=== counter_ctrl4b ===
==> counter_ctrl4b/wire_density.png <==
Scale: 6 px per µm. The die is cut into 14 by 10 equal tiles; black is low, pale yellow is high, scaled to the fullest tile. Values are wire area over tile area, all layers added.
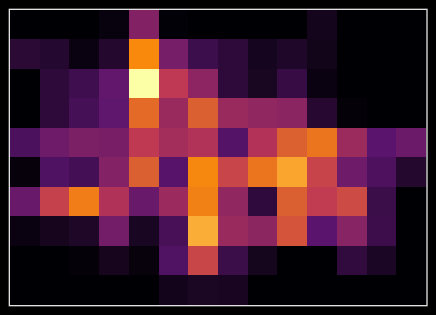

[src/rtl/counter_ctrl4b.sv]
// Sequencing controller for a WIDTH-bit up counter: start/stop, programmable
// terminal value, one-shot or periodic runs. Optional pause via COUNTER_CTRL4B_PAUSE_EN.
module counter_ctrl4b #(
  parameter int WIDTH         = 4,
  parameter int DEFAULT_LIMIT = 15
) (
  input  logic             Clk,
  input  logic             Reset,
  input  logic             Start,
  input  logic             Stop,
  input  logic             Mode,
  input  logic [WIDTH-1:0] Limit,
`ifdef COUNTER_CTRL4B_PAUSE_EN
  input  logic             Pause,
`endif
  output logic [WIDTH-1:0] Q,
  output logic             Busy,
  output logic             Tc,
  output logic             Done,
  output logic [1:0]       State
);

  typedef enum logic [1:0] {
    ST_IDLE   = 2'd0,
    ST_RUN    = 2'd1,
    ST_PAUSED = 2'd2,
    ST_DONE   = 2'd3
  } state_e;

  localparam logic [WIDTH-1:0] ZERO    = {WIDTH{1'b0}};
  localparam logic [WIDTH-1:0] ONE     = WIDTH'(1);
  localparam logic [WIDTH-1:0] DEF_LIM = WIDTH'(DEFAULT_LIMIT);

  state_e           state_q, state_d;
  logic [WIDTH-1:0] q_q, q_d;
  logic [WIDTH-1:0] limit_q, limit_d;
  logic             mode_q, mode_d;
  logic             busy_q, busy_d;
  logic             tc_q, tc_d;
  logic             done_q, done_d;
  logic             pause_s;

`ifdef COUNTER_CTRL4B_PAUSE_EN
  assign pause_s = Pause;
`else
  assign pause_s = 1'b0;
`endif

  // Next-state logic; priority is Stop, terminal action, Pause, Start.
  always_comb begin
    state_d = state_q;
    q_d     = q_q;
    limit_d = limit_q;
    mode_d  = mode_q;
    case (state_q)
      ST_IDLE: begin
        if (Stop) begin
          q_d = ZERO;
        end else if (Start) begin
          limit_d = (Limit == ZERO) ? DEF_LIM : Limit;
          mode_d  = Mode;
          q_d     = ZERO;
          state_d = ST_RUN;
        end else begin
          q_d = q_q;
        end
      end
      ST_RUN: begin
        if (Stop) begin
          q_d     = ZERO;
          state_d = ST_IDLE;
        end else if (q_q == limit_q) begin
          if (mode_q) begin
            q_d = ZERO;
          end else begin
            state_d = ST_DONE;
          end
        end else if (pause_s) begin
          state_d = ST_PAUSED;
        end else begin
          q_d = q_q + ONE;
        end
      end
      ST_PAUSED: begin
        if (Stop) begin
          q_d     = ZERO;
          state_d = ST_IDLE;
        end else if (!pause_s) begin
          state_d = ST_RUN;
        end else begin
          state_d = ST_PAUSED;
        end
      end
      ST_DONE: begin
        if (Stop) begin
          q_d     = ZERO;
          state_d = ST_IDLE;
        end else if (Start) begin
          limit_d = (Limit == ZERO) ? DEF_LIM : Limit;
          mode_d  = Mode;
          q_d     = ZERO;
          state_d = ST_RUN;
        end else begin
          q_d = q_q;
        end
      end
      default: begin
        q_d     = ZERO;
        state_d = ST_IDLE;
      end
    endcase

    // Flags are derived from the next state so they line up with Q after the edge.
    busy_d = (state_d == ST_RUN) || (state_d == ST_PAUSED);
    tc_d   = (state_d == ST_RUN) && (q_d == limit_d);
    done_d = (state_d == ST_DONE);
  end

  // State, count and flag registers with synchronous reset.
  always_ff @(posedge Clk) begin
    if (Reset) begin
      state_q <= ST_IDLE;
      q_q     <= ZERO;
      limit_q <= DEF_LIM;
      mode_q  <= 1'b0;
      busy_q  <= 1'b0;
      tc_q    <= 1'b0;
      done_q  <= 1'b0;
    end else begin
      state_q <= state_d;
      q_q     <= q_d;
      limit_q <= limit_d;
      mode_q  <= mode_d;
      busy_q  <= busy_d;
      tc_q    <= tc_d;
      done_q  <= done_d;
    end
  end

  assign Q     = q_q;
  assign Busy  = busy_q;
  assign Tc    = tc_q;
  assign Done  = done_q;
  assign State = state_q;

endmodule
[config.mk]
export PLATFORM = sky130hd
export DESIGN_NAME = counter_ctrl4b
export DESIGN_NICKNAME = d
export VERILOG_FILES = /design/src/rtl/counter_ctrl4b.sv
export SDC_FILE = /design/constraint.sdc
export NUM_CORES = 1
export LEC_CHECK = 0
export CORE_ASPECT_RATIO = 0.7
export CORE_UTILIZATION = 30
export DETAILED_ROUTE_END_ITERATION = 10
export SLEW_MARGIN = 20
export SYNTH_ARGS = -nofsm -noshare
export SYNTH_HDL_FRONTEND = slang
export SYNTH_SLANG_ARGS = --single-unit
[constraint.sdc]
create_clock -name Clk -period 2.2 [get_ports Clk]
set_input_delay 0.33 -clock Clk [delete_from_list [all_inputs] [get_ports Clk]]
set_output_delay 0.33 -clock Clk [all_outputs]
set_load 0.01 [all_outputs]
=== writeback_commit_n ===
### src/rtl/wb_pkg.sv
// Shared types and constants for the writeback/commit stage.
// Lane struct fields are sized for the widest supported XLEN (64).
package wb_pkg;

  typedef enum logic {
    RUN,
    REDIRECT
  } state_t;

  localparam logic [1:0] USER    = 2'd0;
  localparam logic [1:0] MACHINE = 2'd3;

  localparam int IRQ_MSI = 3;
  localparam int IRQ_MTI = 7;
  localparam int IRQ_MEI = 11;

  localparam int LANE_XLEN   = 64;
  localparam int LANE_CODE_W = 8;

  typedef struct packed {
    logic                   valid;
    logic [LANE_XLEN-1:0]   pc;
    logic [4:0]             rd;
    logic                   rd_we;
    logic [LANE_XLEN-1:0]   value;
    logic                   exc;
    logic [LANE_CODE_W-1:0] exc_code;
    logic                   mret;
  } lane_t;

endpackage

### src/rtl/wb_trap_select.sv
// Combinational lane scan: oldest exception/mret, interrupt priority,
// commit mask and trap cause/epc for one bundle.
module wb_trap_select
  import wb_pkg::*;
#(
  parameter int LANES  = 2,
  parameter int XLEN   = 64,
  parameter int CODE_W = 4
) (
  input  lane_t [LANES-1:0]  lanes_i,
  input  logic  [1:0]        priv_i,
  input  logic               mstatus_mie_i,
  input  logic  [XLEN-1:0]   mip_i,
  input  logic  [XLEN-1:0]   mie_i,
  output logic  [LANES-1:0]  commit_mask_o,
  output logic               trap_valid_o,
  output logic               is_int_o,
  output logic  [CODE_W-1:0] code_o,
  output logic  [XLEN-1:0]   epc_o,
  output logic               mret_hit_o
);

  logic [XLEN-1:0] pend;
  logic            int_en;
  logic            stop;
  logic            unused_lane_bits;

  assign pend   = mip_i & mie_i;
  assign int_en = (priv_i == USER) ||
                  ((priv_i == MACHINE) && mstatus_mie_i);

  always_comb begin
    commit_mask_o = '0;
    trap_valid_o  = 1'b0;
    is_int_o      = 1'b0;
    code_o        = '0;
    epc_o         = '0;
    mret_hit_o    = 1'b0;
    stop          = 1'b0;
    for (int k = 0; k < LANES; k++) begin
      if (!stop) begin
        if (!lanes_i[k].valid) begin
          stop = 1'b1;
        end else if (lanes_i[k].exc) begin
          trap_valid_o = 1'b1;
          code_o       = CODE_W'(lanes_i[k].exc_code);
          epc_o        = XLEN'(lanes_i[k].pc);
          stop         = 1'b1;
        end else begin
          commit_mask_o[k] = 1'b1;
          if (lanes_i[k].mret) begin
            mret_hit_o = 1'b1;
            stop       = 1'b1;
          end
        end
      end
    end
    // an interrupt takes lane 0 and overrides everything younger
    if (int_en && lanes_i[0].valid &&
        (pend[IRQ_MEI] || pend[IRQ_MSI] || pend[IRQ_MTI])) begin
      commit_mask_o = '0;
      mret_hit_o    = 1'b0;
      trap_valid_o  = 1'b1;
      is_int_o      = 1'b1;
      epc_o         = XLEN'(lanes_i[0].pc);
      if (pend[IRQ_MEI])
        code_o = CODE_W'(IRQ_MEI);
      else if (pend[IRQ_MSI])
        code_o = CODE_W'(IRQ_MSI);
      else
        code_o = CODE_W'(IRQ_MTI);
    end
  end

  always_comb begin
    unused_lane_bits = 1'b0;
    for (int k = 0; k < LANES; k++)
      unused_lane_bits = unused_lane_bits ^
        (^{lanes_i[k].rd, lanes_i[k].rd_we,
           lanes_i[k].value, lanes_i[k].pc});
    unused_lane_bits = unused_lane_bits ^ (^{mip_i, mie_i});
  end

endmodule

### src/rtl/writeback_commit_n.sv
// N-lane writeback/commit stage with trap/mret redirect FSM.
// Optional difftest trace ports under WB_DIFFTEST_EN.
module writeback_commit_n
  import wb_pkg::*;
#(
  parameter int LANES  = 2,
  parameter int XLEN   = 64,
  parameter int CODE_W = 4
) (
  input  logic                    clk,
  input  logic                    rst,
  input  logic                    in_valid,
  output logic                    in_ready,
  input  logic [LANES-1:0]        in_lane_valid,
  input  logic [LANES*XLEN-1:0]   in_pc,
  input  logic [LANES*5-1:0]      in_rd,
  input  logic [LANES-1:0]        in_rd_we,
  input  logic [LANES*XLEN-1:0]   in_value,
  input  logic [LANES-1:0]        in_exc,
  input  logic [LANES*CODE_W-1:0] in_exc_code,
  input  logic [LANES-1:0]        in_mret,
  input  logic [1:0]              priv_mode,
  input  logic                    mstatus_mie,
  input  logic [XLEN-1:0]         mip,
  input  logic [XLEN-1:0]         mie,
  input  logic [XLEN-1:0]         mtvec,
  input  logic [XLEN-1:0]         mepc,
  output logic [LANES-1:0]        rf_we,
  output logic [LANES*5-1:0]      rf_addr,
  output logic [LANES*XLEN-1:0]   rf_data,
  output logic                    csr_trap_valid,
  output logic                    csr_trap_is_int,
  output logic [CODE_W-1:0]       csr_trap_code,
  output logic [XLEN-1:0]         csr_trap_pc,
  output logic                    csr_mret,
  output logic                    redirect_valid,
  output logic [XLEN-1:0]         redirect_pc,
  input  logic                    redirect_ack,
  output logic [63:0]             retire_count
`ifdef WB_DIFFTEST_EN
  ,
  output logic [LANES-1:0]        dt_valid,
  output logic [LANES*XLEN-1:0]   dt_pc,
  output logic [LANES-1:0]        dt_skip
`endif
);

  state_t              state_q;
  lane_t [LANES-1:0]   lanes;
  logic  [LANES-1:0]   commit;
  logic                trap_valid;
  logic                is_int;
  logic  [CODE_W-1:0]  code;
  logic  [XLEN-1:0]    epc;
  logic                mret_hit;
  logic                accept;
  logic  [LANES-1:0]   rf_we_d;
  logic  [63:0]        cnt_d;
  logic  [XLEN-1:0]    base;
  logic  [XLEN-1:0]    target_d;

  logic [LANES-1:0]      rf_we_q;
  logic [LANES*5-1:0]    rf_addr_q;
  logic [LANES*XLEN-1:0] rf_data_q;
  logic                  trap_valid_q;
  logic                  is_int_q;
  logic [CODE_W-1:0]     code_q;
  logic [XLEN-1:0]       epc_q;
  logic                  mret_q;
  logic                  rv_q;
  logic [XLEN-1:0]       rpc_q;
  logic [63:0]           retire_q;

  always_comb begin
    for (int k = 0; k < LANES; k++) begin
      lanes[k].valid    = in_lane_valid[k];
      lanes[k].pc       = LANE_XLEN'(in_pc[k*XLEN +: XLEN]);
      lanes[k].rd       = in_rd[k*5 +: 5];
      lanes[k].rd_we    = in_rd_we[k];
      lanes[k].value    = LANE_XLEN'(in_value[k*XLEN +: XLEN]);
      lanes[k].exc      = in_exc[k];
      lanes[k].exc_code = LANE_CODE_W'(in_exc_code[k*CODE_W +: CODE_W]);
      lanes[k].mret     = in_mret[k];
    end
  end

  wb_trap_select #(
    .LANES (LANES),
    .XLEN  (XLEN),
    .CODE_W(CODE_W)
  ) u_sel (
    .lanes_i      (lanes),
    .priv_i       (priv_mode),
    .mstatus_mie_i(mstatus_mie),
    .mip_i        (mip),
    .mie_i        (mie),
    .commit_mask_o(commit),
    .trap_valid_o (trap_valid),
    .is_int_o     (is_int),
    .code_o       (code),
    .epc_o        (epc),
    .mret_hit_o   (mret_hit)
  );

  assign in_ready = (state_q == RUN);
  assign accept   = in_valid && in_ready;
  assign base     = {mtvec[XLEN-1:2], 2'b00};

  always_comb begin
    cnt_d = '0;
    for (int k = 0; k < LANES; k++) begin
      rf_we_d[k] = commit[k] && in_rd_we[k] && (in_rd[k*5 +: 5] != 5'd0);
      cnt_d      = cnt_d + 64'(commit[k]);
    end
    if (mret_hit)
      target_d = mepc;
    else if (is_int && (mtvec[1:0] == 2'b01))
      target_d = base + (XLEN'(code) << 2);
    else
      target_d = base;
  end

  always_ff @(posedge clk or posedge rst) begin
    if (rst) begin
      state_q      <= RUN;
      rf_we_q      <= '0;
      rf_addr_q    <= '0;
      rf_data_q    <= '0;
      trap_valid_q <= 1'b0;
      is_int_q     <= 1'b0;
      code_q       <= '0;
      epc_q        <= '0;
      mret_q       <= 1'b0;
      rv_q         <= 1'b0;
      rpc_q        <= '0;
      retire_q     <= '0;
    end else begin
      rf_we_q      <= '0;
      trap_valid_q <= 1'b0;
      mret_q       <= 1'b0;
      if (accept) begin
        rf_we_q      <= rf_we_d;
        rf_addr_q    <= in_rd;
        rf_data_q    <= in_value;
        trap_valid_q <= trap_valid;
        is_int_q     <= is_int;
        code_q       <= code;
        epc_q        <= epc;
        mret_q       <= mret_hit;
        retire_q     <= retire_q + cnt_d;
      end
      unique case (state_q)
        RUN: begin
          if (accept && (trap_valid || mret_hit)) begin
            state_q <= REDIRECT;
            rv_q    <= 1'b1;
            rpc_q   <= target_d;
          end
        end
        REDIRECT: begin
          if (redirect_ack) begin
            state_q <= RUN;
            rv_q    <= 1'b0;
          end
        end
        default: state_q <= RUN;
      endcase
    end
  end

  assign rf_we           = rf_we_q;
  assign rf_addr         = rf_addr_q;
  assign rf_data         = rf_data_q;
  assign csr_trap_valid  = trap_valid_q;
  assign csr_trap_is_int = is_int_q;
  assign csr_trap_code   = code_q;
  assign csr_trap_pc     = epc_q;
  assign csr_mret        = mret_q;
  assign redirect_valid  = rv_q;
  assign redirect_pc     = rpc_q;
  assign retire_count    = retire_q;

`ifdef WB_DIFFTEST_EN
  logic [LANES-1:0]      dt_valid_q;
  logic [LANES*XLEN-1:0] dt_pc_q;
  logic [LANES-1:0]      dt_skip_q;

  // mret lanes are flagged so the reference model resyncs CSR state
  always_ff @(posedge clk or posedge rst) begin
    if (rst) begin
      dt_valid_q <= '0;
      dt_pc_q    <= '0;
      dt_skip_q  <= '0;
    end else begin
      dt_valid_q <= '0;
      dt_skip_q  <= '0;
      if (accept) begin
        dt_valid_q <= commit;
        dt_pc_q    <= in_pc;
        dt_skip_q  <= commit & in_mret;
      end
    end
  end

  assign dt_valid = dt_valid_q;
  assign dt_pc    = dt_pc_q;
  assign dt_skip  = dt_skip_q;
`endif

endmodule
### config.mk
export PLATFORM = sky130hd
export DESIGN_NAME = writeback_commit_n
export DESIGN_NICKNAME = d
export VERILOG_FILES = /design/src/rtl/wb_pkg.sv /design/src/rtl/wb_trap_select.sv /design/src/rtl/writeback_commit_n.sv
export SDC_FILE = /design/constraint.sdc
export NUM_CORES = 1
export LEC_CHECK = 0
export CAP_MARGIN = 10
export CORE_AREA = 2 2 342 344
export DETAILED_ROUTE_END_ITERATION = 12
export DIE_AREA = 0 0 344 346
export HOLD_SLACK_MARGIN = 0.12
export PLACE_DENSITY = 0.44
export SYNTH_ARGS = -nofsm -noshare
export SYNTH_HDL_FRONTEND = slang
export SYNTH_SLANG_ARGS = --single-unit
### constraint.sdc
create_clock -name clk -period 9.7 [get_ports clk]
set_clock_uncertainty 0.2 [all_clocks]
set_input_delay 0.97 -clock clk [delete_from_list [all_inputs] [get_ports clk]]
set_output_delay 0.97 -clock clk [all_outputs]
set_load 0.05 [all_outputs]
=== hazard_control_unit_flat ===
### src/rtl/hazard_control_unit_pkg.sv
// Shared definitions for the pipeline hazard/sequencing unit.
package hazard_control_unit_pkg;

  localparam int DEF_REG_AW      = 3;
  localparam int DEF_STACK_WORDS = 2;
  localparam int DEF_CNT_W       = 1;

  // PC source select encodings
  localparam logic [1:0] PC_SEL_SEQ = 2'b00;  // PC+1
  localparam logic [1:0] PC_SEL_JMP = 2'b01;  // EX jump target
  localparam logic [1:0] PC_SEL_MEM = 2'b10;  // memory data (RET/RTI)
  localparam logic [1:0] PC_SEL_VEC = 2'b11;  // interrupt vector

  // Winning pipeline event for a cycle, in priority order
  typedef enum logic [2:0] {
    EV_NONE,
    EV_FREEZE,
    EV_LAST,
    EV_JUMP,
    EV_LOAD_USE,
    EV_INT
  } hz_event_t;

  typedef struct packed {
    logic       pc_en;
    logic       if_id_en;
    logic       if_id_flush;
    logic       id_ex_en;
    logic       id_ex_bubble;
    logic       ex_mem_en;
    logic       ex_mem_bubble;
    logic [1:0] pc_sel;
    logic       int_inject;
    logic       int_ack;
  } pipe_ctrl_t;

  // Normal advance: everything enabled, nothing flushed, sequential PC
  function automatic pipe_ctrl_t ctrl_advance();
    pipe_ctrl_t c;
    c.pc_en         = 1'b1;
    c.if_id_en      = 1'b1;
    c.if_id_flush   = 1'b0;
    c.id_ex_en      = 1'b1;
    c.id_ex_bubble  = 1'b0;
    c.ex_mem_en     = 1'b1;
    c.ex_mem_bubble = 1'b0;
    c.pc_sel        = PC_SEL_SEQ;
    c.int_inject    = 1'b0;
    c.int_ack       = 1'b0;
    return c;
  endfunction

endpackage

### src/rtl/hazard_control_unit_if.sv
// Pipeline-side signals of the hazard unit: stage status in, buffer controls out.
interface hazard_control_unit_if #(
  parameter int REG_AW = 3,
  parameter int CNT_W  = 1
);
  logic [REG_AW-1:0] id_src1_addr;
  logic              id_src1_used;
  logic [REG_AW-1:0] id_src2_addr;
  logic              id_src2_used;
  logic              ex_mr;
  logic              ex_wb;
  logic [REG_AW-1:0] ex_wb_addr;
  logic              ex_taken_jump;
  logic              mem_stack_pc;
  logic              mem_stack_flg;
  logic              mem_jwsp;
  logic              int_req;

  logic              pc_en;
  logic              if_id_en;
  logic              if_id_flush;
  logic              id_ex_en;
  logic              id_ex_bubble;
  logic              ex_mem_en;
  logic              ex_mem_bubble;
  logic [1:0]        pc_sel;
  logic [CNT_W-1:0]  mem_word_sel;
  logic              int_inject;
  logic              int_ack;

  // Pipeline datapath side
  modport master (
    output id_src1_addr, id_src1_used, id_src2_addr, id_src2_used,
           ex_mr, ex_wb, ex_wb_addr, ex_taken_jump,
           mem_stack_pc, mem_stack_flg, mem_jwsp, int_req,
    input  pc_en, if_id_en, if_id_flush, id_ex_en, id_ex_bubble,
           ex_mem_en, ex_mem_bubble, pc_sel, mem_word_sel, int_inject, int_ack
  );

  // Hazard unit side
  modport slave (
    input  id_src1_addr, id_src1_used, id_src2_addr, id_src2_used,
           ex_mr, ex_wb, ex_wb_addr, ex_taken_jump,
           mem_stack_pc, mem_stack_flg, mem_jwsp, int_req,
    output pc_en, if_id_en, if_id_flush, id_ex_en, id_ex_bubble,
           ex_mem_en, ex_mem_bubble, pc_sel, mem_word_sel, int_inject, int_ack
  );
endinterface

### src/rtl/hazard_control_unit_stack_word_counter.sv
// Tracks which 16-bit word of a multi-word Stack_PC access is in MEM.
module hazard_control_unit_stack_word_counter #(
  parameter int STACK_WORDS = 2,
  parameter int CNT_W       = 1
)(
  input  logic             clk,
  input  logic             rst,
  input  logic             stack_pc,
  output logic [CNT_W-1:0] word_cnt,
  output logic             freeze,
  output logic             last_word
);
  localparam logic [CNT_W-1:0] LAST = CNT_W'(STACK_WORDS - 1);

  // Not on the last word yet: hold the pipe; on the last word: let it go
  always_comb begin
    freeze    = stack_pc && (word_cnt != LAST);
    last_word = stack_pc && (word_cnt == LAST);
  end

  // Step through the words, wrapping back to 0 only after the last one
  always_ff @(posedge clk) begin
    if (rst)            word_cnt <= '0;
    else if (freeze)    word_cnt <= word_cnt + 1'b1;
    else if (last_word) word_cnt <= '0;
  end
endmodule

### src/rtl/hazard_control_unit.sv
// Pipeline sequencer: stalls, flushes, PC redirect and interrupt injection.
module hazard_control_unit
  import hazard_control_unit_pkg::*;
#(
  parameter int REG_AW      = DEF_REG_AW,
  parameter int STACK_WORDS = DEF_STACK_WORDS,
  parameter int CNT_W       = DEF_CNT_W
)(
  input logic                 clk,
  input logic                 rst,
  hazard_control_unit_if.slave bus
);
  logic [CNT_W-1:0]  word_cnt;
  logic              freeze, last_word;
  logic              int_pending, int_inflight;
  logic              load_use;
  logic [REG_AW-1:0] wb_addr;
  hz_event_t         ev;
  pipe_ctrl_t        ctrl;

  hazard_control_unit_stack_word_counter #(
    .STACK_WORDS (STACK_WORDS),
    .CNT_W       (CNT_W)
  ) u_word_cnt (
    .clk       (clk),
    .rst       (rst),
    .stack_pc  (bus.mem_stack_pc),
    .word_cnt  (word_cnt),
    .freeze    (freeze),
    .last_word (last_word)
  );

  assign wb_addr = bus.ex_wb_addr;

  // Load in EX whose destination is read by the instruction in decode
  always_comb begin
    load_use = bus.ex_mr && bus.ex_wb &&
               ((bus.id_src1_used && (bus.id_src1_addr == wb_addr)) ||
                (bus.id_src2_used && (bus.id_src2_addr == wb_addr)));
  end

  // Pick the single highest-priority event; lower ones are dropped this cycle
  always_comb begin
    ev = EV_NONE;
    if (freeze)                            ev = EV_FREEZE;
    else if (last_word)                    ev = EV_LAST;
    else if (bus.ex_taken_jump)            ev = EV_JUMP;
    else if (load_use)                     ev = EV_LOAD_USE;
    else if (int_pending && !int_inflight) ev = EV_INT;
  end

  // Translate the event (or reset) into buffer enables/flushes and PC select
  always_comb begin
    ctrl = ctrl_advance();
    if (rst) begin
      ctrl.if_id_flush   = 1'b1;
      ctrl.id_ex_bubble  = 1'b1;
      ctrl.ex_mem_bubble = 1'b1;
    end else begin
      case (ev)
        EV_FREEZE: begin
          ctrl.pc_en     = 1'b0;
          ctrl.if_id_en  = 1'b0;
          ctrl.id_ex_en  = 1'b0;
          ctrl.ex_mem_en = 1'b0;
        end
        EV_LAST: begin
          if (bus.mem_jwsp) begin
            ctrl.pc_sel        = PC_SEL_MEM;
            ctrl.if_id_flush   = 1'b1;
            ctrl.id_ex_bubble  = 1'b1;
            ctrl.ex_mem_bubble = 1'b1;
          end
        end
        EV_JUMP: begin
          ctrl.pc_sel       = PC_SEL_JMP;
          ctrl.if_id_flush  = 1'b1;
          ctrl.id_ex_bubble = 1'b1;
        end
        EV_LOAD_USE: begin
          ctrl.pc_en        = 1'b0;
          ctrl.if_id_en     = 1'b0;
          ctrl.id_ex_bubble = 1'b1;
        end
        EV_INT: begin
          // PC is held so the INT op pushes the interrupted address
          ctrl.pc_en      = 1'b0;
          ctrl.int_inject = 1'b1;
          ctrl.int_ack    = 1'b1;
        end
        default: ;
      endcase
    end
  end

  // Interrupt flags: latch one request, hold it in flight until RTI retires
  always_ff @(posedge clk) begin
    if (rst) begin
      int_pending  <= 1'b0;
      int_inflight <= 1'b0;
    end else begin
      if (ev == EV_INT) begin
        int_pending  <= 1'b0;
        int_inflight <= 1'b1;
      end else if (bus.int_req && !int_pending && !int_inflight) begin
        int_pending <= 1'b1;
      end
      if ((ev == EV_LAST) && bus.mem_stack_flg && int_inflight)
        int_inflight <= 1'b0;
    end
  end

  assign bus.pc_en         = ctrl.pc_en;
  assign bus.if_id_en      = ctrl.if_id_en;
  assign bus.if_id_flush   = ctrl.if_id_flush;
  assign bus.id_ex_en      = ctrl.id_ex_en;
  assign bus.id_ex_bubble  = ctrl.id_ex_bubble;
  assign bus.ex_mem_en     = ctrl.ex_mem_en;
  assign bus.ex_mem_bubble = ctrl.ex_mem_bubble;
  assign bus.pc_sel        = ctrl.pc_sel;
  assign bus.int_inject    = ctrl.int_inject;
  assign bus.int_ack       = ctrl.int_ack;
  assign bus.mem_word_sel  = rst ? '0 : word_cnt;
endmodule

### src/flat_wrapper.sv
// flat-port wrapper written by rule: the top's interface ports become plain ports
module hazard_control_unit_flat import hazard_control_unit_pkg::*;
#(
  parameter int REG_AW      = DEF_REG_AW,
  parameter int STACK_WORDS = DEF_STACK_WORDS,
  parameter int CNT_W       = DEF_CNT_W
)
  (clk, rst, bus_id_src1_addr, bus_id_src1_used, bus_id_src2_addr, bus_id_src2_used, bus_ex_mr, bus_ex_wb, bus_ex_wb_addr, bus_ex_taken_jump, bus_mem_stack_pc, bus_mem_stack_flg, bus_mem_jwsp, bus_int_req, bus_pc_en, bus_if_id_en, bus_if_id_flush, bus_id_ex_en, bus_id_ex_bubble, bus_ex_mem_en, bus_ex_mem_bubble, bus_pc_sel, bus_mem_word_sel, bus_int_inject, bus_int_ack);
  hazard_control_unit_if #(.REG_AW(REG_AW), .CNT_W(CNT_W)) bus_i ();
  input logic clk;
  input logic rst;
  input wire logic [$bits(bus_i.id_src1_addr)-1:0] bus_id_src1_addr;
  input wire logic [$bits(bus_i.id_src1_used)-1:0] bus_id_src1_used;
  input wire logic [$bits(bus_i.id_src2_addr)-1:0] bus_id_src2_addr;
  input wire logic [$bits(bus_i.id_src2_used)-1:0] bus_id_src2_used;
  input wire logic [$bits(bus_i.ex_mr)-1:0] bus_ex_mr;
  input wire logic [$bits(bus_i.ex_wb)-1:0] bus_ex_wb;
  input wire logic [$bits(bus_i.ex_wb_addr)-1:0] bus_ex_wb_addr;
  input wire logic [$bits(bus_i.ex_taken_jump)-1:0] bus_ex_taken_jump;
  input wire logic [$bits(bus_i.mem_stack_pc)-1:0] bus_mem_stack_pc;
  input wire logic [$bits(bus_i.mem_stack_flg)-1:0] bus_mem_stack_flg;
  input wire logic [$bits(bus_i.mem_jwsp)-1:0] bus_mem_jwsp;
  input wire logic [$bits(bus_i.int_req)-1:0] bus_int_req;
  output wire logic [$bits(bus_i.pc_en)-1:0] bus_pc_en;
  output wire logic [$bits(bus_i.if_id_en)-1:0] bus_if_id_en;
  output wire logic [$bits(bus_i.if_id_flush)-1:0] bus_if_id_flush;
  output wire logic [$bits(bus_i.id_ex_en)-1:0] bus_id_ex_en;
  output wire logic [$bits(bus_i.id_ex_bubble)-1:0] bus_id_ex_bubble;
  output wire logic [$bits(bus_i.ex_mem_en)-1:0] bus_ex_mem_en;
  output wire logic [$bits(bus_i.ex_mem_bubble)-1:0] bus_ex_mem_bubble;
  output wire logic [$bits(bus_i.pc_sel)-1:0] bus_pc_sel;
  output wire logic [$bits(bus_i.mem_word_sel)-1:0] bus_mem_word_sel;
  output wire logic [$bits(bus_i.int_inject)-1:0] bus_int_inject;
  output wire logic [$bits(bus_i.int_ack)-1:0] bus_int_ack;
  assign bus_i.id_src1_addr = bus_id_src1_addr;
  assign bus_i.id_src1_used = bus_id_src1_used;
  assign bus_i.id_src2_addr = bus_id_src2_addr;
  assign bus_i.id_src2_used = bus_id_src2_used;
  assign bus_i.ex_mr = bus_ex_mr;
  assign bus_i.ex_wb = bus_ex_wb;
  assign bus_i.ex_wb_addr = bus_ex_wb_addr;
  assign bus_i.ex_taken_jump = bus_ex_taken_jump;
  assign bus_i.mem_stack_pc = bus_mem_stack_pc;
  assign bus_i.mem_stack_flg = bus_mem_stack_flg;
  assign bus_i.mem_jwsp = bus_mem_jwsp;
  assign bus_i.int_req = bus_int_req;
  assign bus_pc_en = bus_i.pc_en;
  assign bus_if_id_en = bus_i.if_id_en;
  assign bus_if_id_flush = bus_i.if_id_flush;
  assign bus_id_ex_en = bus_i.id_ex_en;
  assign bus_id_ex_bubble = bus_i.id_ex_bubble;
  assign bus_ex_mem_en = bus_i.ex_mem_en;
  assign bus_ex_mem_bubble = bus_i.ex_mem_bubble;
  assign bus_pc_sel = bus_i.pc_sel;
  assign bus_mem_word_sel = bus_i.mem_word_sel;
  assign bus_int_inject = bus_i.int_inject;
  assign bus_int_ack = bus_i.int_ack;
  hazard_control_unit #(.REG_AW(REG_AW), .STACK_WORDS(STACK_WORDS), .CNT_W(CNT_W)) u_core (.clk(clk), .rst(rst), .bus(bus_i));
endmodule
### config.mk
export PLATFORM = sky130hd
export DESIGN_NAME = hazard_control_unit_flat
export DESIGN_NICKNAME = d
export VERILOG_FILES = /design/src/rtl/hazard_control_unit_pkg.sv /design/src/rtl/hazard_control_unit_if.sv /design/src/rtl/hazard_control_unit_stack_word_counter.sv /design/src/rtl/hazard_control_unit.sv /design/src/flat_wrapper.sv
export SDC_FILE = /design/constraint.sdc
export NUM_CORES = 1
export LEC_CHECK = 0
export CAP_MARGIN = 20
export CORE_AREA = 2 2 39 41
export DETAILED_ROUTE_END_ITERATION = 12
export DIE_AREA = 0 0 41 43
export PLACE_DENSITY = 0.69
export SLEW_MARGIN = 20
export SYNTH_ARGS = -nofsm -noshare
export SYNTH_HDL_FRONTEND = slang
export SYNTH_SLANG_ARGS = --single-unit
### constraint.sdc
create_clock -name clk -period 2.4 [get_ports clk]
set_input_delay 0.48 -clock clk [delete_from_list [all_inputs] [get_ports clk]]
set_output_delay 0.48 -clock clk [all_outputs]
set_load 0.01 [all_outputs]

==> notes/layouts.md <==
Pictures saved along the way, in no particular order.

Drive-strength map.
shot_01.png
Scale: 6 px per µm.
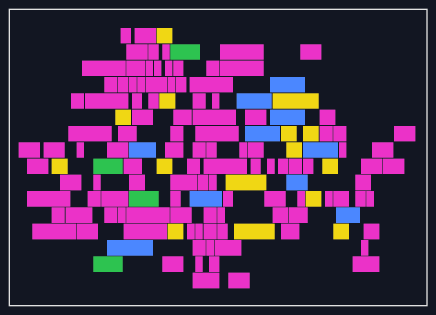
shot_02.png
Scale: 12 px per µm.
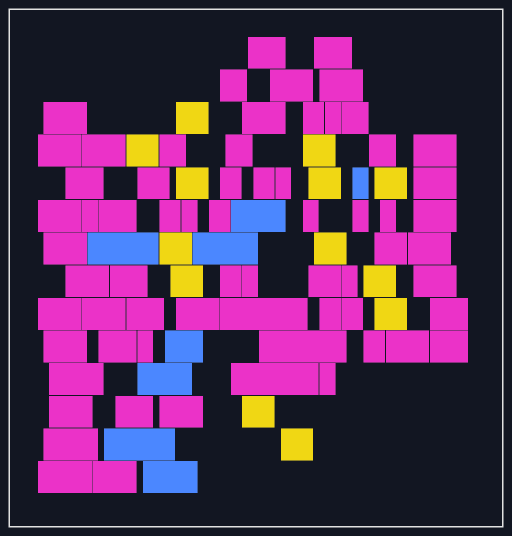
shot_03.png
Scale: 1.5 px per µm.
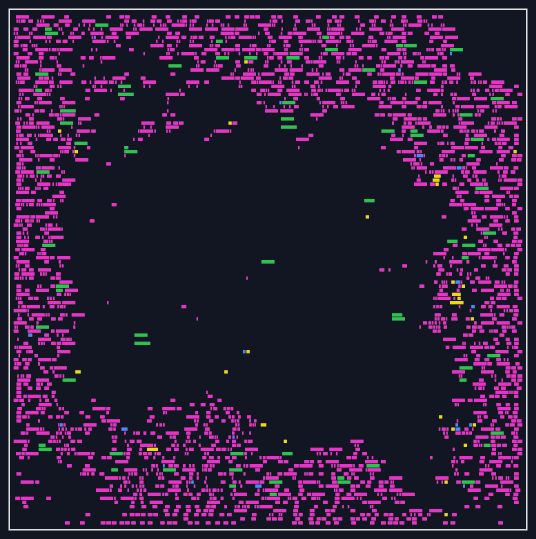
shot_03.png comes from writeback_commit_n.
shot_02.png comes from hazard_control_unit_flat.
shot_01.png comes from counter_ctrl4b.

==> writeback_commit_n/final_clocks.png <==
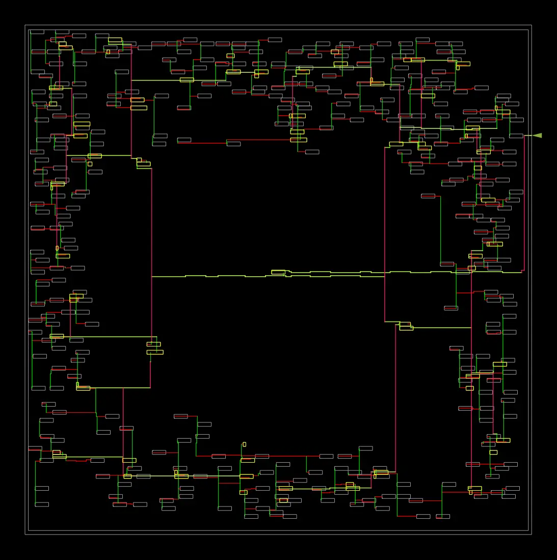
latest clock arrival within the worst-skew pair: 620 ps
clock sink count: 341
count of clock buffers in the final design: 70
clock network power: 1.81 mW
total CTS buffers: 46

==> qor.log, writeback_commit_n <==
INFO  status         status=finished clean
INFO  detailed_routing highest_routed_layer=met5
INFO  min_path       min_delay_worst_endpoint=rf_data[78]
INFO  floorplanning  coreArea=115000µm²
INFO  detailed_routing ant_nets=0
INFO  yosys          enable_flop_cells=0
INFO  power          share_comb_of_total_power=35.7%
INFO  clock_tree     htree_levels=2
INFO  worst_setup_path worstReg2RegStart=state_q
INFO  floorplanning  std_cell_rows=125
INFO  sta            hold_violations=0
INFO  power          fin_total_pwr=5.57mW
INFO  yosys          synth.area.top_cells=sky130_fd_sc_hd__dfrtp_1, sky130_fd_sc_hd__nand2_1, sky130_fd_sc_hd__nor2_1, sky130_fd_sc_hd__xnor2_1, sky130_fd_sc_hd__a221oi_1
INFO  power          clockPowerShare=32.5%
INFO  yosys          synth.comb.largest_family=simple AND/OR/NAND/NOR gates
INFO  worst_setup_path arrival_worst_endpoint=6300ps
INFO  global_routing grt_use_total=13.5%
INFO  clock_tree     hold_buffers=0
INFO  power          power_sequential=1.77mW
INFO  sta            hold_ws=271ps
INFO  cells_and_area area_growth=70.9%
INFO  worst_setup_path critical_path.endpoint=redirect_pc[38]
INFO  worst_setup_path r2r_setup_slk=6200ps
INFO  floorplanning  num_io_pins=886
INFO  yosys          ys_dominant_reg_cell=sky130_fd_sc_hd__dfrtp_1
[writeback_commit_n: final cells by class]
class	instances	area (µm²)	area share [%]
inverter	28	109	0.409
clock buffer	70	1400	5.26
clock inverter	14	194	0.728
antenna	10	25.0	0.0939
tap	1524	1910	7.16
timing repair buffer	784	7830	29.4
multi-input combinational	1253	6640	24.9
sequential	341	8530	32.0
[writeback_commit_n: worst max-delay path: stages]
cell and delay (ps):
sky130_fd_sc_hd__clkdlybuf4s50_1 470, sky130_fd_sc_hd__buf_4 260, sky130_fd_sc_hd__inv_1 190, sky130_fd_sc_hd__or4_1 610, sky130_fd_sc_hd__buf_4 240, sky130_fd_sc_hd__and2_2 220, sky130_fd_sc_hd__a221o_1 400, sky130_fd_sc_hd__ha_1 340
sky130_fd_sc_hd__nor2b_1 280, sky130_fd_sc_hd__o31a_1 360, sky130_fd_sc_hd__nand4_1 820, sky130_fd_sc_hd__o31a_1 560, sky130_fd_sc_hd__nor3_1 390, sky130_fd_sc_hd__o21ai_0 160
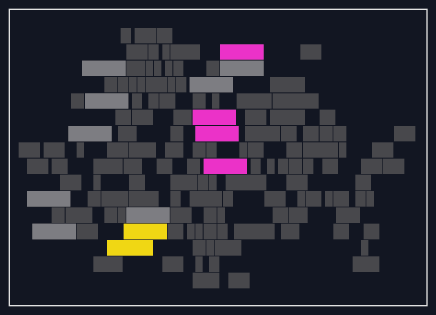
(counter_ctrl4b/registers.png)
Scale: 6 px per µm.
name in the netlist	color	flops
Q	magenta	4
State	yellow	2
not colored	8

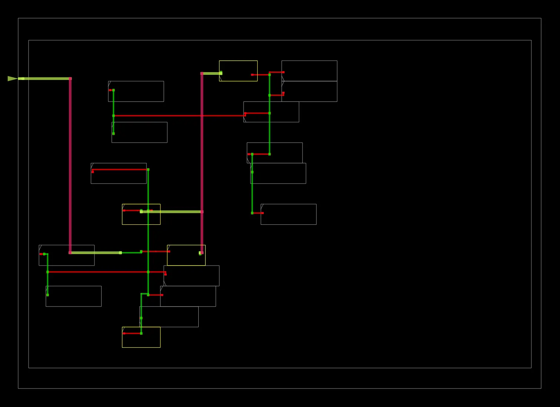
(counter_ctrl4b/final_clocks.png)
latest clock arrival within the worst-skew pair: 240 ps
number of flip-flops and latches: 14
clock network power: 0.249 mW

About counter_ctrl4b/wire_density.png:
fullest tile	0.48
densest ninth of the die	middle
emptiest ninth of the die	top right

==> qor.log, counter_ctrl4b <==
INFO  cells_and_area stdcell_count=175
INFO  power          pwr.group.combinational=0.128mW
INFO  clock_tree     total_cts_buffers=3
INFO  placed_design  placed_cells=168
INFO  yosys          yosys_warnings=0
INFO  worst_setup_path timing.setup.critical_path_class=reg2reg
INFO  sta            post-route-period-util=88.5%
INFO  worst_setup_path worst_setup_path_startpoint=State[0]
INFO  yosys          synth.area.top_cells=sky130_fd_sc_hd__dfxtp_1, sky130_fd_sc_hd__ha_1, sky130_fd_sc_hd__xnor2_2, sky130_fd_sc_hd__nor2b_1, sky130_fd_sc_hd__o21ai_0
INFO  power          power-per-cell-area=489nW/µm²
INFO  flow_run       max_cap_violations=0
INFO  yosys          ys_chip_area=953µm²
INFO  worst_setup_path reg2reg_depth=8
INFO  power          fin_total_pwr=0.648mW
INFO  yosys          ys_seq_share=29.4%
INFO  status         status=finished clean
INFO  power          power.sequential.fraction=41.9%
INFO  power          switch_pwr=0.162mW
INFO  clock_tree     clkTransAtPathRegs=60ps
INFO  cells_and_area design_area=1330µm²
[counter_ctrl4b: cells in the final DEF, fill, tap and decap left out, types with 2 or more instances in the layout]
cell,synthesis,final
sky130_fd_sc_hd__mux2i_1,3,3
sky130_fd_sc_hd__dfxtp_1,14,13
sky130_fd_sc_hd__nor4_1,2,2
sky130_fd_sc_hd__nor2_1,9,9
sky130_fd_sc_hd__buf_4,0,12
sky130_fd_sc_hd__o21a_1,3,3
sky130_fd_sc_hd__a21oi_1,3,3
sky130_fd_sc_hd__o21ai_0,8,7
sky130_fd_sc_hd__nand3_1,3,3
sky130_fd_sc_hd__nand2b_1,5,5
sky130_fd_sc_hd__clkbuf_8,0,4
sky130_fd_sc_hd__xor2_1,2,2
sky130_fd_sc_hd__nand2_1,7,7
sky130_fd_sc_hd__inv_1,8,8
sky130_fd_sc_hd__nor2b_1,7,7
sky130_fd_sc_hd__clkdlybuf4s50_1,0,17
sky130_fd_sc_hd__xnor2_1,2,2
sky130_fd_sc_hd__nor3_1,4,3
sky130_fd_sc_hd__ha_1,7,6
sky130_fd_sc_hd__xnor2_2,4,4
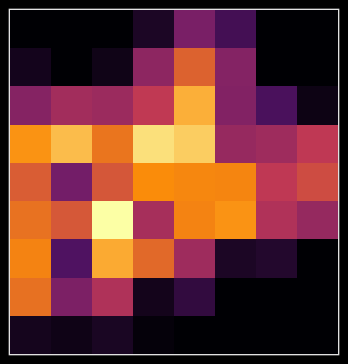
(hazard_control_unit_flat/wire_density.png)
Scale: 8 px per µm. The die is cut into 8 by 9 equal tiles; black is low, pale yellow is high, scaled to the fullest tile. Values are wire area over tile area, all layers added.
densest ninth of the die	middle
fullest tile	0.28
nearly empty tiles	24%

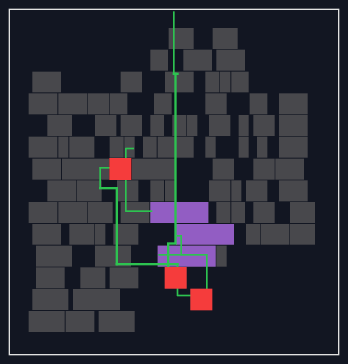
(hazard_control_unit_flat/clock_map.png)
Scale: 8 px per µm.
[cells driving clock nets] red | count: 3
[flip-flops] purple | count: 3
[clock wires] green | length: 90.4 µm
routed clock nets	4

==> qor.log, hazard_control_unit_flat <==
INFO  status         status=finished clean
INFO  global_routing grt_use_total=14.8%
INFO  clock_tree     htree_levels=1
INFO  min_path       hold_path.class=reg2reg
INFO  worst_setup_path reg2reg_depth=4
INFO  clock_tree     hold_buffers=0
INFO  cells_and_area design_area=761µm²
INFO  floorplanning  floorplan.initialDensity=23.7%
INFO  cells_and_area inverters=2
INFO  worst_setup_path timing.critical_path.slowest_stage_cell=sky130_fd_sc_hd__clkdlybuf4s50_1
INFO  clock_tree     clock_tree.buffer_depth=2
INFO  sta            finalClockSkew=0.533ps
INFO  cells_and_area largest_class=non-clock buffers
INFO  cells_and_area area.combinational=262µm²
INFO  detailed_routing number_of_detailed_routing_iterations_run_before_antenna_repair=3
INFO  detailed_routing detail_route.vias_per_cell=4.52
INFO  sta            slew_headroom=82.6%
INFO  yosys          yosys.area.top_type_share=18.3%
INFO  floorplanning  tap-cell-count=16
INFO  sta            hold_violations=0
INFO  worst_setup_path cp_num_cells=6
INFO  floorplanning  chip_area=1760µm²
INFO  cells_and_area ff_count=3
INFO  worst_setup_path timing.setup.critical_path_class=in2out
INFO  cells_and_area final_layout_size_suffix_gt1_share=24.1%
INFO  detailed_routing dr_drc_count=0
==> hazard_control_unit_flat: worst register-to-register path, cell delays in order, from the launching register on <==
cell and delay, ps:
sky130_fd_sc_hd__dfxtp_1 310, sky130_fd_sc_hd__inv_1 70, sky130_fd_sc_hd__nand3_1 140, sky130_fd_sc_hd__buf_4 170, sky130_fd_sc_hd__o21a_1 150
==> hazard_control_unit_flat: through the flow <==
stage / std cells / util (%)
finish: 103 / 55.0
floorplan: 45 / -
global route: 103 / 55.0
CTS: 103 / 53.3
detailed placement: 99 / 51.5
global placement: 99 / 51.5
==> hazard_control_unit_flat: metal layers <==
metal  vias up  global-route usage (%)  wire length [µm]
met5         -                       0                 0
met4         0                    12.0                35
met3         4                    4.71               115
met2        30                    21.9               472
met1       195                    16.2               389
li1        237                       -                 -
==> hazard_control_unit_flat: where the power goes <==
group / internal [mW] / switching, mW
logic: 0.0692 / 0.0415
registers: 0.0537 / 0.00266
clock network: 0.0624 / 0.0270
total: 0.185 / 0.0712
==> hazard_control_unit_flat: timing repair <==
action,in CTS,in global routing
gates cloned,0,0
resized,8,6
pin swaps,4,7
endpoints found under the setup margin,10,3
buffers inserted,0,0

=== bus_mux_arbiter4 ===
==> bus_mux_arbiter4/wire_density.png <==
Scale: 6 px per µm. The die is cut into 11 by 11 equal tiles; black is low, pale yellow is high, scaled to the fullest tile. Values are wire area over tile area, all layers added.
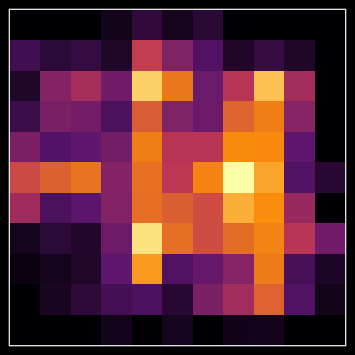

<file path="src/rtl/bus_mux_arbiter4_pkg.sv">
// Shared definitions for the four-way round-robin bus mux arbiter.
// Holds the state encoding, the requester count and the round-robin search helper.
package bus_mux_arbiter4_pkg;

  typedef enum logic {
    IDLE = 1'b0,
    BUSY = 1'b1
  } state_e;

  localparam int N_REQ     = 4;
  localparam int W_DEFAULT = 2;

  typedef struct packed {
    logic       found;
    logic [1:0] idx;
  } pick_t;

  // First set bit of req, searching upward from start with wrap-around.
  function automatic pick_t rr_pick(input logic [N_REQ-1:0] req, input logic [1:0] start);
    pick_t      p;
    logic [1:0] k;
    p = '0;
    // Scan from the farthest offset down so the nearest candidate is written last.
    for (int i = N_REQ - 1; i >= 0; i--) begin
      k = start + 2'(i);
      if (req[k]) begin
        p.found = 1'b1;
        p.idx   = k;
      end
    end
    return p;
  endfunction

endpackage

</file>
<file path="src/rtl/bus_mux_arbiter4_mux.sv">
// Combinational W-bit 4:1 multiplexer driven by the arbiter's registered select.
module bus_mux4
  import bus_mux_arbiter4_pkg::*;
#(
  parameter int W = W_DEFAULT
) (
  input  logic [W-1:0] i0,
  input  logic [W-1:0] i1,
  input  logic [W-1:0] i2,
  input  logic [W-1:0] i3,
  input  logic [1:0]   sel,
  output logic [W-1:0] y
);

  always_comb begin
    y = i0;
    case (sel)
      2'd1:    y = i1;
      2'd2:    y = i2;
      2'd3:    y = i3;
      default: y = i0;
    endcase
  end

endmodule

</file>
<file path="src/rtl/bus_mux_arbiter4.sv">
// Round-robin arbiter sharing a 4:1 data mux among four requesters, with a
// bounded tenure while contested and a registered data output.
module bus_mux_arbiter4
  import bus_mux_arbiter4_pkg::*;
#(
  parameter int W        = W_DEFAULT,
  parameter int HOLD_MAX = 4
) (
  input  logic         clk,
  input  logic         rst_n,
  input  logic [3:0]   req,
  input  logic [W-1:0] i0,
  input  logic [W-1:0] i1,
  input  logic [W-1:0] i2,
  input  logic [W-1:0] i3,
  output logic [3:0]   gnt,
  output logic [1:0]   sel,
  output logic [W-1:0] o,
  output logic         o_valid
);

  localparam logic [3:0] HOLD_LIM = 4'(HOLD_MAX);

  state_e       state_q, state_d;
  logic [1:0]   ptr_q, ptr_d;
  logic [1:0]   sel_q, sel_d;
  logic [3:0]   hold_q, hold_d;
  logic [3:0]   gnt_q, gnt_d;
  logic [W-1:0] o_q, o_d;
  logic         o_valid_q, o_valid_d;

  logic [W-1:0] mux_y;
  logic [3:0]   others;
  pick_t        pick_all, pick_oth;
  logic         grant_en;
  logic [1:0]   grant_idx;

  bus_mux4 #(.W(W)) u_mux (
    .i0  (i0),
    .i1  (i1),
    .i2  (i2),
    .i3  (i3),
    .sel (sel_q),
    .y   (mux_y)
  );

  assign others   = req & ~(4'b0001 << sel_q);
  assign pick_all = rr_pick(req, ptr_q);
  assign pick_oth = rr_pick(others, ptr_q);

  always_comb begin
    // NOTE: every variable gets a default first so no path can infer a latch.
    state_d   = state_q;
    ptr_d     = ptr_q;
    sel_d     = sel_q;
    hold_d    = hold_q;
    gnt_d     = gnt_q;
    grant_en  = 1'b0;
    grant_idx = pick_all.idx;

    if (state_q == IDLE) begin
      if (pick_all.found) grant_en = 1'b1;
      else                gnt_d    = '0;
    end else if (!req[sel_q]) begin
      // Owner released: hand over on this same edge if anyone else is waiting.
      if (pick_all.found) begin
        grant_en = 1'b1;
      end else begin
        state_d = IDLE;
        gnt_d   = '0;
      end
    end else if (pick_oth.found) begin
      if (hold_q >= HOLD_LIM) begin
        grant_en  = 1'b1;
        grant_idx = pick_oth.idx;
      end else begin
        hold_d = hold_q + 4'd1;
      end
    end else if (hold_q < HOLD_LIM) begin
      hold_d = hold_q + 4'd1;
    end

    if (grant_en) begin
      state_d = BUSY;
      gnt_d   = 4'b0001 << grant_idx;
      sel_d   = grant_idx;
      ptr_d   = grant_idx + 2'd1;
      hold_d  = 4'd1;
    end

    o_valid_d = |gnt_q;
    o_d       = (|gnt_q) ? mux_y : o_q;
  end

  // NOTE: state registers use non-blocking assignments so every flop samples pre-edge values.
  always_ff @(posedge clk) begin
    // NOTE: reset is synchronous and clears every register, outputs included.
    if (!rst_n) begin
      state_q   <= IDLE;
      ptr_q     <= '0;
      sel_q     <= '0;
      hold_q    <= '0;
      gnt_q     <= '0;
      o_q       <= '0;
      o_valid_q <= 1'b0;
    end else begin
      state_q   <= state_d;
      ptr_q     <= ptr_d;
      sel_q     <= sel_d;
      hold_q    <= hold_d;
      gnt_q     <= gnt_d;
      o_q       <= o_d;
      o_valid_q <= o_valid_d;
    end
  end

  assign gnt     = gnt_q;
  assign sel     = sel_q;
  assign o       = o_q;
  assign o_valid = o_valid_q;

endmodule

</file>
<file path="config.mk">
export PLATFORM = sky130hd
export DESIGN_NAME = bus_mux_arbiter4
export DESIGN_NICKNAME = d
export VERILOG_FILES = /design/src/rtl/bus_mux_arbiter4_pkg.sv /design/src/rtl/bus_mux_arbiter4_mux.sv /design/src/rtl/bus_mux_arbiter4.sv
export SDC_FILE = /design/constraint.sdc
export NUM_CORES = 1
export LEC_CHECK = 0
export ABC_CLOCK_PERIOD_IN_PS = 1900
export CAP_MARGIN = 10
export CORE_MARGIN = 3
export CORE_UTILIZATION = 45
export CTS_BUF_LIST = sky130_fd_sc_hd__clkbuf_4 sky130_fd_sc_hd__clkbuf_8 sky130_fd_sc_hd__clkbuf_16
export DETAILED_ROUTE_END_ITERATION = 6
export GPL_ROUTABILITY_DRIVEN = 0
export PLACE_DENSITY = 0.74
export SLEW_MARGIN = 20
export SYNTH_ARGS = -nofsm -noshare
export SYNTH_HDL_FRONTEND = slang
export SYNTH_SLANG_ARGS = --single-unit
</file>
<file path="constraint.sdc">
create_clock -name clk -period 1.9 [get_ports clk]
set_input_delay 0.38 -clock clk [delete_from_list [all_inputs] [get_ports clk]]
set_output_delay 0.38 -clock clk [all_outputs]
set_load 0.01 [all_outputs]
</file>
=== mdl_dmaseq ===
`config.mk`:
```
export PLATFORM = sky130hd
export DESIGN_NAME = mdl_dmaseq
export DESIGN_NICKNAME = d
export VERILOG_FILES = /design/src/rtl/mdl_dmaseq_pkg.sv /design/src/rtl/mdl_dmaseq_rot8.sv /design/src/rtl/mdl_dmaseq.sv
export SDC_FILE = /design/constraint.sdc
export NUM_CORES = 1
export LEC_CHECK = 0
export CORE_MARGIN = 4
export CORE_UTILIZATION = 40
export DETAILED_ROUTE_END_ITERATION = 10
export HOLD_SLACK_MARGIN = 0.05
export PLACE_DENSITY = 0.79
export RECOVER_POWER = 100
export SYNTH_ARGS = -nofsm -noshare
export SYNTH_HDL_FRONTEND = slang
export SYNTH_SLANG_ARGS = --single-unit
```
`constraint.sdc`:
```
create_clock -name i_MCLK -period 2.2 [get_ports i_MCLK]
set_clock_uncertainty 0.2 [all_clocks]
set_input_delay 0.22 -clock i_MCLK [delete_from_list [all_inputs] [get_ports i_MCLK]]
set_output_delay 0.22 -clock i_MCLK [all_outputs]
set_load 0.03 [all_outputs]
```
`src/rtl/mdl_dmaseq_pkg.sv`:
```
// Shared definitions for the DMA cycle sequencer: FSM states, rotator phase
// indices and the rotator idle value.
package mdl_dmaseq_pkg;

    typedef enum logic [2:0] {
        ST_IDLE,
        ST_REQ,
        ST_WAIT_BUS,
        ST_OWN,
        ST_PAUSE
    } state_t;

    localparam int PH_AS   = 2;
    localparam int PH_WAIT = 4;
    localparam int PH_END  = 7;

    localparam logic [7:0] ROT8_RST = 8'h01;

endpackage

```
`src/rtl/mdl_dmaseq_rot8.sv`:
```
// One-hot 8-phase bus timing rotator: advances on enable, freezes on hold,
// and is forced back to phase S0 by a synchronous load.
module mdl_dmaseq_rot8
    import mdl_dmaseq_pkg::*;
(
    input  logic       clk,
    input  logic       rst,
    input  logic       en,
    input  logic       hold,
    input  logic       load,
    output logic [7:0] rot
);

    always_ff @(posedge clk or posedge rst) begin
        if (rst) begin
            rot <= ROT8_RST;
        end else if (load) begin
            rot <= ROT8_RST;
        end else if (en && !hold) begin
            rot <= {rot[6:0], rot[7]};
        end
    end

endmodule

```
`src/rtl/mdl_dmaseq.sv`:
```
// DMA cycle sequencer: 68000 bus arbitration (BR/BG/BGACK), word counting,
// address generation and the one-hot bus phase rotator.
module mdl_dmaseq
    import mdl_dmaseq_pkg::*;
#(
    parameter int CNT_W     = 12,
    parameter int ADDR_W    = 23,
    parameter int BURST_MAX = 16
) (
    input  logic              i_MCLK,
    input  logic              i_RST,
    input  logic              i_CLK4M_PCEN_n,
    input  logic              i_START,
    input  logic [CNT_W-1:0]  i_LEN,
    input  logic [ADDR_W-1:0] i_ADDR,
    input  logic              i_DIR,
    input  logic              i_DMA_RQ,
    input  logic              i_BG_n,
    input  logic              i_AS_n,
    input  logic              i_DTACK_n,
    output logic              o_BR_n,
    output logic              o_BGACK_n,
    output logic [7:0]        o_ROT8,
    output logic              o_DMA_ACT,
    output logic              o_DMA_WR_ACT_n,
    output logic [ADDR_W-1:0] o_ADDR,
    output logic              o_WORD_ACK,
    output logic              o_DONE,
    output logic              o_BUSY
);

    localparam int BURST_W = (BURST_MAX > 1) ? $clog2(BURST_MAX + 1) : 1;
    localparam logic [BURST_W-1:0] BURST_LIM = BURST_W'(BURST_MAX);
    localparam logic [CNT_W-1:0]   CNT_LAST  = CNT_W'(1);

    state_t             state;
    logic [CNT_W-1:0]   count;
    logic [BURST_W-1:0] burst;
    logic [BURST_W-1:0] burst_nxt;
    logic               dir;
    logic               tick;
    logic               rot_hold;
    logic               rot_load;
    logic               burst_hit;
    logic [7:0]         rot;

    assign tick      = ~i_CLK4M_PCEN_n;
    assign rot_load  = (state != ST_OWN);
    assign rot_hold  = rot[PH_WAIT] & i_DTACK_n;
    assign burst_nxt = burst + 1'b1;
    assign burst_hit = (BURST_MAX != 0) && (burst_nxt == BURST_LIM);

    assign o_ROT8         = rot;
    assign o_DMA_WR_ACT_n = ~(o_DMA_ACT & dir);

    mdl_dmaseq_rot8 u_rot8 (
        .clk  (i_MCLK),
        .rst  (i_RST),
        .en   (tick),
        .hold (rot_hold),
        .load (rot_load),
        .rot  (rot)
    );

    always_ff @(posedge i_MCLK or posedge i_RST) begin
        if (i_RST) begin
            state      <= ST_IDLE;
            count      <= '0;
            burst      <= '0;
            dir        <= 1'b0;
            o_BR_n     <= 1'b1;
            o_BGACK_n  <= 1'b1;
            o_DMA_ACT  <= 1'b0;
            o_ADDR     <= '0;
            o_WORD_ACK <= 1'b0;
            o_DONE     <= 1'b0;
            o_BUSY     <= 1'b0;
        end else begin
            o_WORD_ACK <= 1'b0;
            o_DONE     <= 1'b0;
            case (state)
                ST_IDLE: begin
                    // BUSY while idle can only mean a zero-length transfer awaiting its DONE tick
                    if (o_BUSY) begin
                        if (tick) begin
                            o_DONE <= 1'b1;
                            o_BUSY <= 1'b0;
                        end
                    end else if (i_START) begin
                        o_ADDR <= i_ADDR;
                        count  <= i_LEN;
                        dir    <= i_DIR;
                        o_BUSY <= 1'b1;
                        if (i_LEN != '0) begin
                            state <= ST_PAUSE;
                        end
                    end
                end
                ST_PAUSE: begin
                    if (tick && i_DMA_RQ) begin
                        state  <= ST_REQ;
                        o_BR_n <= 1'b0;
                    end
                end
                ST_REQ: begin
                    if (tick && !i_BG_n) begin
                        state <= ST_WAIT_BUS;
                    end
                end
                ST_WAIT_BUS: begin
                    if (tick && i_AS_n && i_DTACK_n && !i_BG_n) begin
                        state     <= ST_OWN;
                        o_BGACK_n <= 1'b0;
                        o_BR_n    <= 1'b1;
                        o_DMA_ACT <= 1'b1;
                        burst     <= '0;
                    end
                end
                ST_OWN: begin
                    // RQ is only consulted here, so a mid-cycle drop never cuts a cycle short
                    if (tick && rot[PH_END]) begin
                        o_WORD_ACK <= 1'b1;
                        o_ADDR     <= o_ADDR + 1'b1;
                        count      <= count - 1'b1;
                        burst      <= burst_nxt;
                        if (count == CNT_LAST) begin
                            o_DMA_ACT <= 1'b0;
                            o_BGACK_n <= 1'b1;
                            o_DONE    <= 1'b1;
                            o_BUSY    <= 1'b0;
                            state     <= ST_IDLE;
                        end else if (burst_hit || !i_DMA_RQ) begin
                            o_DMA_ACT <= 1'b0;
                            o_BGACK_n <= 1'b1;
                            state     <= ST_PAUSE;
                        end
                    end
                end
                default: state <= ST_IDLE;
            endcase
        end
    end

endmodule

```
=== spi_frame_tx ===
==> config.mk <==
export PLATFORM = sky130hd
export DESIGN_NAME = spi_frame_tx
export DESIGN_NICKNAME = d
export VERILOG_FILES = /design/src/rtl/spi_pkg.sv /design/src/rtl/spi_tick_gen.sv /design/src/rtl/spi_frame_tx.sv
export SDC_FILE = /design/constraint.sdc
export NUM_CORES = 1
export LEC_CHECK = 0
export CORE_AREA = 3 3 57 59
export CTS_CLUSTER_SIZE = 8
export DETAILED_ROUTE_END_ITERATION = 10
export DIE_AREA = 0 0 60 62
export PLACE_DENSITY_LB_ADDON = 0.08
export SETUP_SLACK_MARGIN = 0.15
export SYNTH_ARGS = -nofsm -noshare
export SYNTH_HDL_FRONTEND = slang
export SYNTH_HIERARCHICAL = 1
export SYNTH_SLANG_ARGS = --single-unit
==> constraint.sdc <==
create_clock -name clk -period 2.5 [get_ports clk]
set_clock_uncertainty 0.15 [all_clocks]
set_input_delay 0.375 -clock clk [delete_from_list [all_inputs] [get_ports clk]]
set_output_delay 0.375 -clock clk [all_outputs]
set_load 0.02 [all_outputs]
==> src/rtl/spi_pkg.sv <==
// rtl/spi_pkg.sv - shared state encoding and mode constants for the SPI frame transmitter
package spi_pkg;

  typedef enum logic [2:0] {
    S_IDLE,
    S_SETUP,
    S_SHIFT,
    S_HOLD,
    S_GAP,
    S_DONE
  } statetype;

  // Mode 0: CPOL=0, CPHA=0 (data sampled on the rising sclk edge).
  localparam int SPI_MODE = 0;

  // Level sclk rests at between toggles, derived from the mode's CPOL bit.
  localparam logic SCLK_IDLE = (SPI_MODE >= 2);

endpackage

==> src/rtl/spi_tick_gen.sv <==
// rtl/spi_tick_gen.sv - SPI half-period divider producing one tick every CLK_DIV clocks
module spi_tick_gen #(
  parameter int CLK_DIV = 4
) (
  input  logic clk,
  input  logic reset,
  input  logic clr,
  output logic tick
);

  localparam int CW = (CLK_DIV > 1) ? $clog2(CLK_DIV) : 1;
  localparam logic [CW-1:0] LAST = CW'(CLK_DIV - 1);

  logic [CW-1:0] cnt;

  assign tick = (cnt == LAST);

  // Free-running 0..CLK_DIV-1 counter; clr restarts the half-period on state changes.
  always_ff @(posedge clk or negedge reset) begin
    if (!reset) begin
      cnt <= '0;
    end else if (clr || tick) begin
      cnt <= '0;
    end else begin
      cnt <= cnt + CW'(1);
    end
  end

endmodule

==> src/rtl/spi_frame_tx.sv <==
// rtl/spi_frame_tx.sv - SPI mode-0 frame initiator, one WORD_W word per start; optional receive path under SPI_FRAME_TX_MISO_EN
module spi_frame_tx
  import spi_pkg::*;
#(
  parameter int WORD_W  = 16,
  parameter int CLK_DIV = 4
) (
  input  logic              clk,
  input  logic              reset,
  input  logic              start,
  input  logic [WORD_W-1:0] data_in,
  output logic              busy,
  output logic              done,
  output logic              cs,
  output logic              sclk,
  output logic              mosi
`ifdef SPI_FRAME_TX_MISO_EN
  ,
  input  logic              miso,
  output logic [WORD_W-1:0] rx_data
`endif
);

  localparam int BW = (WORD_W > 1) ? $clog2(WORD_W) : 1;

  statetype          state;
  statetype          state_next;
  logic              tick;
  logic              clr;
  logic [WORD_W-1:0] shreg;
  logic [BW-1:0]     bitcnt;
  logic              sclk_q;

  // Each state owns whole half-periods, so the divider restarts whenever the state moves.
  assign clr = (state_next != state);

  spi_tick_gen #(
    .CLK_DIV (CLK_DIV)
  ) u_tick_gen (
    .clk   (clk),
    .reset (reset),
    .clr   (clr),
    .tick  (tick)
  );

  // State register; an asserted reset aborts any frame in flight.
  always_ff @(posedge clk or negedge reset) begin
    if (!reset) begin
      state <= S_IDLE;
    end else begin
      state <= state_next;
    end
  end

  // Next-state: each framing phase lasts one half-period, the shift phase 2*WORD_W of them.
  always_comb begin
    state_next = state;
    case (state)
      S_IDLE:  if (start) state_next = S_SETUP;
      S_SETUP: if (tick) state_next = S_SHIFT;
      S_SHIFT: if (tick && sclk_q && (bitcnt == '0)) state_next = S_HOLD;
      S_HOLD:  if (tick) state_next = S_GAP;
      S_GAP:   if (tick) state_next = S_DONE;
      S_DONE:  state_next = S_IDLE;
      default: state_next = S_IDLE;
    endcase
  end

  // Transmit datapath: latch on accept, toggle sclk per tick, advance the word on falling toggles.
  always_ff @(posedge clk or negedge reset) begin
    if (!reset) begin
      shreg  <= '0;
      bitcnt <= '0;
      sclk_q <= SCLK_IDLE;
    end else begin
      case (state)
        S_IDLE: begin
          if (start) begin
            shreg  <= data_in;
            bitcnt <= BW'(WORD_W - 1);
          end
        end
        S_SHIFT: begin
          if (tick) begin
            sclk_q <= ~sclk_q;
            if (sclk_q && (bitcnt != '0)) begin
              shreg  <= shreg << 1;
              bitcnt <= bitcnt - BW'(1);
            end
          end
        end
        default: sclk_q <= SCLK_IDLE;
      endcase
    end
  end

`ifdef SPI_FRAME_TX_MISO_EN
  logic [WORD_W-1:0] rx_shreg;

  // Receive path: sample miso on rising toggles, publish the word as the frame enters S_DONE.
  always_ff @(posedge clk or negedge reset) begin
    if (!reset) begin
      rx_shreg <= '0;
      rx_data  <= '0;
    end else begin
      if (state == S_IDLE && start) begin
        rx_shreg <= '0;
      end else if (state == S_SHIFT && tick && !sclk_q) begin
        rx_shreg <= (rx_shreg << 1) | WORD_W'(miso);
      end
      if (state == S_GAP && tick) begin
        rx_data <= rx_shreg;
      end
    end
  end
`endif

  // Outputs decoded from state: cs covers setup, shift and hold; mosi is quiet outside the frame.
  always_comb begin
    busy = (state != S_IDLE);
    done = (state == S_DONE);
    cs   = (state == S_SETUP) || (state == S_SHIFT) || (state == S_HOLD);
    sclk = sclk_q;
    mosi = cs ? shreg[WORD_W-1] : 1'b0;
  end

endmodule

=== mux_arb_rr_flat ===
<file path="config.mk">
export PLATFORM = sky130hd
export DESIGN_NAME = mux_arb_rr_flat
export DESIGN_NICKNAME = d
export VERILOG_FILES = /design/src/rtl/mux_arb_rr_pkg.sv /design/src/rtl/mux_arb_rr_if.sv /design/src/rtl/mux_arb_rr_rr_arbiter.sv /design/src/rtl/mux_arb_rr.sv /design/src/flat_wrapper.sv
export SDC_FILE = /design/constraint.sdc
export NUM_CORES = 1
export LEC_CHECK = 0
export ABC_AREA = 1
export CORE_MARGIN = 2
export CORE_UTILIZATION = 42
export CTS_BUF_LIST = sky130_fd_sc_hd__clkbuf_4
export CTS_CLUSTER_DIAMETER = 50
export CTS_CLUSTER_SIZE = 12
export DETAILED_ROUTE_END_ITERATION = 8
export PLACE_DENSITY = 0.94
export REMOVE_ABC_BUFFERS = 1
export SKIP_CTS_REPAIR_TIMING = 1
export SLEW_MARGIN = 10
export SYNTH_ARGS = -nofsm -noshare
export SYNTH_HDL_FRONTEND = slang
export SYNTH_HIERARCHICAL = 1
export SYNTH_SLANG_ARGS = --single-unit
</file>
<file path="constraint.sdc">
create_clock -name clk -period 3.1 [get_ports clk]
set_input_delay 0.775 -clock clk [delete_from_list [all_inputs] [get_ports clk]]
set_output_delay 0.775 -clock clk [all_outputs]
set_load 0.02 [all_outputs]
</file>
<file path="src/rtl/mux_arb_rr_pkg.sv">
// Shared helpers for the arbitrating multiplexer: index-width calculation and
// a wrap-around first-set search used by the round-robin arbiter.
package mux_arb_rr_pkg;

  localparam int MAX_N    = 32;
  localparam int MAX_SELW = 5;

  typedef struct packed {
    logic                found;
    logic [MAX_N-1:0]    onehot;
    logic [MAX_SELW-1:0] idx;
  } pick_t;

  function automatic int clog2(input int value);
    int r;
    r = 0;
    for (int k = 0; k < 31; k++) begin
      if ((32'sd1 <<< k) < value) r = k + 1;
    end
    return r;
  endfunction

  // First set bit of req[0..n-1], searched upward from start with wrap at n.
  function automatic pick_t rr_pick(input logic [MAX_N-1:0] req, input int n, input int start);
    pick_t p;
    int    i;
    p = '0;
    for (int k = 0; k < MAX_N; k++) begin
      i = start + k;
      if (i >= n) i = i - n;
      if ((k < n) && !p.found && req[i[MAX_SELW-1:0]]) begin
        p.found                     = 1'b1;
        p.onehot[i[MAX_SELW-1:0]]   = 1'b1;
        p.idx                       = i[MAX_SELW-1:0];
      end
    end
    return p;
  endfunction

endpackage

</file>
<file path="src/rtl/mux_arb_rr_if.sv">
// Request/response bundle between N requesters and the shared output port.
interface mux_arb_rr_if
  import mux_arb_rr_pkg::*;
#(
  parameter int WIDTH = 32,
  parameter int N     = 4
);
  localparam int SELW = clog2(N);

  logic [N*WIDTH-1:0] in_data;
  logic [N-1:0]       in_valid;
  logic [N-1:0]       in_ready;
  logic               lock;
  logic [WIDTH-1:0]   out_data;
  logic [SELW-1:0]    out_sel;
  logic               out_valid;
  logic               out_ready;

  modport master (
    output in_data, in_valid, lock, out_ready,
    input  in_ready, out_data, out_sel, out_valid
  );

  modport slave (
    input  in_data, in_valid, lock, out_ready,
    output in_ready, out_data, out_sel, out_valid
  );

endinterface

</file>
<file path="src/rtl/mux_arb_rr_rr_arbiter.sv">
// Combinational channel picker: round-robin from ptr, or fixed priority from 0.
module rr_arbiter
  import mux_arb_rr_pkg::*;
#(
  parameter int N    = 4,
  parameter int RR   = 1,
  parameter int SELW = 2
) (
  input  logic [N-1:0]    req,
  input  logic [SELW-1:0] ptr,
  output logic [N-1:0]    gnt_onehot,
  output logic [SELW-1:0] gnt_idx,
  output logic            gnt_valid
);

  // Widen the request vector and run the shared search.
  always_comb begin
    logic [MAX_N-1:0] req_ext_v;
    pick_t            pick_v;
    req_ext_v         = '0;
    req_ext_v[N-1:0]  = req;
    if (RR != 0) begin
      pick_v = rr_pick(req_ext_v, N, int'(ptr));
    end else begin
      pick_v = rr_pick(req_ext_v, N, 0);
    end
    gnt_onehot = pick_v.onehot[N-1:0];
    gnt_idx    = pick_v.idx[SELW-1:0];
    gnt_valid  = pick_v.found;
  end

endmodule

</file>
<file path="src/rtl/mux_arb_rr.sv">
// N-channel arbitrating multiplexer with a one-entry registered output stage
// and valid/ready handshakes on both sides.
module mux_arb_rr
  import mux_arb_rr_pkg::*;
#(
  parameter int WIDTH = 32,
  parameter int N     = 4,
  parameter int RR    = 1
) (
  input  logic         clk,
  input  logic         rst,
  mux_arb_rr_if.slave  bus
);

  localparam int SELW = clog2(N);

  logic [SELW-1:0]  ptr_r;
  logic [WIDTH-1:0] out_data_r;
  logic [SELW-1:0]  out_sel_r;
  logic             out_valid_r;

  logic [N-1:0]     gnt_onehot_s;
  logic [SELW-1:0]  gnt_idx_s;
  logic             gnt_valid_s;
  logic             free_s;
  logic             accept_s;

  rr_arbiter #(
    .N    (N),
    .RR   (RR),
    .SELW (SELW)
  ) u_arb (
    .req        (bus.in_valid),
    .ptr        (ptr_r),
    .gnt_onehot (gnt_onehot_s),
    .gnt_idx    (gnt_idx_s),
    .gnt_valid  (gnt_valid_s)
  );

  // Accept only when the output stage can take a beat and reset is released.
  always_comb begin
    free_s   = !out_valid_r || bus.out_ready;
    accept_s = free_s && gnt_valid_s && !rst;
  end

  assign bus.in_ready  = accept_s ? gnt_onehot_s : {N{1'b0}};
  assign bus.out_data  = out_data_r;
  assign bus.out_sel   = out_sel_r;
  assign bus.out_valid = out_valid_r;

  // Output register and arbitration pointer.
  always_ff @(posedge clk or posedge rst) begin
    if (rst) begin
      out_valid_r <= 1'b0;
      out_data_r  <= '0;
      out_sel_r   <= '0;
      ptr_r       <= '0;
    end else begin
      if (accept_s) begin
        out_valid_r <= 1'b1;
        out_data_r  <= bus.in_data[gnt_idx_s*WIDTH +: WIDTH];
        out_sel_r   <= gnt_idx_s;
      end else if (bus.out_ready) begin
        out_valid_r <= 1'b0;
      end else begin
        out_valid_r <= out_valid_r;
      end
      // Explicit wrap keeps ptr below N when N is not a power of two.
      if (accept_s && (RR != 0)) begin
        if (bus.lock) begin
          ptr_r <= gnt_idx_s;
        end else if (gnt_idx_s == SELW'(N - 1)) begin
          ptr_r <= '0;
        end else begin
          ptr_r <= gnt_idx_s + SELW'(1);
        end
      end else begin
        ptr_r <= ptr_r;
      end
    end
  end

endmodule
</file>
<file path="src/flat_wrapper.sv">
// flat-port wrapper written by rule: the top's interface ports become plain ports
module mux_arb_rr_flat import mux_arb_rr_pkg::*;
#(
  parameter int WIDTH = 32,
  parameter int N     = 4,
  parameter int RR    = 1
)
  (clk, rst, bus_in_data, bus_in_valid, bus_lock, bus_out_ready, bus_in_ready, bus_out_data, bus_out_sel, bus_out_valid);
  mux_arb_rr_if #(.WIDTH(WIDTH), .N(N)) bus_i ();
  input  logic clk;
  input  logic rst;
  input wire logic [$bits(bus_i.in_data)-1:0] bus_in_data;
  input wire logic [$bits(bus_i.in_valid)-1:0] bus_in_valid;
  input wire logic [$bits(bus_i.lock)-1:0] bus_lock;
  input wire logic [$bits(bus_i.out_ready)-1:0] bus_out_ready;
  output wire logic [$bits(bus_i.in_ready)-1:0] bus_in_ready;
  output wire logic [$bits(bus_i.out_data)-1:0] bus_out_data;
  output wire logic [$bits(bus_i.out_sel)-1:0] bus_out_sel;
  output wire logic [$bits(bus_i.out_valid)-1:0] bus_out_valid;
  assign bus_i.in_data = bus_in_data;
  assign bus_i.in_valid = bus_in_valid;
  assign bus_i.lock = bus_lock;
  assign bus_i.out_ready = bus_out_ready;
  assign bus_in_ready = bus_i.in_ready;
  assign bus_out_data = bus_i.out_data;
  assign bus_out_sel = bus_i.out_sel;
  assign bus_out_valid = bus_i.out_valid;
  mux_arb_rr #(.WIDTH(WIDTH), .N(N), .RR(RR)) u_core (.clk(clk), .rst(rst), .bus(bus_i));
endmodule
</file>
==> spi_frame_tx/drive_strength.png <==
Scale: 8 px per µm.
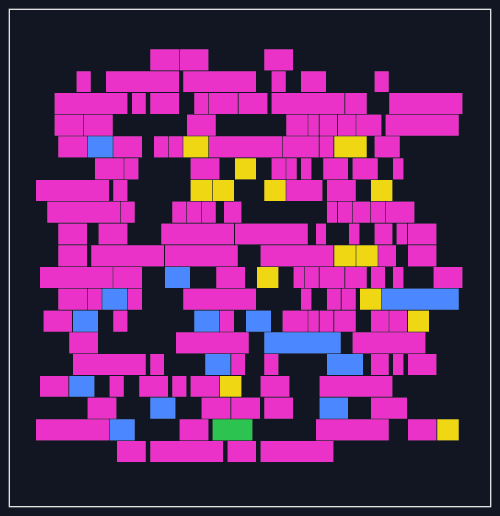
size	color	cells
drive 2	blue	14
drive 6 and up	green	1
drive 1 or less	magenta	130
drive 3 to 4	yellow	14

==> qor.log, spi_frame_tx <==
INFO  yosys          synth-compound-area-share=19.9%
INFO  yosys          synth.area.top_cells=sky130_fd_sc_hd__dfrtp_1, sky130_fd_sc_hd__mux2i_1, sky130_fd_sc_hd__a21oi_1, sky130_fd_sc_hd__a21oi_2, sky130_fd_sc_hd__ha_1
INFO  yosys          post_synth_mux_area_share=10.7%
INFO  detailed_routing drt-met1-wl=1300µm
INFO  status         status=finished clean
INFO  floorplanning  floorplan.initialDensity=50.9%
INFO  worst_setup_path start_kind=register
INFO  clock_tree     tritoncts=done
INFO  floorplanning  chip_area=3720µm²
INFO  yosys          post_synth_most_frequent_cells=sky130_fd_sc_hd__dfrtp_1, sky130_fd_sc_hd__a21oi_1, sky130_fd_sc_hd__mux2i_1
INFO  detailed_routing wl_met2=1400µm
INFO  yosys          synth.lib_cells_used.distinct=33
INFO  worst_setup_path cp_num_cells=3
INFO  clock_tree     hold_buffers=0
INFO  yosys          yosys.area.top_type_share=46.4%
INFO  worst_setup_path worst_path_dominant_cell_family=buffers and inverters
INFO  cells_and_area final_layout_size_suffix_gt1_share=18.2%
INFO  yosys          ys_seq_share=46.4%
INFO  worst_setup_path arrival_worst_endpoint=1740ps
INFO  worst_setup_path path_buffers=1
==> spi_frame_tx: through the flow <==
stage	cells	hold WS [ps]	setup WS, ps	power [mW]	util [%]
floorplan	134	-70.6	343	1.42	-
global placement	183	292	478	1.64	59.6
detailed placement	183	294	469	1.68	59.6
CTS	187	251	183	1.89	61.0
global route	190	263	117	2.04	61.8
finish	190	242	230	1.89	61.8
==> spi_frame_tx: cell type report <==
| cell class | instances | area (µm²) | area share (%) |
|---|---|---|---|
| inverters | 2 | 7.51 | 0.440 |
| flip-flops and latches | 26 | 653 | 38.3 |
| well taps | 31 | 38.8 | 2.27 |
| multi-input cells | 95 | 672 | 39.4 |
| repair buffers | 32 | 298 | 17.5 |
| clock buffers | 4 | 36.3 | 2.13 |
==> spi_frame_tx: power groups by stage <==
stage | combinational [mW] | clock (mW) | sequential, mW
final | 0.947 | 0.214 | 0.728
after global routing | 1.05 | 0.234 | 0.755
after CTS | 0.945 | 0.223 | 0.727
after detailed placement | 0.945 | 0 | 0.734
after global placement | 0.909 | 0 | 0.731
after floorplan | 0.729 | 0 | 0.693
==> spi_frame_tx: repair_timing <==
item	in CTS	in global routing
endpoints found under the setup margin	1	2
buffers inserted	0	3
resized	1	1
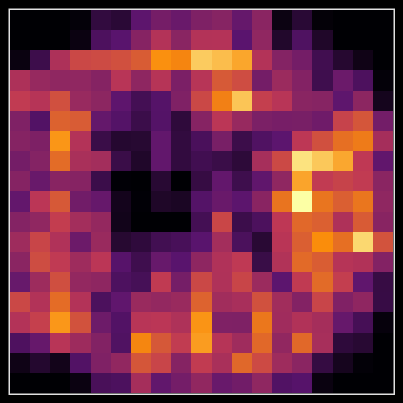
(mux_arb_rr_flat/wire_density.png)
Scale: 4 px per µm. The die is cut into 19 by 19 equal tiles; black is low, pale yellow is high, scaled to the fullest tile. Values are wire area over tile area, all layers added.
mean over tiles	0.19
densest ninth of the die	right middle
fullest tile	0.53

==> qor.log, mux_arb_rr_flat <==
INFO  worst_setup_path worst_setup_path_startpoint=bus_in_valid[2]
INFO  sta            tns=0ps
INFO  yosys          post_synthesis_cell_area=3540µm²
INFO  power          power.static_leakage=3.16nW
INFO  sta            post-route-period-util=98.5%
INFO  floorplanning  die.size.y=95.9µm
INFO  flow_run       number_of_logged_tool_warnings=32
INFO  yosys          yosys.area.top_type_share=30.4%
INFO  yosys          post_synth_regs=37
INFO  sta            final_critical_path_setup_slack=46.5ps
INFO  yosys          ys_sh_xor=0%
INFO  cells_and_area final_layout_size_suffix_gt1_share=15.5%
INFO  worst_setup_path worst_setup_path_end_kind=output pin
INFO  placed_design  globalplace.congestion=0.893
INFO  power          power_sequential=0.855mW
INFO  yosys          enable_flop_cells=0
INFO  floorplanning  horizontal_die_dimension=95.9µm
INFO  sta            finalMaxSlewViolations=0
INFO  min_path       hold_path.class=reg2reg
INFO  power          intPower=3.05mW
INFO  sta            finalSetupViolCount=0
INFO  worst_setup_path worstReg2RegStart=u_core/ptr_r[0]
INFO  cells_and_area finalCoreUtilization=68.5%
INFO  cells_and_area area_growth=58.9%
INFO  yosys          post-synth-top-count-cell=sky130_fd_sc_hd__nand2_1
INFO  status         status=finished clean
INFO  worst_setup_path path_cells=clkdlybuf4s50_1, inv_1, nand2_2, nand3_2, nand2_2, nor2_4, nand4_1, nand3_1, inv_1, nor2_1, buf_4
INFO  worst_setup_path path_buffers=4
## mux_arb_rr_flat: per-layer routing
| metal | global-route usage (%) | vias to the layer above | share of wire, % | wire, µm |
|---|---|---|---|---|
| met4 | 7.50 | 0 | 2.2 | 232 |
| met3 | 5.48 | 20 | 7.4 | 780 |
| li1 | - | 2192 | - | - |
| met1 | 25.9 | 1823 | 39 | 4140 |
| met2 | 42.7 | 139 | 51 | 5350 |
| met5 | 0 | - | 0 | 0 |
## mux_arb_rr_flat: cell type report
| class | count | share of cell area [%] |
|---|---|---|
| repair buffers | 200 | 35.7 |
| well taps | 105 | 2.33 |
| repair inverters | 1 | 0.0889 |
| inverters | 153 | 10.3 |
| clock buffers | 5 | 0.667 |
| multi-input cells | 413 | 34.2 |
| clock inverters | 2 | 0.200 |
| flip-flops and latches | 37 | 16.4 |
## mux_arb_rr_flat: flip-flops by register name, summed over array words and instances, names as in the netlist
| signal | cells |
|---|---|
| u_core/bus.out_valid | 1 |
| u_core/bus.out_data | 32 |
| u_core/ptr_r | 2 |
| u_core/bus.out_sel | 2 |
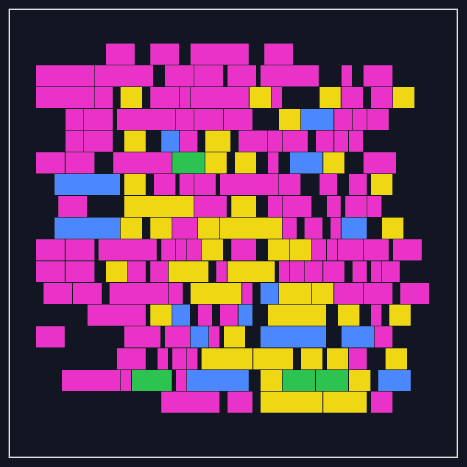
(bus_mux_arbiter4/drive_strength.png)
Scale: 8 px per µm.
size	color	cells
drive 2	blue	14
drive 1 or less	magenta	113
drive 6 and up	green	4
drive 3 to 4	yellow	42

About bus_mux_arbiter4/wire_density.png:
emptiest ninth of the die	bottom left
densest ninth of the die	middle
tiles over half the peak	25%
nearly empty tiles	17%
fullest tile	0.50

==> qor.log, bus_mux_arbiter4 <==
INFO  status         status=finished with violations
INFO  status         violations=setup timing
INFO  yosys          netlist.top_cell.by_area=sky130_fd_sc_hd__dfxtp_1
INFO  global_routing global_route_wire_length_before_repair=5050µm
INFO  sta            rsz_0062_raised_after_global_routing=true
INFO  detailed_routing wirelength=3010µm
INFO  sta            hold_ws=469ps
INFO  sta            finalSetupViolCount=4
INFO  detailed_routing dr_drc_count=0
INFO  global_routing gr-total-overflow=0
INFO  floorplanning  std_cell_rows=17
INFO  floorplanning  coreArea=2280µm²
INFO  sta            final_critical_path_setup_slack=-32.0ps
INFO  worst_setup_path start_kind=register
INFO  worst_setup_path timing.rr.end=gnt[0]
INFO  yosys          enable_flop_cells=0
INFO  placed_design  hpwlAfterDp=2240µm
INFO  floorplanning  num_io_pins=23
INFO  clock_tree     clkTransAtPathRegs=90ps
INFO  cells_and_area design.final.nets=189
INFO  cells_and_area diodes=0
INFO  sta            finalMaxSlewViolations=0
INFO  worst_setup_path timing.setup.critical_path_class=reg2reg
bus_mux_arbiter4: power groups by stage:
stage	combinational, mW	sequential (mW)	clock, mW
final	0.561	0.419	0.217
after global routing	0.605	0.424	0.242
after CTS	0.542	0.417	0.225
after detailed placement	0.504	0.424	0
after global placement	0.496	0.422	0
after floorplan	0.291	0.420	0
bus_mux_arbiter4: cell families after synthesis:
family                     Yosys count  synth area share (%)
DFF                                 16                  28.7
buffers and inverters               16                  6.05
AOI/OAI and AO/OA                   42                  26.4
and+or+nand+nor                     38                  21.6
adders and majority gates            2                  2.02
xor gates and xnor gates             1                 0.784
muxes                               12                  14.4
bus_mux_arbiter4: registers in the layout, indices dropped and copies added, names as in the netlist:
register	cells
ptr_q	2
hold_q	4
o_valid	1
o	2
sel	2
gnt	4
state_q	1
bus_mux_arbiter4: layer usage:
metal  routed length, µm  vias up  part of all wire, %  track usage (%)
met5                   0        -                    0                0
met3                 140        6                  4.6             2.78
met2                1530       43                   51             36.0
li1                    -      567                    -                -
met1                1280      554                   42             22.7
met4                  57        0                  1.9             7.80
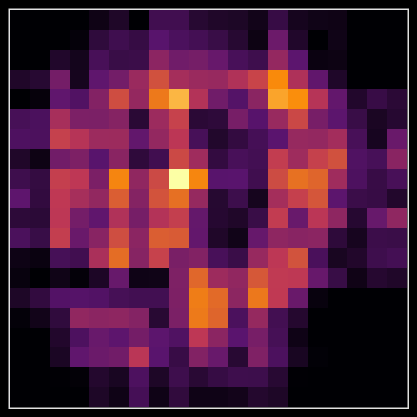
(mdl_dmaseq/wire_density.png)
Scale: 4 px per µm. The die is cut into 20 by 20 equal tiles; black is low, pale yellow is high, scaled to the fullest tile. Values are wire area over tile area, all layers added.
mean over tiles	0.15
emptiest ninth of the die	bottom right
tiles over half the peak	12%
fullest tile	0.64
nearly empty tiles	18%

==> qor.log, mdl_dmaseq <==
INFO  power          power.sequential.fraction=34.0%
INFO  cells_and_area diodes=0
INFO  floorplanning  chip_area=9870µm²
INFO  worst_setup_path timing.rr.end=state[1]
INFO  worst_setup_path worst_path_dominant_cell_family=simple AND/OR/NAND/NOR gates
INFO  floorplanning  horizontal_die_dimension=99.4µm
INFO  floorplanning  die.size.y=99.4µm
INFO  clock_tree     cts_sinks=58
INFO  floorplanning  coreArea=8180µm²
INFO  clock_tree     master_cell_of_the_clock_root_buffer=sky130_fd_sc_hd__clkbuf_8
INFO  yosys          postSynthNetCount=436
INFO  min_path       min_delay_worst_endpoint=o_ADDR[1]
INFO  yosys          synth_async_sr_flop_share=100%
INFO  cells_and_area lay_top_count=sky130_fd_sc_hd__dfrtp_1
INFO  power          switch_pwr=2.61mW
INFO  worst_setup_path worstReg2RegStart=count[6]
INFO  placed_design  placed_area=4440µm²
INFO  cells_and_area nonClkBufAreaFrac=22.7%
INFO  power          power-per-cell-area=1240nW/µm²
INFO  yosys          syn_area_per_cell=8.61µm²
INFO  yosys          post_synth_most_frequent_cells=sky130_fd_sc_hd__dfrtp_1, sky130_fd_sc_hd__a21oi_1, sky130_fd_sc_hd__nand2_1
INFO  power          intPower=3.10mW
INFO  worst_setup_path path_buffers=0
INFO  status         status=finished clean
INFO  power          share_comb_of_total_power=50.9%
INFO  sta            finalSetupViolCount=0
INFO  yosys          synth-compound-area-share=26.0%
INFO  detailed_routing dr.first_iter.drc_count=227
INFO  placed_design  port-buffer-count=81
INFO  yosys          synth.comb.largest_family=AND-OR/OR-AND gates
-- mdl_dmaseq: power by group through the flow --
stage	logic, mW	registers (mW)	clock network (mW)
2_1_floorplan	1.43	2.34	0
3_3_place_gp	2.95	1.93	0
3_5_place_dp	3.02	1.95	0
4_1_cts	3.03	1.94	0.882
5_1_grt	3.17	2.01	0.930
6_report	2.90	1.94	0.860
-- mdl_dmaseq: how the worst max path moves through the flow --
stage | depth (start not counted) | slack, ps | to
2_1_floorplan | 6 | 40 | o_ADDR[22]
3_3_place_gp | 6 | 30 | state[1]
3_5_place_dp | 6 | -10 | state[1]
4_1_cts | 6 | 20 | o_ADDR[22]
5_1_grt | 8 | 6 | o_ADDR[4]
6_report | 5 | 90 | state[1]
-- mdl_dmaseq: through the flow --
step / utilization, % / power (mW)
after floorplan: - / 3.78
after global placement: 54.3 / 4.88
after detailed placement: 54.3 / 4.97
after CTS: 56.6 / 5.85
after global routing: 56.4 / 6.11
final: 56.4 / 5.70
-- mdl_dmaseq: metal layers --
metal	wire (µm)	vias up	track usage (%)
met1	4050	1626	25.3
li1	-	1632	-
met5	0	-	0
met3	572	21	4.00
met4	228	0	7.77
met2	4280	115	30.7


==> layout pictures side by side <==
Met3 routing.
picture 1
Scale: 1.5 px per µm.
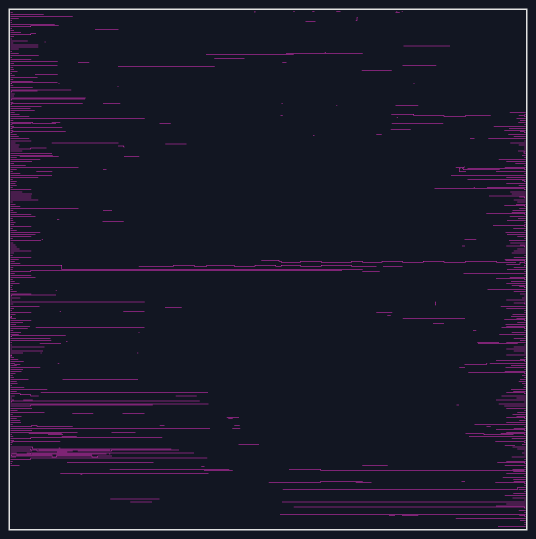
picture 2
Scale: 4 px per µm.
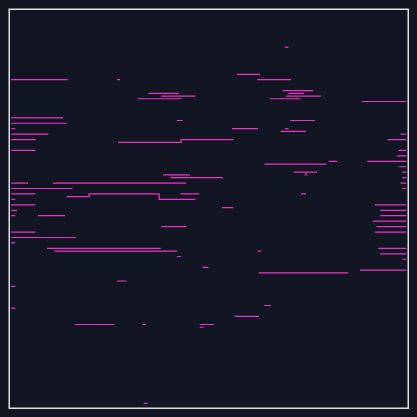
picture 3
Scale: 6 px per µm.
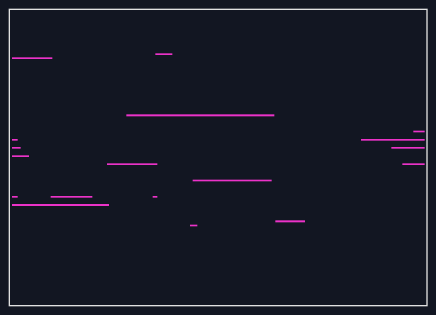
picture 4
Scale: 4 px per µm.
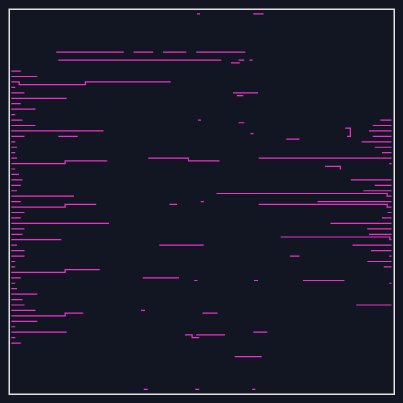
picture 5
Scale: 12 px per µm.
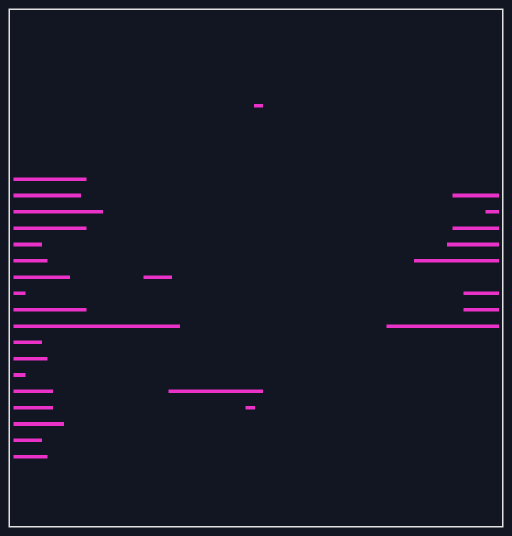
picture 6
Scale: 8 px per µm.
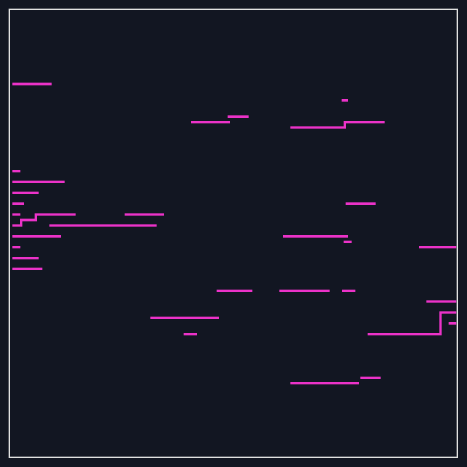
- largest die: picture 1
counter_ctrl4b is picture 3.
mux_arb_rr_flat is picture 4.
bus_mux_arbiter4 is picture 6.
hazard_control_unit_flat is picture 5.
mdl_dmaseq is picture 2.
writeback_commit_n is picture 1.

Key to picture 5:
main direction	horizontal
share of all routed wire	11%
longest straight run	13.6 µm
wire length on this layer	116 µm
nets with wire on the layer	28


==> notes/layouts.md <==
Pictures saved along the way, in no particular order.

Clock wiring as the flow saved it.
image #1
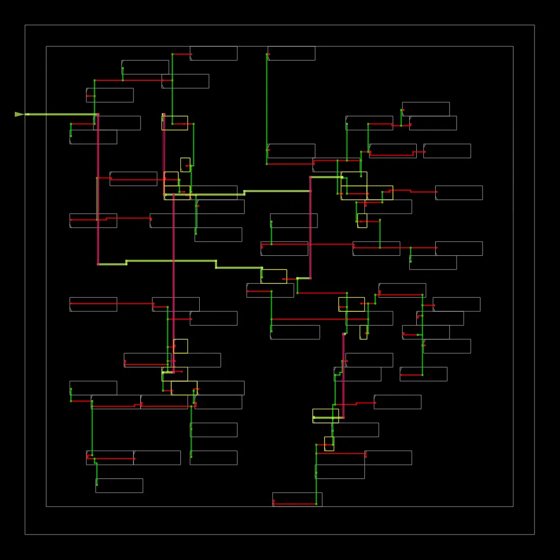
image #2
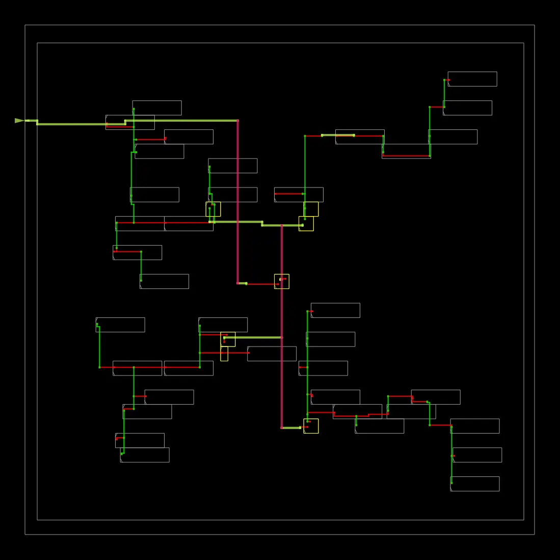
image #3
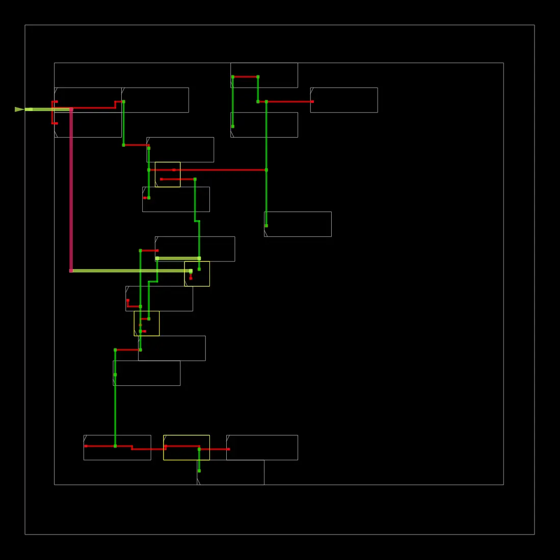
image #4
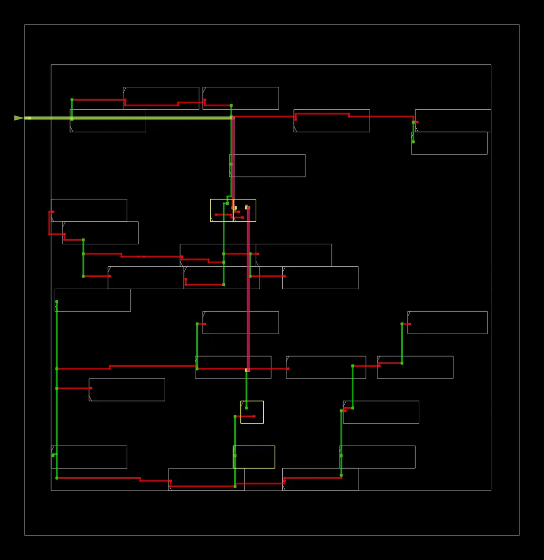
Image #2 is mux_arb_rr_flat.
Image #1 is mdl_dmaseq.
Image #3 is bus_mux_arbiter4.
Image #4 is spi_frame_tx.
The one with the most sequential cells is image #1.
The one with the most clock buffers is image #1.

No activity file was given, so power comes from the tool's default toggle rates.
